# ---- dvs_line_dma_sched ----
Figure 1. Sizing map (dvs_line_dma_sched).
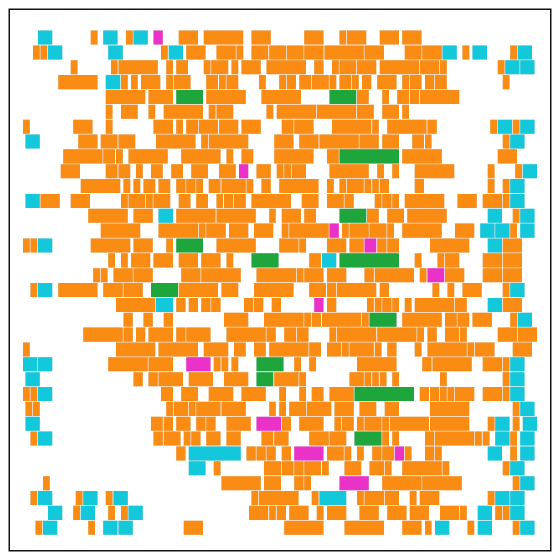
Figure 2. Met2 routing (dvs_line_dma_sched).
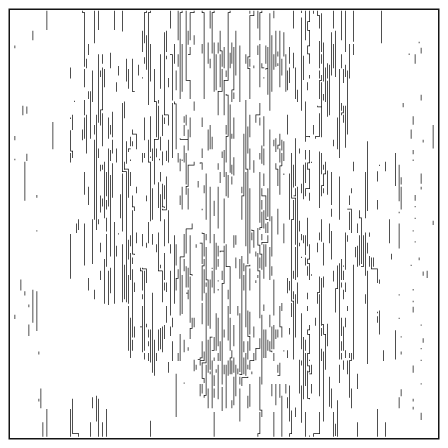
<file path="src/rtl/dvs_line_dma_sched.sv">
// DVS line DMA scheduler: queues completed BRAM lines (ping-pong halves) and
// issues one CDMA descriptor at a time to copy each line into the frame buffer.
//
//   state   | meaning
//   --------+-----------------------------------------------------------
//   S_IDLE  | no descriptor outstanding; issue when queue non-empty and enabled
//   S_ISSUE | desc_valid held with stable fields until desc_ready
//   S_WAIT  | descriptor accepted; waiting for xfer_done / xfer_err
module dvs_line_dma_sched #(
    parameter logic [31:0] BRAM_BASE  = 32'h4000_0000,
    parameter logic [31:0] DDR_BASE   = 32'h1000_0000,
    parameter int          LINE_BYTES = 320,
    parameter int          ROWS       = 240
) (
    input  logic        pclk,
    input  logic        reset,
    input  logic        enable,
    input  logic        new_frame,
    input  logic        write_new_line,
    input  logic        clr_status,
    output logic        desc_valid,
    input  logic        desc_ready,
    output logic [31:0] desc_src,
    output logic [31:0] desc_dst,
    output logic [15:0] desc_len,
    input  logic        xfer_done,
    input  logic        xfer_err,
    output logic [1:0]  pending,
    output logic [8:0]  row_idx,
    output logic [15:0] frame_cnt,
    output logic        busy,
    output logic        overflow,
    output logic        row_overrun,
    output logic        err_sticky,
    output logic        frame_done
);

    localparam logic [31:0] LINE_B   = 32'(LINE_BYTES);
    localparam logic [31:0] FRAME_B  = 32'(LINE_BYTES * ROWS);
    localparam logic [8:0]  ROWS_N   = 9'(ROWS);
    localparam logic [8:0]  ROW_LAST = 9'(ROWS - 1);
    localparam logic [15:0] LEN16    = 16'(LINE_BYTES);

    typedef enum logic [1:0] {S_IDLE, S_ISSUE, S_WAIT} state_t;

    state_t      state, state_nxt;
    logic        load_desc, pop, pop_err;
    logic        wr_half, fbuf;
    logic        q0_half, q0_fbuf, q1_half, q1_fbuf;
    logic [8:0]  q0_row, q1_row;
    logic [8:0]  row_eff;
    logic        half_eff, fbuf_eff, row_ok;
    logic        push, drop_ovf, drop_row;
    logic [31:0] head_src, head_dst;

    assign desc_valid = (state == S_ISSUE);
    assign busy       = (state != S_IDLE);

    // Next-state logic; pops happen only when the in-flight head completes
    always_comb begin
        state_nxt = state;
        load_desc = 1'b0;
        pop       = 1'b0;
        pop_err   = 1'b0;
        case (state)
            S_IDLE: begin
                if (enable && pending != 2'd0) begin
                    state_nxt = S_ISSUE;
                    load_desc = 1'b1;
                end
            end
            S_ISSUE: begin
                if (desc_ready) state_nxt = S_WAIT;
            end
            S_WAIT: begin
                if (xfer_err) begin
                    pop       = 1'b1;
                    pop_err   = 1'b1;
                    state_nxt = S_IDLE;
                end else if (xfer_done) begin
                    pop       = 1'b1;
                    state_nxt = S_IDLE;
                end
            end
            default: state_nxt = S_IDLE;
        endcase
    end

    // Line acceptance; a coincident new_frame is applied before the line
    always_comb begin
        row_eff  = new_frame ? 9'd0 : row_idx;
        half_eff = new_frame ? 1'b0 : wr_half;
        fbuf_eff = new_frame ? ~fbuf : fbuf;
        row_ok   = (row_eff < ROWS_N);
        push     = write_new_line && row_ok && (pending != 2'd2 || pop);
        drop_ovf = write_new_line && row_ok && pending == 2'd2 && !pop;
        drop_row = write_new_line && !row_ok;
        head_src = BRAM_BASE + (q0_half ? LINE_B : 32'd0);
        head_dst = DDR_BASE + (q0_fbuf ? FRAME_B : 32'd0) + 32'(q0_row) * LINE_B;
    end

    // FSM state register
    always_ff @(posedge pclk) begin
        if (!reset) state <= S_IDLE;
        else        state <= state_nxt;
    end

    // Descriptor fields captured from the queue head when leaving IDLE
    always_ff @(posedge pclk) begin
        if (!reset) begin
            desc_src <= 32'd0;
            desc_dst <= 32'd0;
            desc_len <= 16'd0;
        end else if (load_desc) begin
            desc_src <= head_src;
            desc_dst <= head_dst;
            desc_len <= LEN16;
        end
    end

    // Frame position tracking: row counter, BRAM write half, frame buffer
    always_ff @(posedge pclk) begin
        if (!reset) begin
            row_idx   <= 9'd0;
            wr_half   <= 1'b0;
            fbuf      <= 1'b0;
            frame_cnt <= 16'd0;
        end else begin
            if (new_frame) begin
                fbuf      <= ~fbuf;
                frame_cnt <= frame_cnt + 16'd1;
            end
            row_idx <= row_eff;
            wr_half <= half_eff;
            if (push) begin
                row_idx <= row_eff + 9'd1;
                wr_half <= ~half_eff;
            end else if (drop_ovf) begin
                row_idx <= row_eff + 9'd1;
            end
        end
    end

    // Two-entry queue, q0 is the head (and the in-flight entry while busy)
    always_ff @(posedge pclk) begin
        if (!reset) begin
            pending <= 2'd0;
            q0_half <= 1'b0;
            q0_row  <= 9'd0;
            q0_fbuf <= 1'b0;
            q1_half <= 1'b0;
            q1_row  <= 9'd0;
            q1_fbuf <= 1'b0;
        end else begin
            case ({push, pop})
                2'b10: begin
                    if (pending == 2'd0) begin
                        q0_half <= half_eff;
                        q0_row  <= row_eff;
                        q0_fbuf <= fbuf_eff;
                    end else begin
                        q1_half <= half_eff;
                        q1_row  <= row_eff;
                        q1_fbuf <= fbuf_eff;
                    end
                    pending <= pending + 2'd1;
                end
                2'b01: begin
                    q0_half <= q1_half;
                    q0_row  <= q1_row;
                    q0_fbuf <= q1_fbuf;
                    pending <= pending - 2'd1;
                end
                2'b11: begin
                    if (pending == 2'd2) begin
                        q0_half <= q1_half;
                        q0_row  <= q1_row;
                        q0_fbuf <= q1_fbuf;
                        q1_half <= half_eff;
                        q1_row  <= row_eff;
                        q1_fbuf <= fbuf_eff;
                    end else begin
                        q0_half <= half_eff;
                        q0_row  <= row_eff;
                        q0_fbuf <= fbuf_eff;
                    end
                end
                default: ;
            endcase
        end
    end

    // Sticky status flags (set beats clear) and the frame-complete pulse
    always_ff @(posedge pclk) begin
        if (!reset) begin
            overflow    <= 1'b0;
            row_overrun <= 1'b0;
            err_sticky  <= 1'b0;
            frame_done  <= 1'b0;
        end else begin
            overflow    <= drop_ovf | (overflow & ~clr_status);
            row_overrun <= drop_row | (row_overrun & ~clr_status);
            err_sticky  <= pop_err | (err_sticky & ~clr_status);
            frame_done  <= pop && !pop_err && (q0_row == ROW_LAST);
        end
    end

endmodule

</file>
<file path="config.mk">
export PLATFORM = sky130hd
export DESIGN_NAME = dvs_line_dma_sched
export DESIGN_NICKNAME = d
export VERILOG_FILES = /design/src/rtl/dvs_line_dma_sched.sv
export SDC_FILE = /design/constraint.sdc
export NUM_CORES = 1
export LEC_CHECK = 0
export CORE_MARGIN = 2
export CORE_UTILIZATION = 45
export DETAILED_ROUTE_END_ITERATION = 8
export GPL_TIMING_DRIVEN = 0
export HOLD_SLACK_MARGIN = 0.1
export PLACE_DENSITY = 0.74
export SLEW_MARGIN = 20
export SYNTH_ARGS = -nofsm -noshare
export SYNTH_HDL_FRONTEND = slang
export SYNTH_SLANG_ARGS = --single-unit
export TNS_END_PERCENT = 30
</file>
<file path="constraint.sdc">
create_clock -name pclk -period 3.8 [get_ports pclk]
set_clock_uncertainty 0.1 [all_clocks]
set_input_delay 0.38 -clock pclk [delete_from_list [all_inputs] [get_ports pclk]]
set_output_delay 0.38 -clock pclk [all_outputs]
set_load 0.01 [all_outputs]
</file>
==> CHANGELOG.md <==
### Implementation results

- Logic area: 0.00222 mm²
- Distinct lib cells: 52
- Combinational Power Share: 22.2%
- Post-Place Cells: 697
- Metal2 WL: 4.01 mm
- Max-cap violations: 0
- Critical path peak fanout: 5
- Worst-margin pin slew: 0.634 ns
- Min-delay src: desc_dst[10]
- Syn Inst Count: 470
- Setup TNS: 0 ns
- Final setup viols: 0
- Starting DRT DRC Count: 147
- CLK BUF: 10
- Main flop type: dfxtp_1
- Status: complete, no violations
- Int Pwr: 1.44 mW
About Figure 1:
- cyan: drive 3 to 4 (cells 71; share 12%)
- green: drive 6 and up (cells 13; share 2.1%)
- orange: drive 1 or less (cells 510; share 84%)
- magenta: drive 2 (cells 11; share 1.8%)

About Figure 2:
- nets with wire on the layer: 514
- wire length on this layer: 4010 µm
- main direction: vertical
- longest straight run: 30.1 µm
- share of all routed wire: 46%


# ---- dataflow_proc_sequencer ----
Figure 3. Gate-type map (dataflow_proc_sequencer).
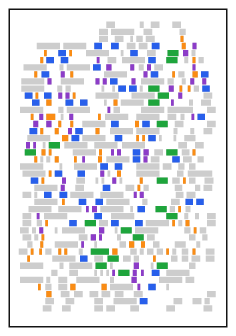
Figure 4. Clock routing (dataflow_proc_sequencer).
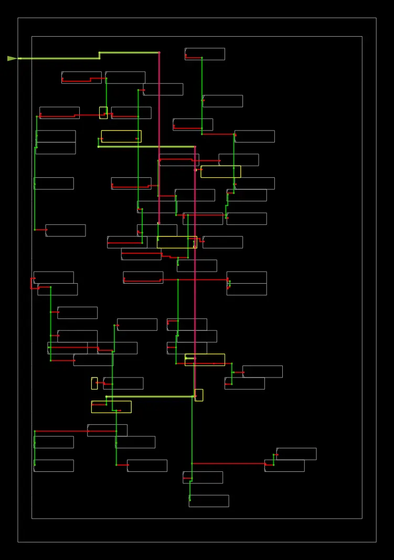
Figure 5. Met2 routing (dataflow_proc_sequencer).
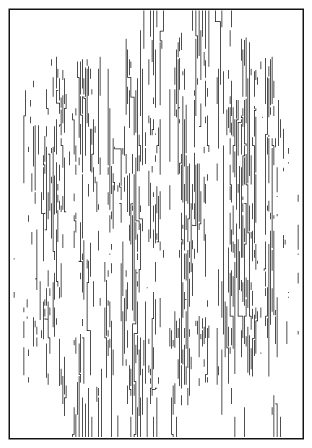
**config.mk**
```make
export PLATFORM = sky130hd
export DESIGN_NAME = dataflow_proc_sequencer
export DESIGN_NICKNAME = d
export VERILOG_FILES = /design/src/rtl/dataflow_proc_sequencer.sv
export SDC_FILE = /design/constraint.sdc
export NUM_CORES = 1
export LEC_CHECK = 0
export CELL_PAD_IN_SITES_DETAIL_PLACEMENT = 1
export CELL_PAD_IN_SITES_GLOBAL_PLACEMENT = 1
export CORE_ASPECT_RATIO = 1.5
export CORE_MARGIN = 3
export CORE_UTILIZATION = 37
export CTS_CLUSTER_SIZE = 20
export DETAILED_ROUTE_END_ITERATION = 10
export PLACE_DENSITY_LB_ADDON = 0.1
export SYNTH_ARGS = -nofsm -noshare
export SYNTH_HDL_FRONTEND = slang
export SYNTH_SLANG_ARGS = --single-unit
```
**constraint.sdc**
```tcl
create_clock -name clock -period 4.5 [get_ports clock]
set_clock_uncertainty 0.05 [all_clocks]
set_input_delay 0.675 -clock clock [delete_from_list [all_inputs] [get_ports clock]]
set_output_delay 0.675 -clock clock [all_outputs]
set_load 0.02 [all_outputs]
```
**src/rtl/dataflow_proc_sequencer.sv**
```systemverilog
// dataflow_proc_sequencer
// Handshake sequencer for a two-process dataflow region (block process and
// zero-padding process). It fans the region start out to each process,
// latches the per-process ready/done pulses until every process has reported,
// and then releases the region-level ap_ready / ap_done. Iteration counters,
// a progress watchdog and a sticky done-overflow flag are kept for debug and
// for the simulation deadlock detector.
module dataflow_proc_sequencer #(
   parameter int NUM_PROC   = 2,
   parameter int ITER_W     = 16,
   parameter int WDOG_W     = 16,
   parameter int WDOG_LIMIT = 1000
) (
   input  logic                clock,
   input  logic                reset,
   input  logic                i_ap_start,
   input  logic                i_ap_continue,
   output logic                o_ap_ready,
   output logic                o_ap_done,
   output logic                o_ap_idle,
   output logic [NUM_PROC-1:0] o_proc_start,
   input  logic [NUM_PROC-1:0] i_proc_ready,
   input  logic [NUM_PROC-1:0] i_proc_done,
   input  logic [NUM_PROC-1:0] i_proc_idle,
   output logic [NUM_PROC-1:0] o_ready_count,
   output logic [ITER_W-1:0]   o_iter_started,
   output logic [ITER_W-1:0]   o_iter_finished,
   output logic [ITER_W-1:0]   o_inflight,
   output logic                o_stall,
   output logic                o_done_ovf
);

   localparam logic [WDOG_W-1:0] LP_WDOG_LIMIT = WDOG_W'(WDOG_LIMIT);
   localparam logic [WDOG_W-1:0] LP_WDOG_ONE   = WDOG_W'(1);
   localparam logic [ITER_W-1:0] LP_ITER_ONE   = ITER_W'(1);

   logic [NUM_PROC-1:0] r_ready_count;
   logic [NUM_PROC-1:0] r_done_count;
   logic [ITER_W-1:0]   r_iter_started;
   logic [ITER_W-1:0]   r_iter_finished;
   logic [WDOG_W-1:0]   r_wdog;
   logic                r_done_ovf;

   logic                w_all_ready;
   logic                w_all_done;
   logic                w_done_sync;
   logic                w_progress;
   logic                w_active;

   // Region handshakes are combinational so a process reporting in the same
   // cycle as the last outstanding one syncs with zero latency.
   assign w_all_ready     = &(r_ready_count | i_proc_ready);
   assign o_ap_ready      = i_ap_start & w_all_ready;
   assign o_proc_start    = {NUM_PROC{i_ap_start}} & ~r_ready_count;

   assign w_all_done      = &(r_done_count | i_proc_done);
   assign o_ap_done       = w_all_done;
   assign w_done_sync     = w_all_done & i_ap_continue;

   assign o_ap_idle       = &i_proc_idle;
   assign o_ready_count   = r_ready_count;
   assign o_iter_started  = r_iter_started;
   assign o_iter_finished = r_iter_finished;
   assign o_inflight      = r_iter_started - r_iter_finished;
   assign o_done_ovf      = r_done_ovf;

   // Watchdog only runs while the region has work pending (start requested
   // or iterations still in flight); any handshake counts as progress.
   assign w_progress      = (|i_proc_ready) | (|i_proc_done) | o_ap_ready;
   assign w_active        = i_ap_start | (o_inflight != '0);
   assign o_stall         = (r_wdog == LP_WDOG_LIMIT);

   // Latch per-process ready flags until the region accepts the input.
   always_ff @(posedge clock or negedge reset) begin
      if (!reset) begin
         r_ready_count <= '0;
      end else if (o_ap_ready) begin
         r_ready_count <= '0;
      end else begin
         r_ready_count <= r_ready_count | ({NUM_PROC{i_ap_start}} & i_proc_ready);
      end
   end

   // Latch per-process done flags; once all are set ap_done holds until
   // ap_continue. A done pulse on an already-latched slot is a lost event.
   always_ff @(posedge clock or negedge reset) begin
      if (!reset) begin
         r_done_count <= '0;
         r_done_ovf   <= 1'b0;
      end else begin
         if (w_done_sync) begin
            r_done_count <= '0;
         end else begin
            r_done_count <= r_done_count | i_proc_done;
            if (|(i_proc_done & r_done_count)) begin
               r_done_ovf <= 1'b1;
            end
         end
      end
   end

   // Iteration counters wrap naturally; inflight is their modular difference.
   always_ff @(posedge clock or negedge reset) begin
      if (!reset) begin
         r_iter_started  <= '0;
         r_iter_finished <= '0;
      end else begin
         if (o_ap_ready) begin
            r_iter_started <= r_iter_started + LP_ITER_ONE;
         end
         if (w_done_sync) begin
            r_iter_finished <= r_iter_finished + LP_ITER_ONE;
         end
      end
   end

   // Idle-progress watchdog, saturating at the limit.
   always_ff @(posedge clock or negedge reset) begin
      if (!reset) begin
         r_wdog <= '0;
      end else if (w_progress || !w_active) begin
         r_wdog <= '0;
      end else if (r_wdog != LP_WDOG_LIMIT) begin
         r_wdog <= r_wdog + LP_WDOG_ONE;
      end
   end

endmodule

```
==> CHANGELOG.md <==
### Implementation results

- Post-CTS Setup Repair Bufs: 0
- Signal buffers: 68
- Total die size: 0.0100 mm²
- Int Pwr: 1.27 mW
- Hold Path Cell Cnt: 2
- AO/OA Area Share: 12.7%
- Gates resized, CTS repair: 0
- End of the worst hold path: o_done_ovf
- Critical path depth: 9
- Largest class: logic gates
- Seq/Total Area, Yosys: 40.5%
- First-pass GRT wire length: 14.9 mm
- Distinct lib cells: 48
- Max-cap violations: 0
- GRT Total Usage: 18.4%
- Seq group: 0.629 mW
- F_max: 239 MHz
- Worst path max stage delay: 0.67 ns
- Pre-antenna DRT Iters: 4
- FF-to-FF End: r_wdog[0]
- CTS root buffer: clkbuf_16
- Worst path slowest cell: clkdlybuf4s50_1
- Via-per-instance ratio: 5.20
- Worst reg2reg setup slack: 0.64 ns
- Simple Share, Synth: 20.7%
- Worst r2r path cells: 12
- Number of buffers added on ports: 66
- CORE AREA: 0.00852 mm²
- Status: complete, no violations
## Picture notes: Figure 3
- blue: XOR/XNOR gates (cells 53; most used xnor2_1)
- orange: NOR gates (cells 65; most used nor2_1)
- green: adder and majority cells (cells 20; most used ha_1)
- purple: NAND gates (cells 54; most used nand3_1; where widely spread)

## Picture notes: Figure 4
CTS buffer count: 5
clock latency (worst-skew pair): 0.29 ns

## Picture notes: Figure 5
- nets with wire on the layer: 409
- share of all routed wire: 55%
- longest straight run: 53.4 µm
- wire length on this layer: 4880 µm
DR vias: 2744
M2 GR Usage: 34.8%
WL final: 8.87 mm


# ---- btn_debounce ----
## src/rtl/btn_debounce.sv

```systemverilog
// Per-channel push-button debouncer: 2-flop synchronizer feeding a 4-state
// stability FSM with registered level and one-cycle press-strobe outputs.
module btn_debounce #(
   parameter int N_BTN           = 3,
   parameter int DEBOUNCE_CYCLES = 1000000,
   parameter int CNT_WIDTH       = $clog2(DEBOUNCE_CYCLES)
) (
   input  logic             i_clock,
   input  logic             i_reset_n,
   input  logic [N_BTN-1:0] i_btn,
   output logic [N_BTN-1:0] o_btn_level,
   output logic [N_BTN-1:0] o_btn_pulse
);

   typedef enum logic [1:0] {
      IDLE     = 2'd0,
      ARM_HIGH = 2'd1,
      HIGH     = 2'd2,
      ARM_LOW  = 2'd3
   } state_t;

   localparam logic [CNT_WIDTH-1:0] CNT_LAST = CNT_WIDTH'(DEBOUNCE_CYCLES - 1);
   localparam logic [CNT_WIDTH-1:0] CNT_ONE  = CNT_WIDTH'(1);

   logic [N_BTN-1:0]     sync_meta;
   logic [N_BTN-1:0]     sync_s;
   state_t               state_q [N_BTN];
   state_t               state_d [N_BTN];
   logic [CNT_WIDTH-1:0] cnt_q   [N_BTN];
   logic [CNT_WIDTH-1:0] cnt_d   [N_BTN];
   logic [N_BTN-1:0]     pulse_d;
   logic [N_BTN-1:0]     level_d;

   always_ff @(posedge i_clock or negedge i_reset_n) begin
      if (!i_reset_n) begin
         sync_meta <= '0;
         sync_s    <= '0;
      end else begin
         sync_meta <= i_btn;
         sync_s    <= sync_meta;
      end
   end

   always_comb begin
      state_d = state_q;
      cnt_d   = cnt_q;
      pulse_d = '0;
      level_d = '0;
      for (int unsigned k = 0; k < N_BTN; k++) begin
         case (state_q[k])
            IDLE: begin
               if (sync_s[k]) begin
                  state_d[k] = ARM_HIGH;
                  cnt_d[k]   = CNT_ONE;
               end
            end
            ARM_HIGH: begin
               if (!sync_s[k]) begin
                  state_d[k] = IDLE;
                  cnt_d[k]   = '0;
               end else if (cnt_q[k] == CNT_LAST) begin
                  state_d[k] = HIGH;
                  cnt_d[k]   = '0;
                  pulse_d[k] = 1'b1;
               end else begin
                  cnt_d[k] = cnt_q[k] + CNT_ONE;
               end
            end
            HIGH: begin
               if (!sync_s[k]) begin
                  state_d[k] = ARM_LOW;
                  cnt_d[k]   = CNT_ONE;
               end
            end
            ARM_LOW: begin
               if (sync_s[k]) begin
                  state_d[k] = HIGH;
                  cnt_d[k]   = '0;
               end else if (cnt_q[k] == CNT_LAST) begin
                  state_d[k] = IDLE;
                  cnt_d[k]   = '0;
               end else begin
                  cnt_d[k] = cnt_q[k] + CNT_ONE;
               end
            end
            default: begin
               state_d[k] = IDLE;
               cnt_d[k]   = '0;
            end
         endcase
         // Outputs are registered from the next state so they change on the
         // same edge as the accepting transition.
         level_d[k] = (state_d[k] == HIGH) || (state_d[k] == ARM_LOW);
      end
   end

   always_ff @(posedge i_clock or negedge i_reset_n) begin
      if (!i_reset_n) begin
         for (int unsigned k = 0; k < N_BTN; k++) begin
            state_q[k] <= IDLE;
            cnt_q[k]   <= '0;
         end
         o_btn_level <= '0;
         o_btn_pulse <= '0;
      end else begin
         state_q     <= state_d;
         cnt_q       <= cnt_d;
         o_btn_level <= level_d;
         o_btn_pulse <= pulse_d;
      end
   end

endmodule

```

## config.mk

```make
export PLATFORM = sky130hd
export DESIGN_NAME = btn_debounce
export DESIGN_NICKNAME = d
export VERILOG_FILES = /design/src/rtl/btn_debounce.sv
export SDC_FILE = /design/constraint.sdc
export NUM_CORES = 1
export LEC_CHECK = 0
export CELL_PAD_IN_SITES_DETAIL_PLACEMENT = 0
export CELL_PAD_IN_SITES_GLOBAL_PLACEMENT = 1
export CORE_MARGIN = 2
export CORE_UTILIZATION = 52
export DETAILED_ROUTE_END_ITERATION = 6
export GPL_TIMING_DRIVEN = 0
export PLACE_DENSITY = 0.92
export SETUP_SLACK_MARGIN = 0.05
export SYNTH_ARGS = -nofsm -noshare
export SYNTH_HDL_FRONTEND = slang
export SYNTH_SLANG_ARGS = --single-unit
```

## constraint.sdc

```tcl
create_clock -name i_clock -period 3.25 [get_ports i_clock]
set_clock_uncertainty 0.05 [all_clocks]
set_input_delay 0.325 -clock i_clock [delete_from_list [all_inputs] [get_ports i_clock]]
set_output_delay 0.325 -clock i_clock [all_outputs]
set_load 0.03 [all_outputs]
```

Figure 6. Met2 routing (btn_debounce).
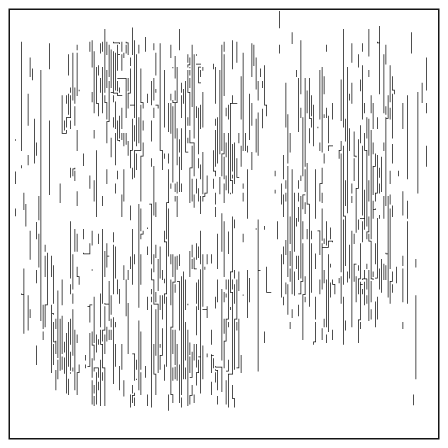
- wire length on this layer: 4060 µm
- nets with wire on the layer: 373
- main direction: vertical
- share of all routed wire: 47%
WL final: 8.64 mm
M2 GR Usage: 34.4%
DR vias: 3336

Figure 7. Gate-type map (btn_debounce).
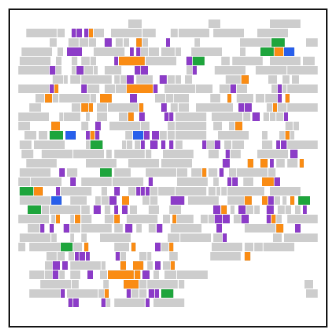
- green: multiplexers (cells 11; most used mux2i_1; where widely spread)
- orange: NOR gates (cells 48; most used nor2_1)
- purple: NAND gates (cells 102; most used nand2_1; where widely spread)
- blue: XOR/XNOR gates (cells 4; most used xor2_1)
combinational share of cell area: 43.6%
Layout Cells excl Fill: 552
most frequent logic cell in the layout: dfrtp_1

==> CHANGELOG.md <==
### Implementation results

- Status: complete, no violations
- Top Layout Cells: dfrtp_1 (77), nand2_1 (45), nand3_1 (32)
- Largest register by flop count: cnt_q
- Most area-hungry cell type in the Yosys netlist: dfrtp_1
- Reg2reg start: cnt_q[0]
- Die Width: 92.4 µm
- Crit path from: cnt_q[0]
- Mapped cell area: 0.00407 mm²
- FILL cells: 653
- Int Pwr: 1.49 mW
- Signal buffers: 30
- Max-cap violations: 0
- WL met3: 356 µm
- Setup TNS: 0 ns
- GR Util met1: 29.1%
- Max reg flops: 60
- Leak: 1.98 nW
- Post-synth EDFFs: 0
- Critical Path RT: 3.46 ns
- Number of warnings in the stage logs: 26
- FFs w/ async S/R, synth: 100%
- Hold-fix buffers, CTS: 1
- Tap cells: 102
- Diodes inserted: 0
- Buf/Inv on CP: 2
- Number of buffers added on ports: 10
- GRT Total Usage: 21.5%
- Worst r2r path cells: 8
- Worst-path clk slew: 0.08 ns
- Critical path depth: 8
- Post-Place Cells: 535
- Utilization after layout: 59.4%
- Wire per inst: 15.6 µm
- Mux share: 2.86%
- Clk. pwr: 0.793 mW
- Post-synth regs: 77
- Overall Power: 1.99 mW
- Number of logic gates: 316
- Die H: 92.4 µm
- Final worst slack: 0.897 ns
- Crit path to: cnt_q[15]

# ---- alu_seq ----
Figure 8. Sizing map (alu_seq).
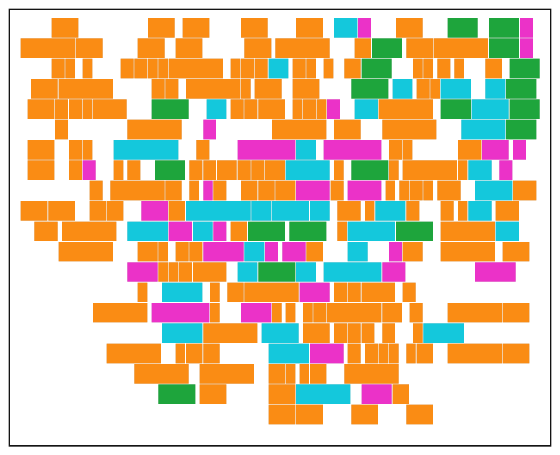
Figure 9. Met2 routing (alu_seq).
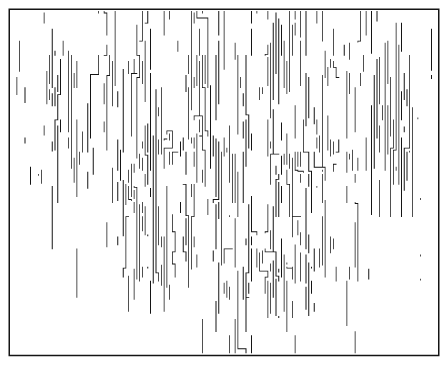
`src/rtl/alu_seq.sv`:
```
// alu_seq -- instruction sequencer for a 4-bit accumulator ALU.
//
// Accepts 8-bit instructions ({opcode, immediate}) over a valid/ready
// handshake. Each instruction is expanded into a fixed control sequence on the
// ALU pins. Accumulator read-outs are returned over a second valid/ready channel.
//
// Ports:
//   clk, rst                  clock, synchronous active-high reset
//   instr_valid/instr_ready   instruction handshake
//   instr[7:4]                opcode; instr[3:0] immediate
//   alu_tin, alu_pin          ALU second operand / accumulator load value
//   alu_cmode                 00 add, 01 and, 10 or, 11 xor
//   alu_inmode                1 = accumulator loads alu_pin
//   alu_outmode               0 = accumulator drives alu_bus
//   alu_uacc                  accumulator/flag write strobe
//   alu_bus, alu_flgs         accumulator read-back and {carry, parity, zero}
//   res_valid/res_ready       read-out handshake, with res_data/res_flgs
//   illegal                   one-cycle pulse after an undefined opcode is accepted
//   retired                   wrapping count of completed instructions
//
// Parameters:
//   SETTLE  cycles alu_outmode is held low before alu_bus is sampled (1..7)
//   RET_W   width of the retired counter
module alu_seq #(
    parameter int unsigned SETTLE = 1,
    parameter int unsigned RET_W  = 8
) (
    input  logic             clk,
    input  logic             rst,
    input  logic             instr_valid,
    output logic             instr_ready,
    input  logic [7:0]       instr,
    output logic [3:0]       alu_tin,
    output logic [3:0]       alu_pin,
    output logic [1:0]       alu_cmode,
    output logic             alu_inmode,
    output logic             alu_outmode,
    output logic             alu_uacc,
    input  logic [3:0]       alu_bus,
    input  logic [2:0]       alu_flgs,
    output logic             res_valid,
    input  logic             res_ready,
    output logic [3:0]       res_data,
    output logic [2:0]       res_flgs,
    output logic             illegal,
    output logic [RET_W-1:0] retired
);

    localparam logic [3:0] OP_NOP = 4'h0;
    localparam logic [3:0] OP_LDA = 4'h1;
    localparam logic [3:0] OP_ADD = 4'h2;
    localparam logic [3:0] OP_AND = 4'h3;
    localparam logic [3:0] OP_OR  = 4'h4;
    localparam logic [3:0] OP_XOR = 4'h5;
    localparam logic [3:0] OP_OUT = 4'h6;

    // The settle counter is loaded with SETTLE-1 and counts down to zero, so
    // SETTLE_W lasts exactly SETTLE cycles.
    localparam logic [2:0] SETTLE_M1 = 3'(SETTLE - 1);

    typedef enum logic [2:0] {
        IDLE,
        SETUP,
        STROBE,
        HOLD,
        SETTLE_W,
        CAPTURE,
        WAIT_RES
    } state_t;

    state_t           state_q, state_d;
    logic [3:0]       op_q, op_d;
    logic [3:0]       imm_q, imm_d;
    logic [2:0]       cnt_q, cnt_d;
    logic             res_valid_q, res_valid_d;
    logic [3:0]       res_data_q, res_data_d;
    logic [2:0]       res_flgs_q, res_flgs_d;
    logic             illegal_q, illegal_d;
    logic [RET_W-1:0] retired_q, retired_d;

    always_ff @(posedge clk) begin
        if (rst) begin
            state_q     <= IDLE;
            op_q        <= OP_NOP;
            imm_q       <= 4'h0;
            cnt_q       <= 3'd0;
            res_valid_q <= 1'b0;
            res_data_q  <= 4'h0;
            res_flgs_q  <= 3'b000;
            illegal_q   <= 1'b0;
            retired_q   <= '0;
        end else begin
            state_q     <= state_d;
            op_q        <= op_d;
            imm_q       <= imm_d;
            cnt_q       <= cnt_d;
            res_valid_q <= res_valid_d;
            res_data_q  <= res_data_d;
            res_flgs_q  <= res_flgs_d;
            illegal_q   <= illegal_d;
            retired_q   <= retired_d;
        end
    end

    // Next-state and register updates.
    always_comb begin
        state_d     = state_q;
        op_d        = op_q;
        imm_d       = imm_q;
        cnt_d       = cnt_q;
        // A consumed result drops unless CAPTURE reloads it below (set wins).
        res_valid_d = res_valid_q && !res_ready;
        res_data_d  = res_data_q;
        res_flgs_d  = res_flgs_q;
        illegal_d   = 1'b0;
        retired_d   = retired_q;

        case (state_q)
            IDLE: begin
                if (instr_valid) begin
                    op_d  = instr[7:4];
                    imm_d = instr[3:0];
                    case (instr[7:4])
                        OP_NOP: begin
                            retired_d = retired_q + RET_W'(1);
                        end
                        OP_LDA, OP_ADD, OP_AND, OP_OR, OP_XOR: begin
                            state_d = SETUP;
                        end
                        OP_OUT: begin
                            // Do not overwrite an unconsumed result: park
                            // until the consumer takes it.
                            if (res_valid_q && !res_ready) begin
                                state_d = WAIT_RES;
                            end else begin
                                state_d = SETTLE_W;
                                cnt_d   = SETTLE_M1;
                            end
                        end
                        default: begin
                            illegal_d = 1'b1;
                            retired_d = retired_q + RET_W'(1);
                        end
                    endcase
                end
            end
            SETUP: begin
                state_d = STROBE;
            end
            STROBE: begin
                state_d = HOLD;
            end
            HOLD: begin
                retired_d = retired_q + RET_W'(1);
                state_d   = IDLE;
            end
            WAIT_RES: begin
                if (!res_valid_q || res_ready) begin
                    state_d = SETTLE_W;
                    cnt_d   = SETTLE_M1;
                end
            end
            SETTLE_W: begin
                if (cnt_q == 3'd0) begin
                    state_d = CAPTURE;
                end else begin
                    cnt_d = cnt_q - 3'd1;
                end
            end
            CAPTURE: begin
                res_data_d  = alu_bus;
                res_flgs_d  = alu_flgs;
                res_valid_d = 1'b1;
                retired_d   = retired_q + RET_W'(1);
                state_d     = IDLE;
            end
            default: begin
                state_d = IDLE;
            end
        endcase
    end

    // ALU control pins are decoded purely from registered state, so they only
    // move on rising clock edges; the strobe is exactly the STROBE state.
    always_comb begin
        alu_tin     = 4'h0;
        alu_pin     = 4'h0;
        alu_cmode   = 2'b00;
        alu_inmode  = 1'b0;
        alu_uacc    = (state_q == STROBE);
        alu_outmode = !((state_q == SETTLE_W) || (state_q == CAPTURE));
        instr_ready = (state_q == IDLE);

        if ((state_q == SETUP) || (state_q == STROBE) || (state_q == HOLD)) begin
            if (op_q == OP_LDA) begin
                alu_pin    = imm_q;
                alu_inmode = 1'b1;
            end else begin
                alu_tin = imm_q;
                case (op_q)
                    OP_AND:  alu_cmode = 2'b01;
                    OP_OR:   alu_cmode = 2'b10;
                    OP_XOR:  alu_cmode = 2'b11;
                    default: alu_cmode = 2'b00;
                endcase
            end
        end
    end

    assign res_valid = res_valid_q;
    assign res_data  = res_data_q;
    assign res_flgs  = res_flgs_q;
    assign illegal   = illegal_q;
    assign retired   = retired_q;

endmodule

```
`config.mk`:
```
export PLATFORM = sky130hd
export DESIGN_NAME = alu_seq
export DESIGN_NICKNAME = d
export VERILOG_FILES = /design/src/rtl/alu_seq.sv
export SDC_FILE = /design/constraint.sdc
export NUM_CORES = 1
export LEC_CHECK = 0
export CAP_MARGIN = 0
export CORE_ASPECT_RATIO = 0.8
export CORE_UTILIZATION = 40
export DETAILED_ROUTE_END_ITERATION = 8
export GPL_TIMING_DRIVEN = 0
export HOLD_SLACK_MARGIN = 0.08
export PLACE_DENSITY_LB_ADDON = 0.3
export SLEW_MARGIN = 20
export SYNTH_ARGS = -nofsm -noshare
export SYNTH_HDL_FRONTEND = slang
export SYNTH_SLANG_ARGS = --single-unit
```
`constraint.sdc`:
```
create_clock -name clk -period 1.7 [get_ports clk]
set_input_delay 0.34 -clock clk [delete_from_list [all_inputs] [get_ports clk]]
set_output_delay 0.34 -clock clk [all_outputs]
set_load 0.005 [all_outputs]
```
==> CHANGELOG.md <==
### Implementation results

- Place WS: -0.583 ns
- VDD IR max: 0.349 mV
- Status: finished, violations left
- Slew Viols, Final: 0
- Worst path slowest cell: or4b_4
- Diodes inserted: 0
- Layout Cells excl Fill: 317
- Critical path peak fanout: 7
- Max Root-Sink Buffers: 2
- WL met3: 240 µm
- Hold-fix buffers, CTS: 0
- Cell area power density: 676 mW/mm²
- FFs w/ async S/R, synth: 0%
- CTS tree: done
- Detail Route Antenna Nets: 0
- WL met1: 1.88 mm
- Nets: 284
- Mux share: 6.67%
- Metal2 WL: 2.01 mm
- Area delta synth->final: 57.3%
- GR Util met1: 26.3%
- M2 GR Usage: 30.0%
- Critical path class: register to register
- Seq area share: 25.5%
- Failing checks: negative setup slack
- XOR Share, Synth: 0.556%
- Final worst slack: -0.150 ns
- Final setup viols: 16
- Combinational share of cell area: 40.6%
Notes on Figure 8 above:
- orange: drive 1 or less (cells 179; share 68%)
- magenta: drive 2 (cells 29; share 11%)
- cyan: drive 3 to 4 (cells 35; share 13%)
- green: drive 6 and up (cells 19; share 7.3%)

Notes on Figure 9 above:
- nets with wire on the layer: 232
- share of all routed wire: 48%
- longest straight run: 30.9 µm
- wire length on this layer: 2010 µm


# ---- reg_dump_sender ----
File: config.mk
export PLATFORM = sky130hd
export DESIGN_NAME = reg_dump_sender
export DESIGN_NICKNAME = d
export VERILOG_FILES = /design/src/rtl/reg_dump_sender.sv
export SDC_FILE = /design/constraint.sdc
export NUM_CORES = 1
export LEC_CHECK = 0
export CORE_UTILIZATION = 40
export CTS_CLUSTER_SIZE = 8
export DETAILED_ROUTE_END_ITERATION = 6
export GPL_TIMING_DRIVEN = 0
export PLACE_DENSITY = 0.66
export SLEW_MARGIN = 25
export SYNTH_ARGS = -nofsm -noshare
export SYNTH_HDL_FRONTEND = slang
export SYNTH_SLANG_ARGS = --single-unit
File: constraint.sdc
create_clock -name clock -period 2.6 [get_ports clock]
set_input_delay 0.52 -clock clock [delete_from_list [all_inputs] [get_ports clock]]
set_output_delay 0.52 -clock clock [all_outputs]
set_load 0.05 [all_outputs]
File: src/rtl/reg_dump_sender.sv
// reg_dump_sender: walks a register file and streams it out as one byte frame:
// HEADER, each register's 4 bytes LSB first, then the XOR of all data bytes.
//
// Handshake (tx side): a byte moves on a rising edge where tx_valid=1 and
// tx_ready=1. Once tx_valid is raised, tx_valid and tx_data are held steady
// until that transfer happens; tx_ready has no effect while tx_valid=0.
module reg_dump_sender #(
  parameter int unsigned NUM_REGS = 32,
  parameter logic [7:0]  HEADER   = 8'hA5
) (
  input  logic        clock,
  input  logic        reset,
  input  logic        start,
  output logic [4:0]  reg_sel,
  input  logic [31:0] reg_value,
  output logic [7:0]  tx_data,
  output logic        tx_valid,
  input  logic        tx_ready,
  output logic        busy,
  output logic        done,
  output logic [2:0]  dbg_state
);

  typedef enum logic [2:0] {
    ST_IDLE   = 3'd0,
    ST_HEADER = 3'd1,
    ST_FETCH  = 3'd2,
    ST_SEND   = 3'd3,
    ST_CHECK  = 3'd4,
    ST_DONE   = 3'd5
  } state_t;

  localparam logic [4:0] LAST_IDX = 5'(NUM_REGS - 1);

  state_t      state_q, state_d;
  logic [4:0]  index_q, index_d;
  logic [1:0]  byte_q, byte_d;
  logic [7:0]  csum_q, csum_d;
  logic [31:0] value_q, value_d;
  logic        tx_valid_d;
  logic [7:0]  tx_data_d;
  logic [1:0]  next_byte;
  logic [31:0] shifted;
  logic        xfer;

  assign xfer      = tx_valid && tx_ready;
  assign busy      = (state_q != ST_IDLE);
  assign done      = (state_q == ST_DONE);
  assign reg_sel   = (state_q == ST_FETCH) ? index_q : 5'd0;
  assign dbg_state = state_q;

  // Next-state logic; tx_valid/tx_data are computed one edge ahead so the
  // registered copies line up with the state that owns the byte.
  always_comb begin
    state_d    = state_q;
    index_d    = index_q;
    byte_d     = byte_q;
    csum_d     = csum_q;
    value_d    = value_q;
    tx_valid_d = tx_valid;
    tx_data_d  = tx_data;
    next_byte  = byte_q + 2'd1;
    shifted    = value_q >> {next_byte, 3'b000};
    case (state_q)
      ST_IDLE: begin
        tx_valid_d = 1'b0;
        if (start) begin
          state_d    = ST_HEADER;
          csum_d     = 8'd0;
          index_d    = 5'd0;
          byte_d     = 2'd0;
          tx_valid_d = 1'b1;
          tx_data_d  = HEADER;
        end
      end
      ST_HEADER: begin
        if (xfer) begin
          state_d    = ST_FETCH;
          tx_valid_d = 1'b0;
        end
      end
      ST_FETCH: begin
        // reg_value is combinational from reg_sel, so capture it now.
        value_d    = reg_value;
        byte_d     = 2'd0;
        state_d    = ST_SEND;
        tx_valid_d = 1'b1;
        tx_data_d  = reg_value[7:0];
      end
      ST_SEND: begin
        if (xfer) begin
          csum_d = csum_q ^ tx_data;
          if (byte_q == 2'd3) begin
            if (index_q == LAST_IDX) begin
              state_d    = ST_CHECK;
              tx_valid_d = 1'b1;
              tx_data_d  = csum_q ^ tx_data;
            end else begin
              state_d    = ST_FETCH;
              index_d    = index_q + 5'd1;
              tx_valid_d = 1'b0;
            end
          end else begin
            byte_d    = next_byte;
            tx_data_d = shifted[7:0];
          end
        end
      end
      ST_CHECK: begin
        if (xfer) begin
          state_d    = ST_DONE;
          tx_valid_d = 1'b0;
        end
      end
      ST_DONE: begin
        tx_valid_d = 1'b0;
        state_d    = ST_IDLE;
      end
      default: begin
        state_d    = ST_IDLE;
        tx_valid_d = 1'b0;
      end
    endcase
  end

  // State and output registers; reset wins over start and tx_ready.
  always_ff @(posedge clock) begin
    if (reset) begin
      state_q  <= ST_IDLE;
      index_q  <= 5'd0;
      byte_q   <= 2'd0;
      csum_q   <= 8'd0;
      value_q  <= 32'd0;
      tx_valid <= 1'b0;
      tx_data  <= 8'd0;
    end else begin
      state_q  <= state_d;
      index_q  <= index_d;
      byte_q   <= byte_d;
      csum_q   <= csum_d;
      value_q  <= value_d;
      tx_valid <= tx_valid_d;
      tx_data  <= tx_data_d;
    end
  end

endmodule

Figure 10. Gate-type map (reg_dump_sender).
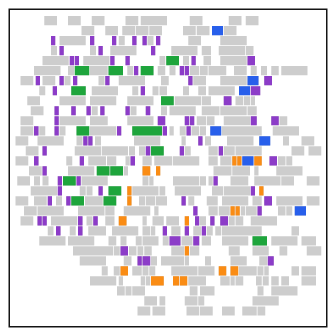
- green: multiplexers (cells 16; most used mux2i_1)
- orange: NOR gates (cells 19; most used nor2_1)
- blue: XOR/XNOR gates (cells 7; most used xor2_1)
- purple: NAND gates (cells 87; most used nand2_1)

==> CHANGELOG.md <==
### Implementation results

- Sw power: 0.503 mW
- CTS tree: done
- Final worst slack: 0.206 ns
- Largest net degree at the start of global routing: 11
- Syn Inst Count: 342
- Total I/O pin count: 55
- Cell area leaders: dfxtp_1 (42%), nand2_1 (9.6%), a21oi_1 (9.1%)
- Top Metal Used: met4
- Gates resized, CTS repair: 18
- Clock-cell share: 6.96%
- Top pwr grp: clock
- Routability cong.: 0.850
- Pre-antenna DRT Iters: 4
- Number of logic gates: 253
- Total die size: 0.00737 mm²
- Crit. End Element: primary output
- Status: complete, no violations
- Post-synth EDFFs: 0
- Slew Viols, Final: 0
- CTS root buffer: clkbuf_8
- Buf/Inv on CP: 3
- Post-synth regs: 59

# ---- button_conditioner ----
Figure 11. Sizing map (button_conditioner).
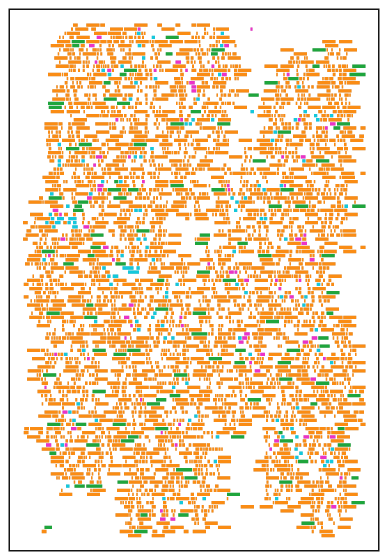
### config.mk
export PLATFORM = sky130hd
export DESIGN_NAME = button_conditioner
export DESIGN_NICKNAME = d
export VERILOG_FILES = /design/src/rtl/button_conditioner.sv
export SDC_FILE = /design/constraint.sdc
export NUM_CORES = 2
export LEC_CHECK = 0
export CORE_ASPECT_RATIO = 1.5
export CORE_MARGIN = 8
export CORE_UTILIZATION = 45
export DETAILED_ROUTE_END_ITERATION = 10
export PLACE_DENSITY = 0.63
export SYNTH_ARGS = -nofsm -noshare
export SYNTH_HDL_FRONTEND = slang
export SYNTH_SLANG_ARGS = --single-unit
### constraint.sdc
create_clock -name clk -period 2.7 [get_ports clk]
set_input_delay 0.405 -clock clk [delete_from_list [all_inputs] [get_ports clk]]
set_output_delay 0.405 -clock clk [all_outputs]
set_load 0.02 [all_outputs]
### src/rtl/button_conditioner.sv
// Push-button front end: per channel a 2-flop synchronizer, a debounce filter,
// a one-cycle press pulse, and an optional auto-repeat pulse train while held.
module button_conditioner #(
  parameter int unsigned NUM_BTN          = 12,
  parameter int unsigned DEBOUNCE_CYC     = 1000000,
  parameter int unsigned REPEAT_DELAY_CYC = 50000000,
  parameter int unsigned REPEAT_RATE_CYC  = 10000000
) (
  input  logic               clk,
  input  logic               rst_n,
  input  logic               en_repeat,
  input  logic [NUM_BTN-1:0] btn_raw,
  output logic [NUM_BTN-1:0] btn_level,
  output logic [NUM_BTN-1:0] btn_pulse
);

  localparam int unsigned CNT_W  = $clog2(DEBOUNCE_CYC + 1);
  localparam int unsigned RMAX   = (REPEAT_DELAY_CYC > REPEAT_RATE_CYC) ?
                                   REPEAT_DELAY_CYC : REPEAT_RATE_CYC;
  localparam int unsigned RCNT_W = $clog2(RMAX + 1);

  typedef enum logic [1:0] {
    ST_IDLE   = 2'd0,
    ST_HOLD   = 2'd1,
    ST_REPEAT = 2'd2
  } state_e;

  logic [NUM_BTN-1:0] s1_q;
  logic [NUM_BTN-1:0] s2_q;

  // Two-flop synchronizer for the asynchronous button pins
  always_ff @(posedge clk or negedge rst_n) begin
    if (!rst_n) begin
      s1_q <= '0;
      s2_q <= '0;
    end else begin
      s1_q <= btn_raw;
      s2_q <= s1_q;
    end
  end

  for (genvar i = 0; i < NUM_BTN; i++) begin : g_ch
    logic [CNT_W-1:0]  cnt_q, cnt_d;
    logic              lvl_q, lvl_d;
    logic              rise_c, fall_c;
    state_e            state_q, state_d;
    logic [RCNT_W-1:0] rcnt_q, rcnt_d;
    logic              pulse_q, pulse_d;

    // Debounce: the mismatch must be seen on DEBOUNCE_CYC+1 consecutive edges,
    // which puts the accepted level 2+DEBOUNCE_CYC edges after the raw step.
    always_comb begin
      cnt_d  = '0;
      lvl_d  = lvl_q;
      rise_c = 1'b0;
      fall_c = 1'b0;
      if (s2_q[i] != lvl_q) begin
        if (cnt_q == CNT_W'(DEBOUNCE_CYC)) begin
          lvl_d  = s2_q[i];
          rise_c = s2_q[i];
          fall_c = ~s2_q[i];
        end else begin
          cnt_d = cnt_q + CNT_W'(1);
        end
      end
    end

    // Channel FSM: press pulse, repeat delay, then fixed-rate repeat
    always_comb begin
      state_d = state_q;
      rcnt_d  = rcnt_q;
      pulse_d = 1'b0;
      if (fall_c) begin
        state_d = ST_IDLE;
        rcnt_d  = '0;
      end else begin
        case (state_q)
          ST_IDLE: begin
            if (rise_c) begin
              pulse_d = 1'b1;
              rcnt_d  = '0;
              state_d = ST_HOLD;
            end
          end
          ST_HOLD: begin
            if (!en_repeat) begin
              rcnt_d = '0;
            end else if (rcnt_q == RCNT_W'(REPEAT_DELAY_CYC - 1)) begin
              pulse_d = 1'b1;
              rcnt_d  = '0;
              state_d = ST_REPEAT;
            end else begin
              rcnt_d = rcnt_q + RCNT_W'(1);
            end
          end
          ST_REPEAT: begin
            if (!en_repeat) begin
              rcnt_d  = '0;
              state_d = ST_HOLD;
            end else if (rcnt_q == RCNT_W'(REPEAT_RATE_CYC - 1)) begin
              pulse_d = 1'b1;
              rcnt_d  = '0;
            end else begin
              rcnt_d = rcnt_q + RCNT_W'(1);
            end
          end
          default: begin
            state_d = ST_IDLE;
            rcnt_d  = '0;
          end
        endcase
      end
    end

    // Per-channel state registers
    always_ff @(posedge clk or negedge rst_n) begin
      if (!rst_n) begin
        cnt_q   <= '0;
        lvl_q   <= 1'b0;
        state_q <= ST_IDLE;
        rcnt_q  <= '0;
        pulse_q <= 1'b0;
      end else begin
        cnt_q   <= cnt_d;
        lvl_q   <= lvl_d;
        state_q <= state_d;
        rcnt_q  <= rcnt_d;
        pulse_q <= pulse_d;
      end
    end

    assign btn_level[i] = lvl_q;
    assign btn_pulse[i] = pulse_q;
  end

endmodule

==> CHANGELOG.md <==
### Implementation results

- Die Width: 243 µm
- Hold Path Cell Cnt: 1
- Routability cong.: 0.847
- Synth Net Count: 3956
- CP cell instances: or4b_1 > or4_4 > or4b_4 > o21ai_4 > buf_8 > buf_4 > o21ai_1 > a22o_1
- CLK BUF: 99
- TritonCTS Sinks: 624
- Worst path slowest cell: or4b_4
- CTS root buffer: clkbuf_16
- First-pass GRT wire length: 134 mm
- Critical path depth: 8
- Utilization after layout: 51.1%
- Detail Route Antenna Nets: 0
- Critical path peak fanout: 7
- Worst slew margin: 40.4%
- GRT busiest layer: met2
- Diodes inserted: 0
- Part of the power in the clock network: 42.4%
- Nets: 4046
- Status: complete, no violations
- Setup TNS: 0 ns
- Fa+ha+maj area frac: 3.41%
- Number of logic gates: 2925
- Seq area share: 39.6%
- F_max: 381 MHz
- Int Pwr: 16.3 mW
- Gates resized, CTS repair: 0
- Buffer share of cell area: 4.47%
About Figure 11:
- magenta: drive 2 (cells 89; share 2.2%)
- green: drive 6 and up (cells 118; share 3.0%)
- orange: drive 1 or less (cells 3647; share 92%)
- cyan: drive 3 to 4 (cells 129; share 3.2%)
design area: 0.0394 mm²
area delta synth->final: 13.2%
Signal buffers: 180
final worst slack: 0.0761 ns


# ---- fft_src_stream ----
<file path="config.mk">
export PLATFORM = sky130hd
export DESIGN_NAME = fft_src_stream
export DESIGN_NICKNAME = d
export VERILOG_FILES = /design/src/rtl/fft_src_stream.sv
export SDC_FILE = /design/constraint.sdc
export NUM_CORES = 1
export LEC_CHECK = 0
export CORE_UTILIZATION = 25
export DETAILED_ROUTE_END_ITERATION = 10
export PLACE_DENSITY = 0.43
export SLEW_MARGIN = 20
export SYNTH_ARGS = -nofsm -noshare
export SYNTH_HDL_FRONTEND = slang
export SYNTH_SLANG_ARGS = --single-unit
</file>
<file path="constraint.sdc">
create_clock -name clk -period 5.75 [get_ports clk]
set_input_delay 1.15 -clock clk [delete_from_list [all_inputs] [get_ports clk]]
set_output_delay 1.15 -clock clk [all_outputs]
set_load 0.02 [all_outputs]
</file>
<file path="src/rtl/fft_src_stream.sv">
// Multi-frame sample feeder for the burst FFT core: optional config word, then
// N frames read from a 1-cycle-latency source memory, streamed through a 2-entry skid FIFO.
module fft_src_stream #(
    parameter int DATA_WIDTH = 16,
    parameter int ADDR_WIDTH = 10,
    parameter int LEN_WIDTH  = 10,
    parameter int FRM_WIDTH  = 8,
    parameter int CFG_WIDTH  = 24,
    parameter int CFG_EN     = 1
) (
    input  logic                    clk,
    input  logic                    rst_n,
    input  logic                    fft_start,
    input  logic [LEN_WIDTH-1:0]    frame_len,
    input  logic [FRM_WIDTH-1:0]    frame_num,
    input  logic                    addr_mode,
    input  logic                    fwd_inv,
    input  logic [CFG_WIDTH-2:0]    cfg_sch,
    output logic                    cfg_valid,
    output logic [CFG_WIDTH-1:0]    cfg_data,
    input  logic                    cfg_ready,
    output logic [ADDR_WIDTH-1:0]   rom_addr,
    output logic                    rom_rd_en,
    input  logic [DATA_WIDTH-1:0]   rom_data,
    output logic [2*DATA_WIDTH-1:0] s_axi_data,
    output logic                    s_axi_valid,
    output logic                    s_axi_last,
    input  logic                    s_axi_ready,
    output logic                    busy,
    output logic                    done
);

    typedef enum logic [1:0] {IDLE, CFG, READ, DRAIN} state_t;

    state_t                  state;
    logic [LEN_WIDTH-1:0]    len_q;
    logic [FRM_WIDTH-1:0]    num_q;
    logic                    mode_q;
    logic [LEN_WIDTH-1:0]    sample_cnt;
    logic [FRM_WIDTH-1:0]    frame_cnt;
    logic [ADDR_WIDTH-1:0]   frame_base;
    logic                    rd_pend;
    logic                    pend_last;

    logic [DATA_WIDTH-1:0]   fifo_data [2];
    logic                    fifo_last [2];
    logic                    wr_ptr;
    logic                    rd_ptr;
    logic [1:0]              count;

    logic                    push;
    logic                    pop;
    logic [2:0]              occ;
    logic                    frame_end;

    assign push      = rd_pend;
    assign pop       = s_axi_valid && s_axi_ready;
    assign frame_end = (sample_cnt == len_q);

    // Credit counts the beat leaving this cycle so the stream runs back-to-back.
    assign occ       = {1'b0, count} + {2'b00, rd_pend} - {2'b00, pop};
    assign rom_rd_en = (state == READ) && (occ < 3'd2);
    assign rom_addr  = frame_base + ADDR_WIDTH'(sample_cnt);

    assign s_axi_valid = (count != 2'd0);
    assign s_axi_data  = {{DATA_WIDTH{1'b0}}, fifo_data[rd_ptr]};
    assign s_axi_last  = fifo_last[rd_ptr];

    // NOTE: sequential state uses non-blocking assignments only, so every flop
    // samples the pre-edge value of every other flop regardless of block order.
    always_ff @(posedge clk or negedge rst_n) begin
        if (!rst_n) begin
            state      <= IDLE;
            len_q      <= '0;
            num_q      <= '0;
            mode_q     <= 1'b0;
            cfg_data   <= '0;
            cfg_valid  <= 1'b0;
            sample_cnt <= '0;
            frame_cnt  <= '0;
            frame_base <= '0;
            rd_pend    <= 1'b0;
            pend_last  <= 1'b0;
            busy       <= 1'b0;
            done       <= 1'b0;
        end else begin
            done    <= 1'b0;
            rd_pend <= rom_rd_en;
            case (state)
                IDLE: begin
                    if (fft_start) begin
                        len_q      <= frame_len;
                        num_q      <= frame_num;
                        mode_q     <= addr_mode;
                        cfg_data   <= {cfg_sch, fwd_inv};
                        sample_cnt <= '0;
                        frame_cnt  <= '0;
                        frame_base <= '0;
                        busy       <= 1'b1;
                        cfg_valid  <= (CFG_EN != 0);
                        state      <= (CFG_EN != 0) ? CFG : READ;
                    end
                end
                CFG: begin
                    if (cfg_ready) begin
                        cfg_valid <= 1'b0;
                        state     <= READ;
                    end
                end
                READ: begin
                    if (rom_rd_en) begin
                        pend_last <= frame_end;
                        if (frame_end) begin
                            sample_cnt <= '0;
                            frame_cnt  <= frame_cnt + 1'b1;
                            if (mode_q)
                                frame_base <= frame_base + ADDR_WIDTH'(len_q) + ADDR_WIDTH'(1);
                            if (frame_cnt == num_q)
                                state <= DRAIN;
                        end else begin
                            sample_cnt <= sample_cnt + 1'b1;
                        end
                    end
                end
                DRAIN: begin
                    // Finish on the cycle the final beat leaves, so done lands right after it.
                    if (!rd_pend && count == 2'd1 && pop) begin
                        done  <= 1'b1;
                        busy  <= 1'b0;
                        state <= IDLE;
                    end
                end
                default: state <= IDLE;
            endcase
        end
    end

    // NOTE: the two FIFO entries are reset because they drive s_axi_data/last
    // directly and those outputs must read 0 out of reset.
    always_ff @(posedge clk or negedge rst_n) begin
        if (!rst_n) begin
            fifo_data[0] <= '0;
            fifo_data[1] <= '0;
            fifo_last[0] <= 1'b0;
            fifo_last[1] <= 1'b0;
            wr_ptr       <= 1'b0;
            rd_ptr       <= 1'b0;
            count        <= 2'd0;
        end else begin
            if (push) begin
                fifo_data[wr_ptr] <= rom_data;
                fifo_last[wr_ptr] <= pend_last;
                wr_ptr            <= ~wr_ptr;
            end
            if (pop)
                rd_ptr <= ~rd_ptr;
            case ({push, pop})
                2'b10:   count <= count + 2'd1;
                2'b01:   count <= count - 2'd1;
                default: count <= count;
            endcase
        end
    end

endmodule
</file>
Figure 12. Gate-type map (fft_src_stream).
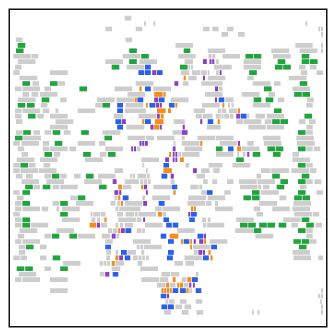
- green: multiplexers (cells 96; most used mux2_2)
- purple: NAND gates (cells 56; most used nand2_1)
- orange: NOR gates (cells 51; most used nor2_1)
- blue: XOR/XNOR gates (cells 49; most used xnor2_1)
combinational share of cell area: 36.5%
most frequent logic cell in the layout: clkdlybuf4s50_1
Layout Cells excl Fill: 973

==> CHANGELOG.md <==
### Implementation results

- Status: complete, no violations
- Top comb family, area: multiplexers
- Max-cap violations: 0
- Total die size: 0.0249 mm²
- Yosys top cell by instances: dfrtp_1
- Area leader share: 47.9%
- WL met1: 6.45 mm
- Diodes inserted: 0
- Post-CTS Setup Repair Bufs: 0
- Reg2reg start: count[1]
- Worst reg2reg setup slack: 2.03 ns
- Average cell area after synthesis: 11.7 µm²
- FILL cells: 2389
- Initial Util: 25.7%
- FFs w/ async S/R, synth: 100%
- Part of the power in the clock network: 23.2%
- Number of logic gates: 372
- Post-Place Cells: 943
- Share of cells above drive strength 1: 21.3%
- Via-per-instance ratio: 4.39
- Largest registers: fifo_data (32), cfg_data (24)
- Nets: 736
- Final worst slack: 0.797 ns
- WL met3: 1.23 mm
- Yosys Instances: 519
- Cell area leaders: dfrtp_1 (48%), mux2_2 (17%), ha_1 (5.4%)
- YS warnings: 0
- Net Sw Frac: 36.2%
- Post-synth regs: 116
- Detail Route Antenna Nets: 0
- Crit path to: rom_rd_en
- Wire per inst: 14.7 µm
- Min-Delay Path Class: register to register
- F_max: 202 MHz
- Clock-cell share: 7.46%
- Signal buffers: 122
- Seq/Total Area, Yosys: 47.9%
- Synth cell count leaders: dfrtp_1 (116), mux2_2 (94), nor2_1 (32)
- CTS tree: done
- GRT busiest layer: met2
- Slew Viols, Final: 0
- Die Width: 158 µm
- Int Pwr: 2.99 mW
- Largest class: logic gates

# ---- pipe_issue_ctrl ----
Figure 13. Placed cells, one color a class (pipe_issue_ctrl).
Scale bar: 20 µm. Fill, decap, tap and diode cells in gray.
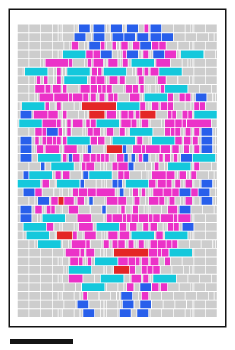
[src/rtl/pipe_issue_ctrl.sv]
// Issue sequencer for a fixed-latency datapath stage: one operand address per beat, credit-throttled,
// with LATENCY-aligned result strobes. Defining PIPE_ISSUE_PERF_EN adds the stall_cycles counter.
module pipe_issue_ctrl #(
  parameter int LATENCY = 4,
  parameter int CNT_W   = 16,
  parameter int ADDR_W  = 10,
  parameter int CREDITS = 8
) (
  input  logic              clk,
  input  logic              reset,
  input  logic              start,
  input  logic [CNT_W-1:0]  len,
  input  logic [ADDR_W-1:0] base_addr,
  input  logic              credit_ret,
  output logic              busy,
  output logic              done,
  output logic              issue_valid,
  output logic [ADDR_W-1:0] issue_addr,
  output logic              issue_last,
  output logic              res_valid,
  output logic              res_last,
  output logic              credit_err
`ifdef PIPE_ISSUE_PERF_EN
  ,
  output logic [31:0]       stall_cycles
`endif
);

  localparam int                CRED_W   = $clog2(CREDITS + 1);
  localparam logic [CRED_W-1:0] CRED_MAX = CRED_W'(CREDITS);

  typedef enum logic [1:0] {S_IDLE, S_ISSUE, S_DRAIN, S_DONE} state_e;

  state_e              state_q, state_d;
  logic [ADDR_W-1:0]   addr_q, addr_d;
  logic [CNT_W-1:0]    rem_q, rem_d;
  logic [CRED_W-1:0]   credits_q, credits_d;
  logic [LATENCY-1:0]  vld_sr_q, vld_sr_d;
  logic [LATENCY-1:0]  last_sr_q, last_sr_d;
  logic                credit_err_q, credit_err_d;
  logic                ret_ok;
`ifdef PIPE_ISSUE_PERF_EN
  logic [31:0]         stall_q, stall_d;
`endif

  always_comb begin
    // NOTE: every signal written here is given a default first, so no path can infer a latch.
    state_d      = state_q;
    addr_d       = addr_q;
    rem_d        = rem_q;
    credit_err_d = credit_err_q;

    issue_valid = (state_q == S_ISSUE) && (credits_q != '0);
    issue_last  = issue_valid && (rem_q == CNT_W'(1));
    issue_addr  = issue_valid ? addr_q : '0;

    // A return while already fully credited is dropped and flagged; it must not overflow credits.
    ret_ok = credit_ret && (credits_q != CRED_MAX);
    if (credit_ret && !ret_ok) credit_err_d = 1'b1;
    credits_d = credits_q - CRED_W'(issue_valid) + CRED_W'(ret_ok);

    vld_sr_d  = LATENCY'({vld_sr_q, issue_valid});
    last_sr_d = LATENCY'({last_sr_q, issue_last});

    unique case (state_q)
      S_IDLE: begin
        if (start) begin
          if (len != '0) begin
            state_d = S_ISSUE;
            addr_d  = base_addr;
            rem_d   = len;
          end else begin
            state_d = S_DONE;
          end
        end
      end
      S_ISSUE: begin
        if (issue_valid) begin
          addr_d = addr_q + ADDR_W'(1);
          rem_d  = rem_q - CNT_W'(1);
          if (rem_q == CNT_W'(1)) state_d = S_DRAIN;
        end
      end
      S_DRAIN: begin
        if (vld_sr_q == '0) state_d = S_DONE;
      end
      S_DONE:  state_d = S_IDLE;
      default: state_d = S_IDLE;
    endcase

`ifdef PIPE_ISSUE_PERF_EN
    stall_d = stall_q;
    if (state_q == S_IDLE && start) begin
      stall_d = '0;
    end else if (state_q == S_ISSUE && credits_q == '0 && stall_q != '1) begin
      stall_d = stall_q + 32'd1;
    end
`endif
  end

  assign busy       = (state_q != S_IDLE);
  assign done       = (state_q == S_DONE);
  assign res_valid  = vld_sr_q[LATENCY-1];
  assign res_last   = last_sr_q[LATENCY-1];
  assign credit_err = credit_err_q;
`ifdef PIPE_ISSUE_PERF_EN
  assign stall_cycles = stall_q;
`endif

  always_ff @(posedge clk) begin
    // NOTE: state registers use non-blocking assignments so every flop samples pre-edge values.
    if (reset) begin
      state_q      <= S_IDLE;
      addr_q       <= '0;
      rem_q        <= '0;
      credits_q    <= CRED_MAX;
      vld_sr_q     <= '0;
      last_sr_q    <= '0;
      credit_err_q <= 1'b0;
`ifdef PIPE_ISSUE_PERF_EN
      stall_q      <= '0;
`endif
    end else begin
      state_q      <= state_d;
      addr_q       <= addr_d;
      rem_q        <= rem_d;
      credits_q    <= credits_d;
      vld_sr_q     <= vld_sr_d;
      last_sr_q    <= last_sr_d;
      credit_err_q <= credit_err_d;
`ifdef PIPE_ISSUE_PERF_EN
      stall_q      <= stall_d;
`endif
    end
  end

endmodule
[config.mk]
export PLATFORM = sky130hd
export DESIGN_NAME = pipe_issue_ctrl
export DESIGN_NICKNAME = d
export VERILOG_FILES = /design/src/rtl/pipe_issue_ctrl.sv
export SDC_FILE = /design/constraint.sdc
export NUM_CORES = 1
export LEC_CHECK = 0
export ABC_AREA = 0
export CORE_ASPECT_RATIO = 1.5
export CORE_MARGIN = 2
export CORE_UTILIZATION = 40
export CTS_CLUSTER_DIAMETER = 50
export DETAILED_ROUTE_END_ITERATION = 8
export GPL_TIMING_DRIVEN = 0
export PLACE_DENSITY = 0.75
export SYNTH_ARGS = -nofsm -noshare
export SYNTH_HDL_FRONTEND = slang
export SYNTH_SLANG_ARGS = --single-unit
export TNS_END_PERCENT = 1
[constraint.sdc]
create_clock -name clk -period 4.1 [get_ports clk]
set_clock_uncertainty 0.1 [all_clocks]
set_input_delay 1.025 -clock clk [delete_from_list [all_inputs] [get_ports clk]]
set_output_delay 1.025 -clock clk [all_outputs]
set_load 0.05 [all_outputs]
==> CHANGELOG.md <==
### Implementation results

- Largest class: logic gates
- Simple Share, Synth: 26.6%
- End of the worst hold path: last_sr_q[1]
- Diodes inserted: 0
- Total die size: 0.00675 mm²
- Pre-antenna DRT Iters: 4
- Final worst-path cycle share: 91.9%
- Detail Route Antenna Nets: 0
- Starting DRT DRC Count: 193
- Status: complete, no violations
- Int Pwr: 1.31 mW
- Worst-path clk slew: 0.08 ns
- Max reg flops: 16
- Post-synth EDFFs: 0
- Number of logic gates: 233
- Worst hold slack: 0.359 ns
- Critical path peak fanout: 10
- Post-synth regs: 41
- CP cell instances: inv_1 > ha_1 > buf_2 > nand2_1 > inv_2 > and2_1 > clkdlybuf4s50_1
Notes on Figure 13 above:
- magenta: all other logic (cells 251)
- cyan: flip-flops (cells 41)
- blue: other buffers and delay cells (cells 61)
- red: clock drivers and dummy loads (cells 8)


# ---- pts_reg ----
Figure 14. Sizing map (pts_reg).
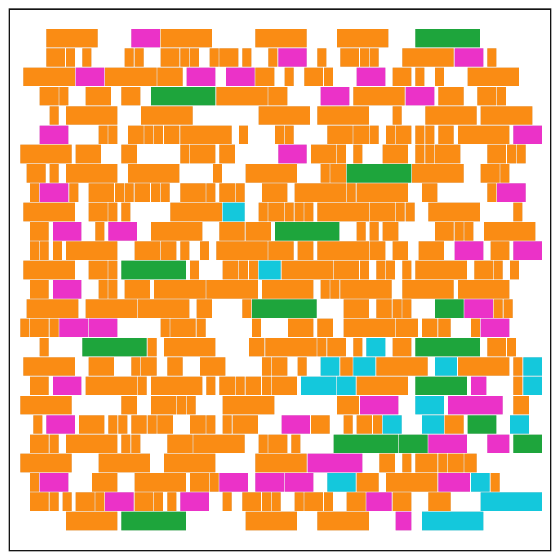
Figure 15. Gate-type map (pts_reg).
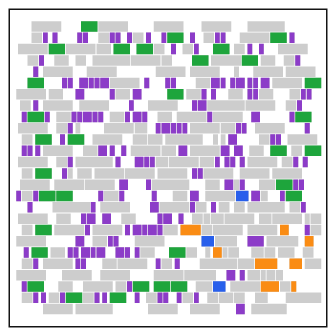
==> config.mk <==
export PLATFORM = sky130hd
export DESIGN_NAME = pts_reg
export DESIGN_NICKNAME = d
export VERILOG_FILES = /design/src/rtl/pts_reg.sv
export SDC_FILE = /design/constraint.sdc
export NUM_CORES = 1
export LEC_CHECK = 0
export CORE_MARGIN = 1
export CORE_UTILIZATION = 63
export CTS_BUF_LIST = sky130_fd_sc_hd__clkbuf_16
export CTS_CLUSTER_DIAMETER = 80
export DETAILED_ROUTE_END_ITERATION = 8
export DONT_BUFFER_PORTS = 1
export GPL_ROUTABILITY_DRIVEN = 0
export PLACE_DENSITY_LB_ADDON = 0.05
export SETUP_SLACK_MARGIN = 0.4
export SLEW_MARGIN = 5
export SYNTH_ARGS = -nofsm -noshare
export SYNTH_HDL_FRONTEND = slang
export SYNTH_SLANG_ARGS = --single-unit
==> constraint.sdc <==
create_clock -name clk -period 2 [get_ports clk]
set_input_delay 0.4 -clock clk [delete_from_list [all_inputs] [get_ports clk]]
set_output_delay 0.4 -clock clk [all_outputs]
set_load 0.02 [all_outputs]
==> src/rtl/pts_reg.sv <==
// pts_reg: parallel-to-serial transmitter with a one-word holding buffer; even parity bit optional via PTS_PARITY_EN
module pts_reg #(
  parameter int DATA_W = 32,
  parameter int CNT_W  = $clog2(DATA_W)
) (
  input  logic              clk,
  input  logic              rst_n,
  input  logic              s_valid,
  output logic              s_ready,
  input  logic [DATA_W-1:0] s_data,
  output logic              tx_start,
  output logic              tx_out,
  output logic              busy,
  output logic              done
);
`ifdef PTS_PARITY_EN
  typedef enum logic [1:0] {IDLE, START, SHIFT, PARITY} state_t;
`else
  typedef enum logic [1:0] {IDLE, START, SHIFT} state_t;
`endif
  state_t            state_q, state_d;
  logic              buf_full_q, buf_full_d;
  logic [DATA_W-1:0] buf_data_q, buf_data_d;
  logic [DATA_W-1:0] shreg_q, shreg_d;
  logic [CNT_W-1:0]  bit_cnt_q, bit_cnt_d;
  logic [DATA_W-1:0] load_data;
  logic              accept, bypass, last_bit, frame_end, load;
`ifdef PTS_PARITY_EN
  logic              par_q, par_d;
`endif
  assign s_ready   = !buf_full_q;
  assign accept    = s_valid && s_ready;
  assign last_bit  = (state_q == SHIFT) && (bit_cnt_q == '0);
`ifdef PTS_PARITY_EN
  assign frame_end = (state_q == PARITY);
  assign done      = frame_end;
  assign tx_out    = (state_q == SHIFT) ? shreg_q[DATA_W-1] : (state_q == PARITY) ? par_q : 1'b0;
`else
  assign frame_end = last_bit;
  assign done      = last_bit;
  assign tx_out    = (state_q == SHIFT) ? shreg_q[DATA_W-1] : 1'b0;
`endif
  // An accept while idle goes straight into the shifter so tx_start follows on the very next cycle.
  assign bypass    = (state_q == IDLE) && !buf_full_q && s_valid;
  assign load      = (((state_q == IDLE) || frame_end) && buf_full_q) || bypass;
  assign load_data = buf_full_q ? buf_data_q : s_data;
  assign tx_start  = (state_q == START);
  assign busy      = (state_q != IDLE) || buf_full_q;
  // Next-state, buffer and shifter updates; a frame end with a full buffer reloads with no gap.
  always_comb begin
    state_d    = load ? START : frame_end ? IDLE : (state_q == START) ? SHIFT :
`ifdef PTS_PARITY_EN
                 last_bit ? PARITY :
`endif
                 state_q;
    buf_full_d = (accept && !bypass) ? 1'b1 : load ? 1'b0 : buf_full_q;
    buf_data_d = accept ? s_data : buf_data_q;
    shreg_d    = load ? load_data : (state_q == SHIFT) ? shreg_q << 1 : shreg_q;
    bit_cnt_d  = load ? CNT_W'(DATA_W - 1) : (state_q == SHIFT) ? bit_cnt_q - CNT_W'(1) : bit_cnt_q;
`ifdef PTS_PARITY_EN
    par_d      = load ? ^load_data : par_q;
`endif
  end
  // State registers with synchronous active-low reset that aborts any frame and drops the buffer.
  always_ff @(posedge clk) begin
    if (!rst_n) begin
      state_q    <= IDLE;
      buf_full_q <= 1'b0;
      buf_data_q <= '0;
      shreg_q    <= '0;
      bit_cnt_q  <= '0;
`ifdef PTS_PARITY_EN
      par_q      <= 1'b0;
`endif
    end else begin
      state_q    <= state_d;
      buf_full_q <= buf_full_d;
      buf_data_q <= buf_data_d;
      shreg_q    <= shreg_d;
      bit_cnt_q  <= bit_cnt_d;
`ifdef PTS_PARITY_EN
      par_q      <= par_d;
`endif
    end
  end
endmodule

==> CHANGELOG.md <==
### Implementation results

- Crit. End Element: primary output
- Reg area: 0.00145 mm²
- Crit path to: done
- Diodes inserted: 0
- Layout Cells excl Fill: 466
- Worst path slowest cell: dfxtp_1
- Top pwr grp: sequential cells
- Area leader share: 41.7%
- XOR Share, Synth: 0.761%
- Min-delay src: s_data[26]
- Clk. pwr: 1.36 mW
- Largest delay share family, worst path: flip-flops
- Design area: 0.00384 mm²
- Int Pwr: 2.71 mW
- Place WS: 0.351 ns
- DR vias: 2768
- CTS tree: done
- GRT Total Usage: 26.1%
- Critical path class: register to primary output
- Overall Power: 3.69 mW
- Leak: 1.72 nW
- Synth cell count leaders: nand2_1 (132), dfxtp_1 (72), a21boi_0 (36)
- Part of the power in the clock network: 36.7%
- RSZ-0062 raised after global routing: yes
- Status: complete, no violations
- Max-cap violations: 0
- Cell Area, Placed: 0.00346 mm²
- Worst-path clk slew: 0.05 ns
- Worst reg2reg setup slack: 0.45 ns
- Starting DRT DRC Count: 251
- Tap cells: 70
- Most area-hungry cell type in the Yosys netlist: dfxtp_1
- WL met3: 367 µm
About Figure 14:
- magenta: drive 2 (cells 41; share 10%)
- orange: drive 1 or less (cells 322; share 81%)
- cyan: drive 3 to 4 (cells 18; share 4.5%)
- green: drive 6 and up (cells 15; share 3.8%)

About Figure 15:
- green: multiplexers (cells 32; most used mux2_2; where widely spread)
- purple: NAND gates (cells 165; most used nand2_1; where widely spread)
- blue: XOR/XNOR gates (cells 3; most used xnor2_1)
- orange: NOR gates (cells 8; where south-east)


# ---- alu_wb_stage_flat ----
===== src/rtl/alu_wb_stage_if.sv =====
// rtl/alu_wb_stage_if.sv - ALU result handshake in, register-file writeback handshake out
interface alu_wb_stage_if #(
    parameter int DW = 6,
    parameter int AW = 3
);
    logic          in_valid;
    logic          in_ready;
    logic [1:0]    alu_cmd;
    logic [DW-1:0] rslt;
    logic          sc_o;
    logic          pari;
    logic          zero;
    logic          neq;
    logic [AW-1:0] wr_addr;
    logic          wr_en;
    logic          out_valid;
    logic          out_ready;
    logic [DW-1:0] out_data;
    logic [AW-1:0] out_addr;
    logic          out_we;

    modport slave (
        input  in_valid, alu_cmd, rslt, sc_o, pari, zero, neq, wr_addr, wr_en, out_ready,
        output in_ready, out_valid, out_data, out_addr, out_we
    );

    modport master (
        output in_valid, alu_cmd, rslt, sc_o, pari, zero, neq, wr_addr, wr_en, out_ready,
        input  in_ready, out_valid, out_data, out_addr, out_we
    );
endinterface


===== src/rtl/alu_wb_stage.sv =====
// rtl/alu_wb_stage.sv - ALU writeback stage: 2-entry skid FIFO, carry/flag registers, retire counter
module alu_wb_stage #(
    parameter int DW = 6,
    parameter int AW = 3
) (
    input  logic          clk,
    input  logic          reset,
    alu_wb_stage_if.slave bus,
    output logic          sc_q,
    output logic [2:0]    flags_q,
    output logic [7:0]    retire_cnt
);

    typedef enum logic [1:0] {
        EMPTY = 2'd0,
        ONE   = 2'd1,
        FULL  = 2'd2
    } state_t;

    localparam logic [1:0] CMD_NOP = 2'b11;

    state_t        state_q, state_d;
    logic          in_ready_q;
    logic [DW-1:0] head_data_q, tail_data_q;
    logic [AW-1:0] head_addr_q, tail_addr_q;
    logic          head_we_q, tail_we_q;
    logic [7:0]    retire_cnt_q;

    logic          accept;
    logic          drain;
    logic          new_we;
    logic          load_head_new;
    logic          load_head_tail;
    logic          load_tail;

    // in_ready_q is low only in FULL (and until the first edge after reset),
    // so an accept can never coincide with FULL.
    assign accept = bus.in_valid && in_ready_q;
    assign drain  = (state_q != EMPTY) && bus.out_ready;
    assign new_we = bus.wr_en && (bus.alu_cmd != CMD_NOP);

    always_ff @(posedge clk or posedge reset) begin
        if (reset) begin
            state_q <= EMPTY;
        end else begin
            state_q <= state_d;
        end
    end

    always_comb begin
        state_d        = state_q;
        load_head_new  = 1'b0;
        load_head_tail = 1'b0;
        load_tail      = 1'b0;
        case (state_q)
            EMPTY: begin
                if (accept) begin
                    state_d       = ONE;
                    load_head_new = 1'b1;
                end
            end
            ONE: begin
                if (accept && drain) begin
                    load_head_new = 1'b1;
                end else if (accept) begin
                    state_d   = FULL;
                    load_tail = 1'b1;
                end else if (drain) begin
                    state_d = EMPTY;
                end
            end
            FULL: begin
                if (drain) begin
                    state_d        = ONE;
                    load_head_tail = 1'b1;
                end
            end
            default: state_d = EMPTY;
        endcase
    end

    always_ff @(posedge clk or posedge reset) begin
        if (reset) begin
            in_ready_q <= 1'b0;
        end else begin
            in_ready_q <= (state_d != FULL);
        end
    end

    // Head slot drives the writeback outputs directly; tail is the skid slot.
    always_ff @(posedge clk or posedge reset) begin
        if (reset) begin
            head_data_q <= '0;
            head_addr_q <= '0;
            head_we_q   <= 1'b0;
        end else if (load_head_new) begin
            head_data_q <= bus.rslt;
            head_addr_q <= bus.wr_addr;
            head_we_q   <= new_we;
        end else if (load_head_tail) begin
            head_data_q <= tail_data_q;
            head_addr_q <= tail_addr_q;
            head_we_q   <= tail_we_q;
        end
    end

    always_ff @(posedge clk or posedge reset) begin
        if (reset) begin
            tail_data_q <= '0;
            tail_addr_q <= '0;
            tail_we_q   <= 1'b0;
        end else if (load_tail) begin
            tail_data_q <= bus.rslt;
            tail_addr_q <= bus.wr_addr;
            tail_we_q   <= new_we;
        end
    end

    // Status is captured at accept time so the ALU sees its own carry next op.
    always_ff @(posedge clk or posedge reset) begin
        if (reset) begin
            flags_q <= 3'b000;
            sc_q    <= 1'b0;
        end else if (accept) begin
            if (bus.alu_cmd != CMD_NOP) begin
                flags_q <= {bus.pari, bus.zero, bus.neq};
            end
            if (!bus.alu_cmd[1]) begin
                sc_q <= bus.sc_o;
            end
        end
    end

    always_ff @(posedge clk or posedge reset) begin
        if (reset) begin
            retire_cnt_q <= 8'd0;
        end else if (drain) begin
            retire_cnt_q <= retire_cnt_q + 8'd1;
        end
    end

    assign bus.in_ready  = in_ready_q;
    assign bus.out_valid = (state_q != EMPTY);
    assign bus.out_data  = head_data_q;
    assign bus.out_addr  = head_addr_q;
    assign bus.out_we    = head_we_q;
    assign retire_cnt    = retire_cnt_q;

endmodule


===== src/flat_wrapper.sv =====
// flat-port wrapper written by rule: the top's interface ports become plain ports
module alu_wb_stage_flat 
#(
    parameter int DW = 6,
    parameter int AW = 3
)
  (clk, reset, sc_q, flags_q, retire_cnt, bus_in_valid, bus_alu_cmd, bus_rslt, bus_sc_o, bus_pari, bus_zero, bus_neq, bus_wr_addr, bus_wr_en, bus_out_ready, bus_in_ready, bus_out_valid, bus_out_data, bus_out_addr, bus_out_we);
  alu_wb_stage_if #(.DW(DW), .AW(AW)) bus_i ();
  input  logic clk;
  input  logic reset;
  output logic sc_q;
  output logic [2:0] flags_q;
  output logic [7:0] retire_cnt;
  input wire logic [$bits(bus_i.in_valid)-1:0] bus_in_valid;
  input wire logic [$bits(bus_i.alu_cmd)-1:0] bus_alu_cmd;
  input wire logic [$bits(bus_i.rslt)-1:0] bus_rslt;
  input wire logic [$bits(bus_i.sc_o)-1:0] bus_sc_o;
  input wire logic [$bits(bus_i.pari)-1:0] bus_pari;
  input wire logic [$bits(bus_i.zero)-1:0] bus_zero;
  input wire logic [$bits(bus_i.neq)-1:0] bus_neq;
  input wire logic [$bits(bus_i.wr_addr)-1:0] bus_wr_addr;
  input wire logic [$bits(bus_i.wr_en)-1:0] bus_wr_en;
  input wire logic [$bits(bus_i.out_ready)-1:0] bus_out_ready;
  output wire logic [$bits(bus_i.in_ready)-1:0] bus_in_ready;
  output wire logic [$bits(bus_i.out_valid)-1:0] bus_out_valid;
  output wire logic [$bits(bus_i.out_data)-1:0] bus_out_data;
  output wire logic [$bits(bus_i.out_addr)-1:0] bus_out_addr;
  output wire logic [$bits(bus_i.out_we)-1:0] bus_out_we;
  assign bus_i.in_valid = bus_in_valid;
  assign bus_i.alu_cmd = bus_alu_cmd;
  assign bus_i.rslt = bus_rslt;
  assign bus_i.sc_o = bus_sc_o;
  assign bus_i.pari = bus_pari;
  assign bus_i.zero = bus_zero;
  assign bus_i.neq = bus_neq;
  assign bus_i.wr_addr = bus_wr_addr;
  assign bus_i.wr_en = bus_wr_en;
  assign bus_i.out_ready = bus_out_ready;
  assign bus_in_ready = bus_i.in_ready;
  assign bus_out_valid = bus_i.out_valid;
  assign bus_out_data = bus_i.out_data;
  assign bus_out_addr = bus_i.out_addr;
  assign bus_out_we = bus_i.out_we;
  alu_wb_stage #(.DW(DW), .AW(AW)) u_core (.clk(clk), .reset(reset), .bus(bus_i), .sc_q(sc_q), .flags_q(flags_q), .retire_cnt(retire_cnt));
endmodule

===== config.mk =====
export PLATFORM = sky130hd
export DESIGN_NAME = alu_wb_stage_flat
export DESIGN_NICKNAME = d
export VERILOG_FILES = /design/src/rtl/alu_wb_stage_if.sv /design/src/rtl/alu_wb_stage.sv /design/src/flat_wrapper.sv
export SDC_FILE = /design/constraint.sdc
export NUM_CORES = 1
export LEC_CHECK = 0
export CAP_MARGIN = 25
export CORE_MARGIN = 2
export CORE_UTILIZATION = 45
export CTS_CLUSTER_DIAMETER = 150
export DETAILED_ROUTE_END_ITERATION = 16
export HOLD_SLACK_MARGIN = 0.02
export PLACE_DENSITY = 0.73
export SETUP_SLACK_MARGIN = 0.02
export SLEW_MARGIN = 20
export SYNTH_ARGS = -nofsm -noshare
export SYNTH_HDL_FRONTEND = slang
export SYNTH_SLANG_ARGS = --single-unit

===== constraint.sdc =====
create_clock -name clk -period 2.3 [get_ports clk]
set_input_delay 0.46 -clock clk [delete_from_list [all_inputs] [get_ports clk]]
set_output_delay 0.46 -clock clk [all_outputs]
set_load 0.005 [all_outputs]

Figure 16. Sizing map (alu_wb_stage_flat).
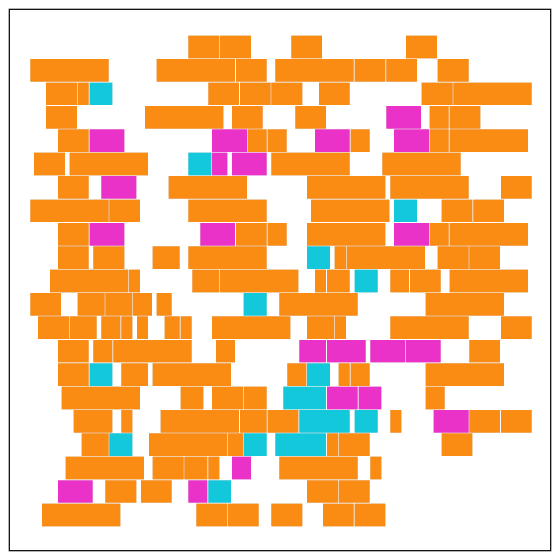
- orange: drive 1 or less (cells 135; share 79%)
- cyan: drive 3 to 4 (cells 15; share 8.8%)
- magenta: drive 2 (cells 21; share 12%)

Figure 17. Met2 routing (alu_wb_stage_flat).
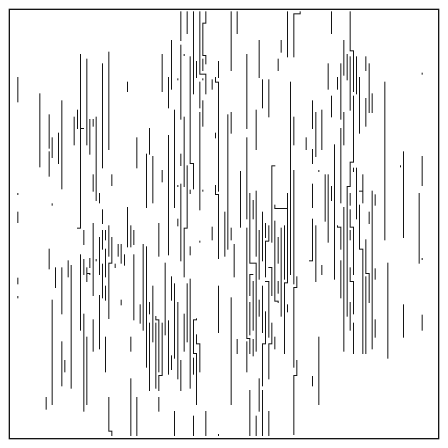
- main direction: vertical
- share of all routed wire: 51%
- wire length on this layer: 1710 µm
- nets with wire on the layer: 173
M2 GR Usage: 30.4%
WL final: 3.36 mm

Figure 18. Placed cells, one color a class (alu_wb_stage_flat).
Scale bar: 20 µm. Fill, decap, tap and diode cells in gray.
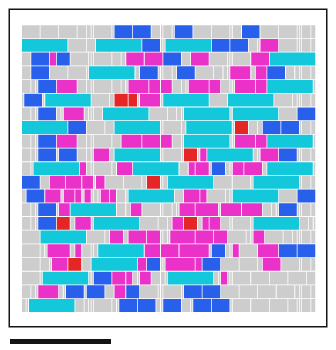
- red: clock drivers and dummy loads (cells 8)
- blue: other buffers and delay cells (cells 48)
- magenta: all other logic (cells 80)
- cyan: flip-flops (cells 35)
CORE AREA: 0.00334 mm²
Seq area share: 41.6%
utilization after layout: 63.1%
design area: 0.00211 mm²
Site Rows: 21

==> CHANGELOG.md <==
### Implementation results

- Worst Path Arrival: 1.60 ns
- Area leader share: 56.3%
- Wire per inst: 15.5 µm
- Average cell area after synthesis: 13.1 µm²
- Post-CTS Setup Repair Bufs: 0
- Status: complete, no violations
- Cell area leaders: dfrtp_1 (56%), mux2_2 (10%), a221o_1 (5.8%)
- Final worst slack: 0.238 ns
- Simple Share, Synth: 14.9%
- Share of cells above drive strength 1: 21.1%
- Starting DRT DRC Count: 101
- Buffer share of cell area: 22.2%
- DRC Markers: 0
- Worst hold slack: 0.493 ns
- Worst path max stage delay: 0.50 ns
- Yosys Instances: 119
- Synth Net Count: 140
- Die Width: 62.8 µm

# ---- bus_txn_arbiter ----
Figure 19. Placed cells, one color a class (bus_txn_arbiter).
Scale bar: 50 µm. Fill, decap, tap and diode cells in gray.
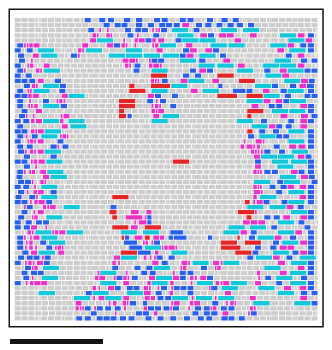
Figure 20. Clock routing (bus_txn_arbiter).
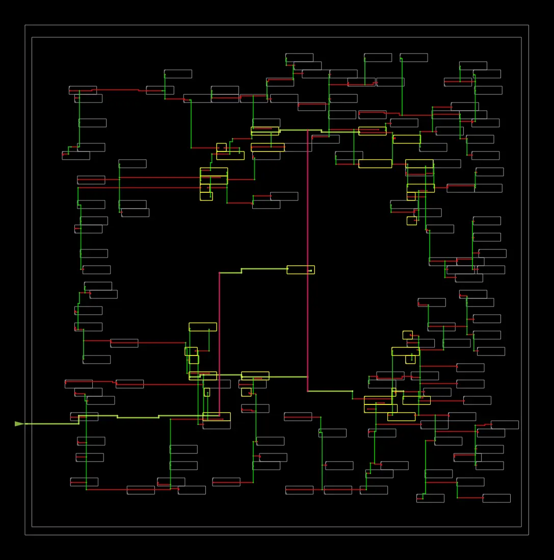
--- config.mk ---
export PLATFORM = sky130hd
export DESIGN_NAME = bus_txn_arbiter
export DESIGN_NICKNAME = d
export VERILOG_FILES = /design/src/rtl/bus_txn_pkg.sv /design/src/rtl/txn_arb_pick.sv /design/src/rtl/bus_txn_arbiter.sv
export SDC_FILE = /design/constraint.sdc
export NUM_CORES = 1
export LEC_CHECK = 0
export CORE_AREA = 2 2 166 168
export DETAILED_ROUTE_END_ITERATION = 10
export DIE_AREA = 0 0 168 170
export GPL_ROUTABILITY_DRIVEN = 0
export SLEW_MARGIN = 20
export SYNTH_ARGS = -nofsm -noshare
export SYNTH_HDL_FRONTEND = slang
export SYNTH_SLANG_ARGS = --single-unit
export TNS_END_PERCENT = 50
--- constraint.sdc ---
create_clock -name clk_i -period 3 [get_ports clk_i]
set_clock_uncertainty 0.05 [all_clocks]
set_input_delay 0.9 -clock clk_i [delete_from_list [all_inputs] [get_ports clk_i]]
set_output_delay 0.9 -clock clk_i [all_outputs]
set_load 0.01 [all_outputs]
--- src/rtl/bus_txn_pkg.sv ---
// Shared types and constants for the two-port transaction arbiter in front of the bus bridge.
// Used by bus_txn_arbiter and txn_arb_pick.
package bus_txn_pkg;

    typedef enum logic [1:0] {
        IDLE  = 2'd0,
        ISSUE = 2'd1,
        WAIT  = 2'd2,
        CLEAR = 2'd3
    } state_t;

    localparam logic [1:0] SIZE_BYTE = 2'd0;
    localparam logic [1:0] SIZE_HALF = 2'd1;
    localparam logic [1:0] SIZE_WORD = 2'd2;

    localparam logic PORT_IF  = 1'b0;
    localparam logic PORT_LSU = 1'b1;

endpackage

--- src/rtl/txn_arb_pick.sv ---
// Combinational two-way requester picker for bus_txn_arbiter.
// BUS_TXN_ARB_RR_EN selects round-robin; otherwise port 0 has fixed priority.
module txn_arb_pick
    import bus_txn_pkg::*;
(
    input  logic req0,
    input  logic req1,
    input  logic last_grant,
    output logic valid,
    output logic grant_idx
);

    assign valid = req0 | req1;

`ifdef BUS_TXN_ARB_RR_EN
    always_comb begin
        if (req0 && req1) begin
            grant_idx = ~last_grant;
        end else begin
            grant_idx = req1 ? PORT_LSU : PORT_IF;
        end
    end
`else
    // History is irrelevant under fixed priority.
    logic unused_last_grant;
    assign unused_last_grant = last_grant;

    assign grant_idx = (!req0 && req1) ? PORT_LSU : PORT_IF;
`endif

endmodule

--- src/rtl/bus_txn_arbiter.sv ---
// Shares one transaction-level bridge master between instruction fetch (port 0) and LSU (port 1).
// Arbitration policy comes from txn_arb_pick; BUS_TXN_ARB_RR_EN enables round-robin.
module bus_txn_arbiter
    import bus_txn_pkg::*;
#(
    parameter int DATA_WIDTH = 32,
    parameter int ADDR_WIDTH = 32
) (
    input  logic                  clk_i,
    input  logic                  rst_ni,

    input  logic                  req0_i,
    input  logic [ADDR_WIDTH-1:0] addr0_i,
    input  logic [DATA_WIDTH-1:0] wdata0_i,
    input  logic [1:0]            size0_i,
    input  logic                  we0_i,
    output logic [DATA_WIDTH-1:0] rdata0_o,
    output logic                  done0_o,

    input  logic                  req1_i,
    input  logic [ADDR_WIDTH-1:0] addr1_i,
    input  logic [DATA_WIDTH-1:0] wdata1_i,
    input  logic [1:0]            size1_i,
    input  logic                  we1_i,
    output logic [DATA_WIDTH-1:0] rdata1_o,
    output logic                  done1_o,

    output logic [ADDR_WIDTH-1:0] txn_addr_o,
    output logic [DATA_WIDTH-1:0] txn_data_o,
    output logic [1:0]            txn_size_o,
    output logic                  txn_we_o,
    output logic                  txn_start_o,
    output logic                  txn_clear_ready_o,
    input  logic                  txn_ready_i,
    input  logic [DATA_WIDTH-1:0] txn_data_i,

    output logic                  grant_o
);

    state_t state_q, state_d;
    logic   pick_valid;
    logic   pick_idx;

    // grant_o doubles as the last-grant history for round-robin.
    txn_arb_pick u_pick (
        .req0       (req0_i),
        .req1       (req1_i),
        .last_grant (grant_o),
        .valid      (pick_valid),
        .grant_idx  (pick_idx)
    );

    // NOTE: state registers use non-blocking assignment so every flop samples pre-edge values.
    always_ff @(posedge clk_i or negedge rst_ni) begin
        if (!rst_ni) begin
            state_q <= IDLE;
        end else begin
            state_q <= state_d;
        end
    end

    // NOTE: state_d gets its default before the case so no path leaves it unassigned (no latch).
    always_comb begin
        state_d = state_q;
        unique case (state_q)
            IDLE:    if (pick_valid)  state_d = ISSUE;
            ISSUE:                    state_d = WAIT;
            WAIT:    if (txn_ready_i) state_d = CLEAR;
            CLEAR:                    state_d = IDLE;
            default:                  state_d = IDLE;
        endcase
    end

    // Bridge forwards txn_* combinationally, so they only change at grant time.
    always_ff @(posedge clk_i or negedge rst_ni) begin
        if (!rst_ni) begin
            grant_o    <= PORT_IF;
            txn_addr_o <= '0;
            txn_data_o <= '0;
            txn_size_o <= SIZE_BYTE;
            txn_we_o   <= 1'b0;
            rdata0_o   <= '0;
            rdata1_o   <= '0;
        end else begin
            if (state_q == IDLE && pick_valid) begin
                grant_o    <= pick_idx;
                txn_addr_o <= (pick_idx == PORT_LSU) ? addr1_i  : addr0_i;
                txn_data_o <= (pick_idx == PORT_LSU) ? wdata1_i : wdata0_i;
                txn_size_o <= (pick_idx == PORT_LSU) ? size1_i  : size0_i;
                txn_we_o   <= (pick_idx == PORT_LSU) ? we1_i    : we0_i;
            end
            if (state_q == WAIT && txn_ready_i) begin
                if (grant_o == PORT_LSU) begin
                    rdata1_o <= txn_data_i;
                end else begin
                    rdata0_o <= txn_data_i;
                end
            end
        end
    end

    assign txn_start_o       = (state_q == ISSUE);
    assign txn_clear_ready_o = (state_q == CLEAR);
    assign done0_o           = (state_q == CLEAR) && (grant_o == PORT_IF);
    assign done1_o           = (state_q == CLEAR) && (grant_o == PORT_LSU);

endmodule

==> CHANGELOG.md <==
### Implementation results

- Status: complete, no violations
- Worst path slowest cell: clkdlybuf4s50_1
- First-pass GRT wire length: 31.0 mm
- Number of buffers added on ports: 306
- Area delta synth->final: 67.5%
- Reg area: 0.00335 mm²
- Largest class: sequential cells
- DR vias: 5253
- Average cell area after synthesis: 11.4 µm²
- Worst hold slack: 0.367 ns
- Comb group: 5.12 mW
- Design area: 0.0101 mm²
- Global-route met3 utilization: 4.58%
- Largest net degree at the start of global routing: 86
- Yosys Chip Area: 0.00605 mm²
- Nets: 1000
- Cell area leaders: dfrtp_1 (55%), mux2_1 (11%), a221o_1 (11%)
- Post-Place Cells: 1147
- Initial Util: 22.7%
- Metal2 WL: 9.42 mm
- Setup TNS: 0 ns
- Pre-antenna DRT Iters: 4
- Most area-hungry cell type in the Yosys netlist: dfrtp_1
- Worst Path Arrival: 1.72 ns
- FF-to-FF End: state_q[1]
- Crit path to: done0_o
- Part of the power in the clock network: 20.5%
Notes on Figure 19 above:
- cyan: flip-flops (cells 134)
- magenta: all other logic (cells 352)
- red: clock drivers and dummy loads (cells 32)
- blue: other buffers and delay cells (cells 320)

Notes on Figure 20 above:
Clk. pwr: 2.20 mW
clock latency (worst-skew pair): 0.40 ns
flip-flops: 134
CLK BUF: 18


# ---- ws2812_bit_sequencer ----
Figure 21. Gate-type map (ws2812_bit_sequencer).
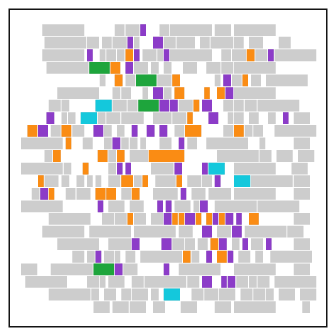
Figure 22. Sizing map (ws2812_bit_sequencer).
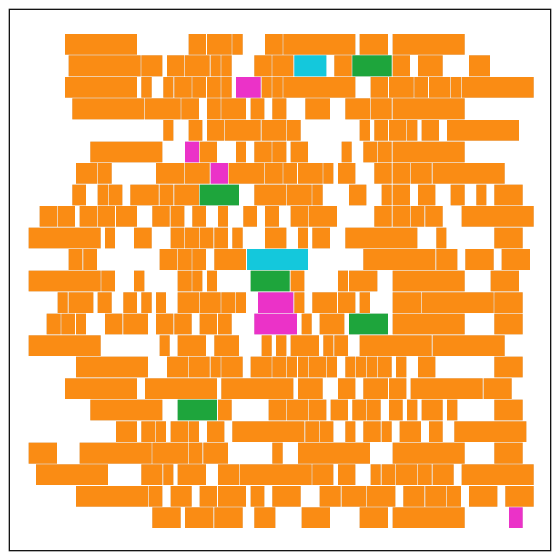
**src/rtl/pipeline_types.sv**
```systemverilog
// ---------------------------------------------------------------------------
// pipeline_types
// Shared types for the WS2812 receive pipeline.
//   shift_reg_input_t : control bundle from the bit sequencer to shift_register
//   seq_state_t       : bit sequencer state encoding (3 bits)
//   C_T_*_CYC         : default pulse timing in i_clk cycles (50 MHz clock)
//   sat_inc16         : saturating 16-bit increment
// ---------------------------------------------------------------------------
package pipeline_types;

  typedef struct packed {
    logic shift_en;    // one-cycle strobe: shift decode_bit into the register
    logic decode_bit;  // decoded bit value, held between strobes
    logic treset;      // one-cycle frame-end (latch) strobe
  } shift_reg_input_t;

  typedef enum logic [2:0] {
    WAIT_IDLE = 3'd0,
    IDLE      = 3'd1,
    HIGH      = 3'd2,
    LOW       = 3'd3,
    STUCK     = 3'd4
  } seq_state_t;

  // Defaults for a 50 MHz clock: T0H ~20 cycles, T1H ~40 cycles, reset 50 us.
  localparam int unsigned C_T_MIN_CYC   = 5;
  localparam int unsigned C_T_ONE_CYC   = 30;
  localparam int unsigned C_T_RESET_CYC = 2500;

  localparam shift_reg_input_t C_SHIFT_REG_IDLE = '{
    shift_en:   1'b0,
    decode_bit: 1'b0,
    treset:     1'b0
  };

  // Saturating increment used for the per-frame bit counter.
  function automatic logic [15:0] sat_inc16(input logic [15:0] value);
    logic [15:0] result;
    if (value == 16'hFFFF) begin
      result = value;
    end else begin
      result = value + 16'd1;
    end
    return result;
  endfunction

endpackage

```
**src/rtl/ws2812_sync_edge.sv**
```systemverilog
// ---------------------------------------------------------------------------
// ws2812_sync_edge
// Brings an asynchronous serial line into the i_clk domain with a 2-flop
// synchronizer and detects edges with one extra history flop.
//   i_clk     : sampling clock
//   i_reset_n : asynchronous active-low reset (all flops clear to 0)
//   i_din     : asynchronous input line
//   o_level   : synchronized level (second synchronizer flop)
//   o_rise    : one-cycle strobe, synchronized level went 0 -> 1
//   o_fall    : one-cycle strobe, synchronized level went 1 -> 0
// ---------------------------------------------------------------------------
module ws2812_sync_edge (
  input  logic i_clk,
  input  logic i_reset_n,
  input  logic i_din,
  output logic o_level,
  output logic o_rise,
  output logic o_fall
);

  logic s1_q;
  logic s2_q;
  logic s3_q;

  // Synchronizer chain plus history flop for edge detection.
  always_ff @(posedge i_clk or negedge i_reset_n) begin
    if (!i_reset_n) begin
      s1_q <= 1'b0;
      s2_q <= 1'b0;
      s3_q <= 1'b0;
    end else begin
      s1_q <= i_din;
      s2_q <= s1_q;
      s3_q <= s2_q;
    end
  end

  assign o_level = s2_q;
  assign o_rise  = s2_q & ~s3_q;
  assign o_fall  = ~s2_q & s3_q;

endmodule

```
**src/rtl/ws2812_bit_sequencer.sv**
```systemverilog
// ---------------------------------------------------------------------------
// ws2812_bit_sequencer
// Measures each high pulse on the WS2812 serial line, decodes it as 0/1 and
// drives the shift_register controls. Short pulses are rejected as glitches,
// a line held high is flagged as stuck, and a long low time ends the frame.
//   i_clk          : system clock
//   i_reset_n      : asynchronous active-low reset
//   i_din          : raw serial input (asynchronous to i_clk)
//   o_shift_reg    : shift_en / decode_bit / treset to shift_register
//   o_bit_count    : bits accepted since the last treset (saturating)
//   o_frame_active : high from the first accepted bit until treset
//   o_err_glitch   : one-cycle pulse, high pulse shorter than T_MIN_CYC
//   o_err_stuck    : one-cycle pulse, line high for T_RESET_CYC cycles
// All outputs are registered.
// ---------------------------------------------------------------------------
module ws2812_bit_sequencer
  import pipeline_types::*;
#(
  parameter int unsigned T_MIN_CYC   = C_T_MIN_CYC,
  parameter int unsigned T_ONE_CYC   = C_T_ONE_CYC,
  parameter int unsigned T_RESET_CYC = C_T_RESET_CYC,
  parameter int unsigned CNT_W       = 12
) (
  input  logic             i_clk,
  input  logic             i_reset_n,
  input  logic             i_din,
  output shift_reg_input_t o_shift_reg,
  output logic [15:0]      o_bit_count,
  output logic             o_frame_active,
  output logic             o_err_glitch,
  output logic             o_err_stuck
);

  localparam logic [CNT_W-1:0] CNT_ZERO  = '0;
  localparam logic [CNT_W-1:0] CNT_ONE   = CNT_W'(1);
  localparam logic [CNT_W-1:0] CNT_MAX   = '1;
  localparam logic [CNT_W-1:0] MIN_CNT   = CNT_W'(T_MIN_CYC);
  localparam logic [CNT_W-1:0] ONE_CNT   = CNT_W'(T_ONE_CYC);
  localparam logic [CNT_W-1:0] RESET_CNT = CNT_W'(T_RESET_CYC);

  logic level_s;
  logic rise_s;
  logic fall_s;

  seq_state_t       state_q;
  logic [CNT_W-1:0] cnt_q;
  logic [CNT_W-1:0] cnt_plus1;
  shift_reg_input_t shift_reg_q;
  logic [15:0]      bit_count_q;
  logic             frame_active_q;
  logic             err_glitch_q;
  logic             err_stuck_q;

  ws2812_sync_edge u_sync_edge (
    .i_clk     (i_clk),
    .i_reset_n (i_reset_n),
    .i_din     (i_din),
    .o_level   (level_s),
    .o_rise    (rise_s),
    .o_fall    (fall_s)
  );

  // The pulse counter never wraps, so a runaway line cannot alias to a
  // short pulse width.
  assign cnt_plus1 = (cnt_q == CNT_MAX) ? cnt_q : (cnt_q + CNT_ONE);

  // Sequencer FSM: state, pulse counter and all registered outputs.
  // Strobes default low every cycle; decode_bit holds between shifts.
  always_ff @(posedge i_clk or negedge i_reset_n) begin
    if (!i_reset_n) begin
      state_q        <= WAIT_IDLE;
      cnt_q          <= CNT_ZERO;
      shift_reg_q    <= C_SHIFT_REG_IDLE;
      bit_count_q    <= 16'd0;
      frame_active_q <= 1'b0;
      err_glitch_q   <= 1'b0;
      err_stuck_q    <= 1'b0;
    end else begin
      shift_reg_q.shift_en <= 1'b0;
      shift_reg_q.treset   <= 1'b0;
      err_glitch_q         <= 1'b0;
      err_stuck_q          <= 1'b0;

      case (state_q)
        // After reset we may be mid-frame: only a full reset-length low
        // period re-aligns us to a bit boundary, so edges are ignored here.
        WAIT_IDLE: begin
          if (cnt_q == RESET_CNT) begin
            shift_reg_q.treset <= 1'b1;
            bit_count_q        <= 16'd0;
            frame_active_q     <= 1'b0;
            cnt_q              <= CNT_ZERO;
            state_q            <= IDLE;
          end else if (level_s) begin
            cnt_q <= CNT_ZERO;
          end else begin
            cnt_q <= cnt_plus1;
          end
        end

        IDLE: begin
          if (rise_s) begin
            cnt_q   <= CNT_ONE;
            state_q <= HIGH;
          end
        end

        // cnt counts synchronized high cycles; the rise cycle is the first.
        HIGH: begin
          if (fall_s) begin
            cnt_q   <= CNT_ONE;
            state_q <= LOW;
            if (cnt_q < MIN_CNT) begin
              err_glitch_q <= 1'b1;
            end else begin
              shift_reg_q.shift_en   <= 1'b1;
              shift_reg_q.decode_bit <= (cnt_q >= ONE_CNT);
              bit_count_q            <= sat_inc16(bit_count_q);
              frame_active_q         <= 1'b1;
            end
          end else if (cnt_q == RESET_CNT) begin
            err_stuck_q <= 1'b1;
            state_q     <= STUCK;
          end else begin
            cnt_q <= cnt_plus1;
          end
        end

        // Frame end has priority over a rise landing on the same cycle;
        // that rise is dropped and the sequencer waits in IDLE.
        LOW: begin
          if (cnt_q == RESET_CNT) begin
            shift_reg_q.treset <= 1'b1;
            bit_count_q        <= 16'd0;
            frame_active_q     <= 1'b0;
            cnt_q              <= CNT_ZERO;
            state_q            <= IDLE;
          end else if (rise_s) begin
            cnt_q   <= CNT_ONE;
            state_q <= HIGH;
          end else begin
            cnt_q <= cnt_plus1;
          end
        end

        // The stuck pulse is not a bit; the eventual fall only restarts
        // the low-time measurement.
        STUCK: begin
          if (fall_s) begin
            cnt_q   <= CNT_ONE;
            state_q <= LOW;
          end
        end

        default: begin
          state_q <= WAIT_IDLE;
          cnt_q   <= CNT_ZERO;
        end
      endcase
    end
  end

  assign o_shift_reg    = shift_reg_q;
  assign o_bit_count    = bit_count_q;
  assign o_frame_active = frame_active_q;
  assign o_err_glitch   = err_glitch_q;
  assign o_err_stuck    = err_stuck_q;

endmodule

```
**config.mk**
```make
export PLATFORM = sky130hd
export DESIGN_NAME = ws2812_bit_sequencer
export DESIGN_NICKNAME = d
export VERILOG_FILES = /design/src/rtl/pipeline_types.sv /design/src/rtl/ws2812_sync_edge.sv /design/src/rtl/ws2812_bit_sequencer.sv
export SDC_FILE = /design/constraint.sdc
export NUM_CORES = 1
export LEC_CHECK = 0
export ABC_CLOCK_PERIOD_IN_PS = 4600
export CORE_MARGIN = 2
export CORE_UTILIZATION = 61
export DETAILED_ROUTE_END_ITERATION = 6
export PLACE_DENSITY = 0.85
export SETUP_SLACK_MARGIN = 0.05
export SLEW_MARGIN = 10
export SYNTH_ARGS = -nofsm -noshare
export SYNTH_HDL_FRONTEND = slang
export SYNTH_SLANG_ARGS = --single-unit
export TNS_END_PERCENT = 100
```
**constraint.sdc**
```tcl
create_clock -name i_clk -period 4.6 [get_ports i_clk]
set_clock_uncertainty 0.15 [all_clocks]
set_input_delay 1.15 -clock i_clk [delete_from_list [all_inputs] [get_ports i_clk]]
set_output_delay 1.15 -clock i_clk [all_outputs]
set_load 0.05 [all_outputs]
```
==> CHANGELOG.md <==
### Implementation results

- Number of buffers added on ports: 24
- Cell area power density: 216 mW/mm²
- Number of global-route vias before repair: 2030
- AO/OA Area Share: 22.0%
- WL met3: 518 µm
- Part of the power in the clock network: 36.4%
- Most frequent logic cell in the layout: dfrtp_1
- Routability cong.: 0.976
- Final worst slack: 1.71 ns
- Synth Net Count: 295
- Simple Share, Synth: 29.6%
- Min-Delay Path Class: register to register
- Worst path slowest cell: clkdlybuf4s50_1
- Crit path from: o_bit_count[11]
- Fa+ha+maj area frac: 1.99%
- Clk. pwr: 0.222 mW
- Number of logic gates: 221
- GRT Total Usage: 28.3%
- Yosys top cell by instances: dfrtp_1
- Die H: 68.3 µm
- Diodes inserted: 0
- Leak: 1.14 nW
- Wire per inst: 17.2 µm
- Sequential share of power: 59.1%
- Average cell area after synthesis: 8.75 µm²
- Clock latency (worst-skew pair): 0.30 ns
- CTS root buffer: clkbuf_8
- Top comb family, area: simple AND/OR/NAND/NOR gates
- Status: complete, no violations
- Crit. End Element: primary output
## Picture notes: Figure 21
- orange: NOR gates (cells 39; most used nor2_1)
- purple: NAND gates (cells 55; most used nand2_1)
- cyan: multiplexers (cells 5; most used mux2i_1; where center)
- green: adder and majority cells (cells 4; most used ha_1)

## Picture notes: Figure 22
- cyan: drive 3 to 4 (cells 2; share 0.65%)
- green: drive 6 and up (cells 5; share 1.6%)
- magenta: drive 2 (cells 6; share 2.0%)
- orange: drive 1 or less (cells 293; share 96%)
design area: 0.00283 mm²
area delta synth->final: 12.3%


# ---- repetition_syndrome_gen ----
Figure 23. Clock routing (repetition_syndrome_gen).
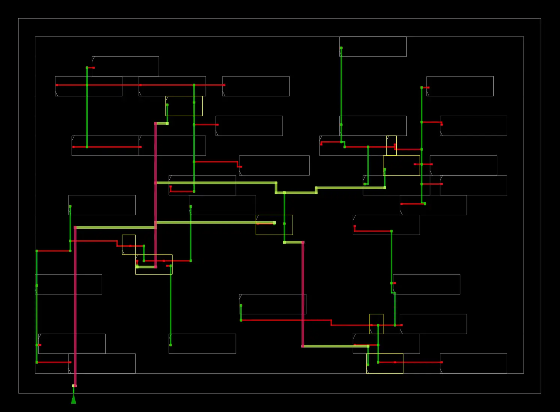
Figure 24. Gate-type map (repetition_syndrome_gen).
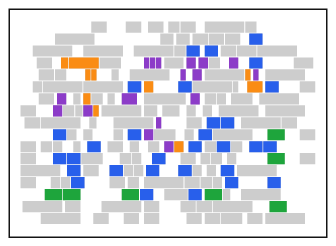
Figure 25. Placed cells, one color a class (repetition_syndrome_gen).
Scale bar: 20 µm. Fill, decap, tap and diode cells in gray.
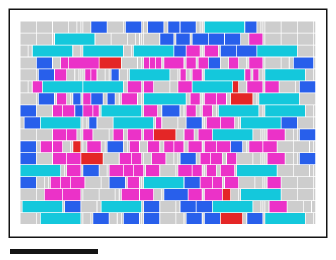
`src/rtl/syndrome_pkg.sv`:
```
// -----------------------------------------------------------------------------
// syndrome_pkg
// Shared definitions for the repetition-code syndrome generator:
//   - syn_state_e : round-sequencing FSM states
//   - num_anc()   : ancilla count derived from the data-qubit count
// -----------------------------------------------------------------------------
package syndrome_pkg;

  typedef enum logic [1:0] {
    IDLE      = 2'd0,
    MEASURE   = 2'd1,
    PRESENT   = 2'd2,
    WAIT_CORR = 2'd3
  } syn_state_e;

  // A 1-D chain of n data qubits has n-1 nearest-neighbour checks.
  function automatic int num_anc(input int num_data);
    return num_data - 1;
  endfunction

endpackage

```
`src/rtl/syndrome_parity.sv`:
```
// -----------------------------------------------------------------------------
// syndrome_parity
// Purely combinational nearest-neighbour parity of a repetition-code frame.
// Ports:
//   frame [NUM_DATA-1:0] in  : current error frame
//   syn   [NUM_ANC-1:0]  out : syn[i] = frame[i] ^ frame[i+1]
// -----------------------------------------------------------------------------
module syndrome_parity
  import syndrome_pkg::*;
#(
  parameter int NUM_DATA = 8,
  localparam int NUM_ANC = num_anc(NUM_DATA)
) (
  input  logic [NUM_DATA-1:0] frame,
  output logic [NUM_ANC-1:0]  syn
);

  function automatic logic [NUM_ANC-1:0] chain_parity(input logic [NUM_DATA-1:0] f);
    logic [NUM_ANC-1:0] p;
    p = {NUM_ANC{1'b0}};
    for (int i = 0; i < NUM_ANC; i++) begin
      p[i] = f[i] ^ f[i+1];
    end
    return p;
  endfunction

  // Parity of adjacent data-qubit pairs.
  always_comb begin
    syn = chain_parity(frame);
  end

endmodule

```
`src/rtl/repetition_syndrome_gen.sv`:
```
// -----------------------------------------------------------------------------
// repetition_syndrome_gen
// Holds the error frame of a 1-D repetition chain, injects errors each round,
// presents the parity syndrome to the decoder over valid/ready, applies the
// returned correction and flags the residual outcome.
// Optional macro: DIFF_SYNDROME_EN -- output detection events (syndrome XOR
// previous round's syndrome) instead of raw parity.
// Ports:
//   clk, rst_n          : clock, async active-low reset
//   round_start,err_mask: start a round / errors to inject (IDLE only)
//   syn_valid,syn_ready : syndrome handshake, syndrome[NUM_ANC-1:0]
//   corr_ready,corr_valid,corr_mask : correction handshake (WAIT_CORR only)
//   round_id            : completed-round counter (wraps)
//   busy                : FSM not idle
//   residual_ok         : frame all-zero after last correction
//   logical_err         : frame all-ones after last correction
// All outputs are registered.
// -----------------------------------------------------------------------------
module repetition_syndrome_gen
  import syndrome_pkg::*;
#(
  parameter int NUM_DATA = 8,
  parameter int ROUND_W  = 8,
  localparam int NUM_ANC = num_anc(NUM_DATA)
) (
  input  logic                clk,
  input  logic                rst_n,
  input  logic                round_start,
  input  logic [NUM_DATA-1:0] err_mask,
  output logic                syn_valid,
  input  logic                syn_ready,
  output logic [NUM_ANC-1:0]  syndrome,
  output logic                corr_ready,
  input  logic                corr_valid,
  input  logic [NUM_DATA-1:0] corr_mask,
  output logic [ROUND_W-1:0]  round_id,
  output logic                busy,
  output logic                residual_ok,
  output logic                logical_err
);

  syn_state_e          state;
  syn_state_e          next_state;
  logic [NUM_DATA-1:0] frame;
  logic [NUM_DATA-1:0] corrected;
  logic [NUM_ANC-1:0]  parity;

  syndrome_parity #(.NUM_DATA(NUM_DATA)) u_parity (
    .frame (frame),
    .syn   (parity)
  );

  // Next-state logic and the frame as it would look after this correction.
  always_comb begin
    next_state = state;
    corrected  = frame ^ corr_mask;
    case (state)
      IDLE: begin
        if (round_start) next_state = MEASURE;
        else             next_state = IDLE;
      end
      MEASURE: next_state = PRESENT;
      PRESENT: begin
        if (syn_ready) next_state = WAIT_CORR;
        else           next_state = PRESENT;
      end
      WAIT_CORR: begin
        if (corr_valid) next_state = IDLE;
        else            next_state = WAIT_CORR;
      end
      default: next_state = IDLE;
    endcase
  end

  // State register; handshake/status flags are registered from next_state so
  // they always agree with the state they describe.
  always_ff @(posedge clk or negedge rst_n) begin
    if (!rst_n) begin
      state      <= IDLE;
      syn_valid  <= 1'b0;
      corr_ready <= 1'b0;
      busy       <= 1'b0;
    end else begin
      state      <= next_state;
      syn_valid  <= (next_state == PRESENT);
      corr_ready <= (next_state == WAIT_CORR);
      busy       <= (next_state != IDLE);
    end
  end

`ifdef DIFF_SYNDROME_EN
  logic [NUM_ANC-1:0] prev_syn;

  // Detection events: this round's parity against the previous round's.
  always_ff @(posedge clk or negedge rst_n) begin
    if (!rst_n) begin
      prev_syn <= {NUM_ANC{1'b0}};
      syndrome <= {NUM_ANC{1'b0}};
    end else if (state == MEASURE) begin
      prev_syn <= parity;
      syndrome <= parity ^ prev_syn;
    end
  end
`else
  // Raw parity captured once per round; held through backpressure.
  always_ff @(posedge clk or negedge rst_n) begin
    if (!rst_n) begin
      syndrome <= {NUM_ANC{1'b0}};
    end else if (state == MEASURE) begin
      syndrome <= parity;
    end
  end
`endif

  // Frame, round counter and residual flags.
  always_ff @(posedge clk or negedge rst_n) begin
    if (!rst_n) begin
      frame       <= {NUM_DATA{1'b0}};
      round_id    <= {ROUND_W{1'b0}};
      residual_ok <= 1'b1;
      logical_err <= 1'b0;
    end else begin
      case (state)
        IDLE: begin
          if (round_start) frame <= frame ^ err_mask;
        end
        WAIT_CORR: begin
          if (corr_valid) begin
            frame       <= corrected;
            residual_ok <= (corrected == {NUM_DATA{1'b0}});
            logical_err <= &corrected;
            round_id    <= round_id + {{(ROUND_W-1){1'b0}}, 1'b1};
          end
        end
        default: begin
        end
      endcase
    end
  end

endmodule

```
`config.mk`:
```
export PLATFORM = sky130hd
export DESIGN_NAME = repetition_syndrome_gen
export DESIGN_NICKNAME = d
export VERILOG_FILES = /design/src/rtl/syndrome_pkg.sv /design/src/rtl/syndrome_parity.sv /design/src/rtl/repetition_syndrome_gen.sv
export SDC_FILE = /design/constraint.sdc
export NUM_CORES = 1
export LEC_CHECK = 0
export CAP_MARGIN = 20
export CORE_ASPECT_RATIO = 0.7
export CORE_MARGIN = 2
export CORE_UTILIZATION = 47
export CTS_CLUSTER_SIZE = 25
export DETAILED_ROUTE_END_ITERATION = 12
export GPL_ROUTABILITY_DRIVEN = 0
export GPL_TIMING_DRIVEN = 0
export PLACE_DENSITY = 0.78
export SYNTH_ARGS = -nofsm -noshare
export SYNTH_HDL_FRONTEND = slang
export SYNTH_HIERARCHICAL = 1
export SYNTH_SLANG_ARGS = --single-unit
```
`constraint.sdc`:
```
create_clock -name clk -period 1.65 [get_ports clk]
set_clock_uncertainty 0.15 [all_clocks]
set_input_delay 0.2475 -clock clk [delete_from_list [all_inputs] [get_ports clk]]
set_output_delay 0.2475 -clock clk [all_outputs]
set_load 0.01 [all_outputs]
```
==> CHANGELOG.md <==
### Implementation results

- Status: complete, no violations
- F_max: 620 MHz
- Setup TNS: 0 ns
- Syn Inst Count: 133
- Worst r2r path cells: 4
- Signal buffers: 53
- Critical path class: register to primary output
- WL met1: 1.60 mm
- XOR Share, Synth: 17.4%
- Detail Route Antenna Nets: 0
- Combinational Power Share: 46.9%
- Number of warnings in the stage logs: 26
- Post-synth regs: 30
- Seq group: 1.35 mW
- Cell Area, Placed: 0.00198 mm²
- Worst Path Arrival: 1.22 ns
- Sw power: 1.32 mW
- Top Layout Cells: clkdlybuf4s50_1 (36), dfrtp_1 (29), xnor2_1 (21)
- Number of global-route vias before repair: 1283
- Reg area: 752 µm²
- Overall Power: 3.61 mW
- Post-synth EDFFs: 0
- RSZ-0062 raised after global routing: no
- End of the worst hold path: round_id[7]
- FF-to-FF End: logical_err
- Top comb family, area: XOR/XNOR gates
- Mux share: 5.21%
- Total I/O pin count: 41
- Site Rows: 17
- Critical Path RT: 1.25 ns
- Final setup viols: 0
- Int Pwr: 2.29 mW
- Die Width: 71.8 µm
- Area delta synth->final: 39.1%
- First-pass GRT wire length: 6.04 mm
- Net Sw Frac: 36.6%
About Figure 23:
CTS buffer count: 5
Clk. pwr: 0.564 mW
clock latency (worst-skew pair): 0.28 ns
flip-flops: 30

About Figure 24:
- blue: XOR/XNOR gates (cells 30; most used xnor2_1)
- green: multiplexers (cells 7; most used mux2_2)
- orange: NOR gates (cells 10; most used nor2_1)
- purple: NAND gates (cells 17; most used nand4_1)
most frequent logic cell in the layout: clkdlybuf4s50_1
combinational share of cell area: 34.4%

About Figure 25:
- cyan: flip-flops (cells 30)
- magenta: all other logic (cells 96)
- blue: other buffers and delay cells (cells 53)
- red: clock drivers and dummy loads (cells 8)



==> notes/layouts.md <==
Pictures saved along the way, in no particular order.

Clock routing.
panel A
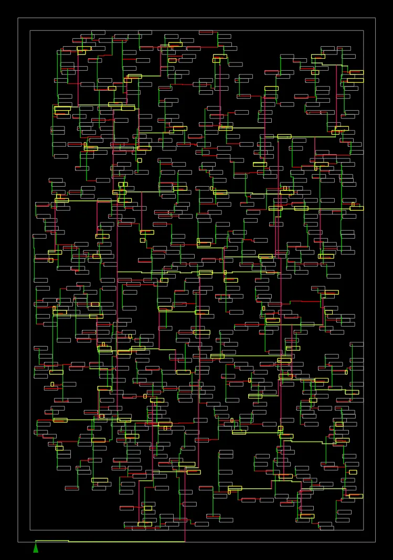
panel B
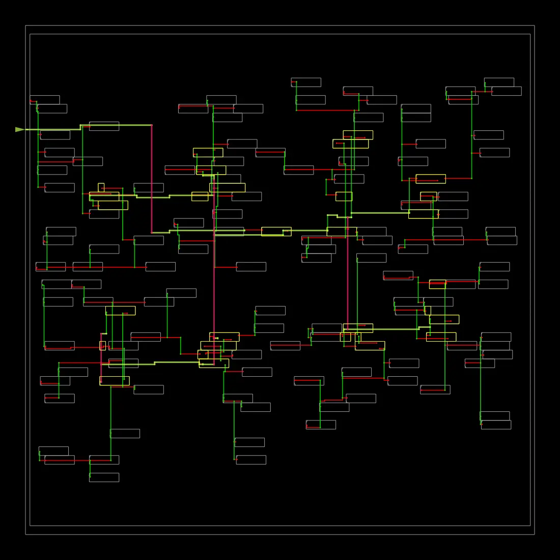
panel C
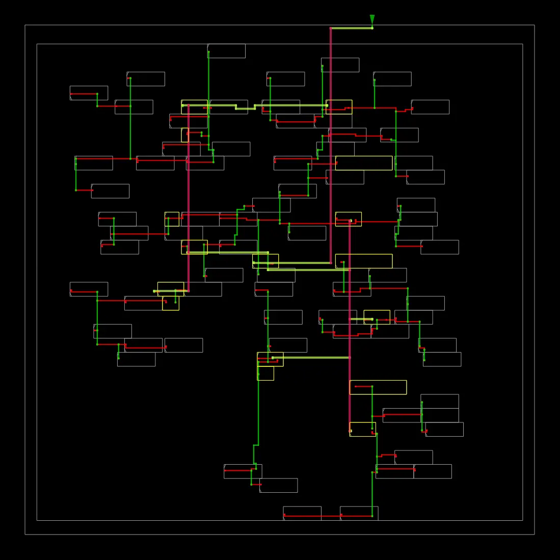
panel D
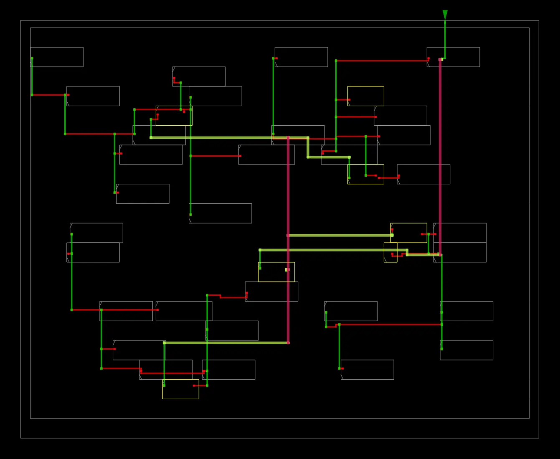
panel E
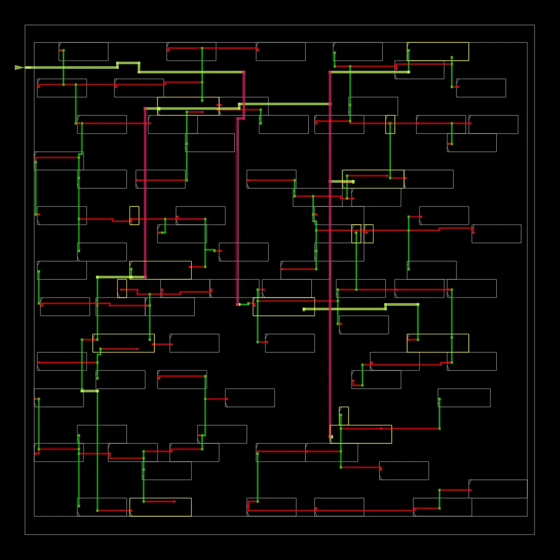
panel F
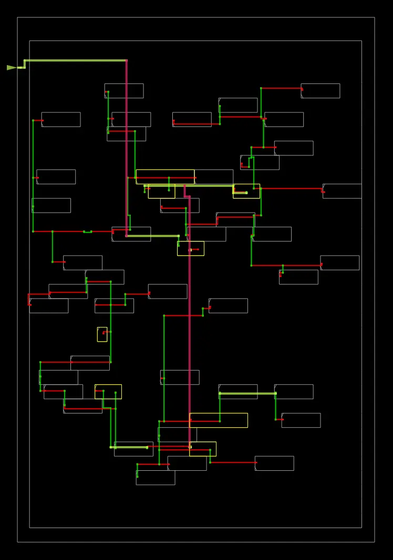
- panel C = dvs_line_dma_sched
- panel F = pipe_issue_ctrl
- panel B = fft_src_stream
- panel A = button_conditioner
- panel E = pts_reg
- panel D = alu_seq


==> notes/layouts.md <==
Pictures saved along the way, in no particular order.

Placed cells, one color a class.
Scale bar: 20 µm. Fill, decap, tap and diode cells in gray.
image #1
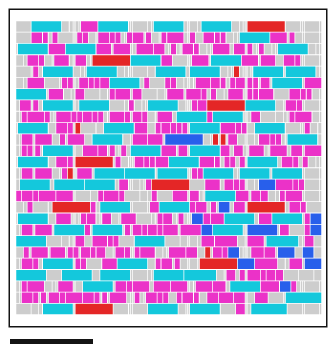
image #2
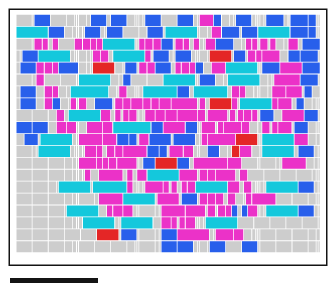
image #3
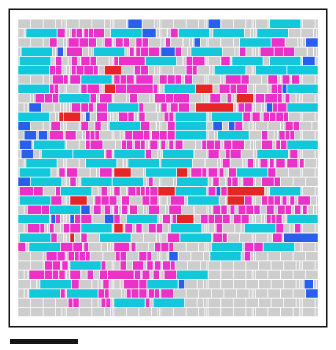
image #4
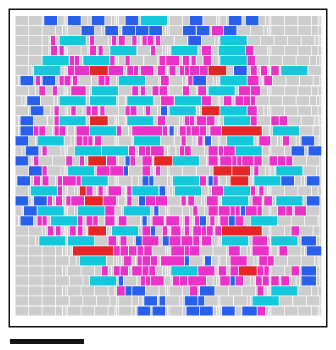
image #5
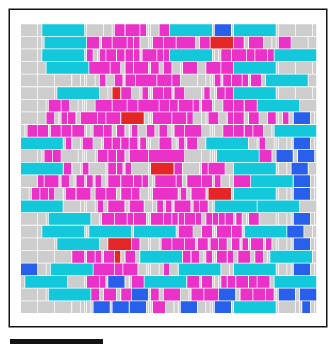
image #6
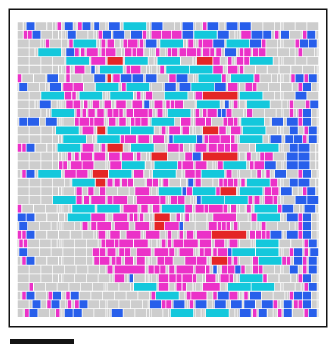
| picture | from |
|---|---|
| image #4 | reg_dump_sender |
| image #1 | pts_reg |
| image #5 | ws2812_bit_sequencer |
| image #6 | dvs_line_dma_sched |
| image #3 | btn_debounce |
| image #2 | alu_seq |
- fewest sequential cells: image #2

Key to image #2:
- magenta: all other logic (cells 151)
- cyan: flip-flops (cells 31)
- blue: other buffers and delay cells (cells 73)
- red: clock drivers and dummy loads (cells 7)

Power and IR drop assume default switching activity.
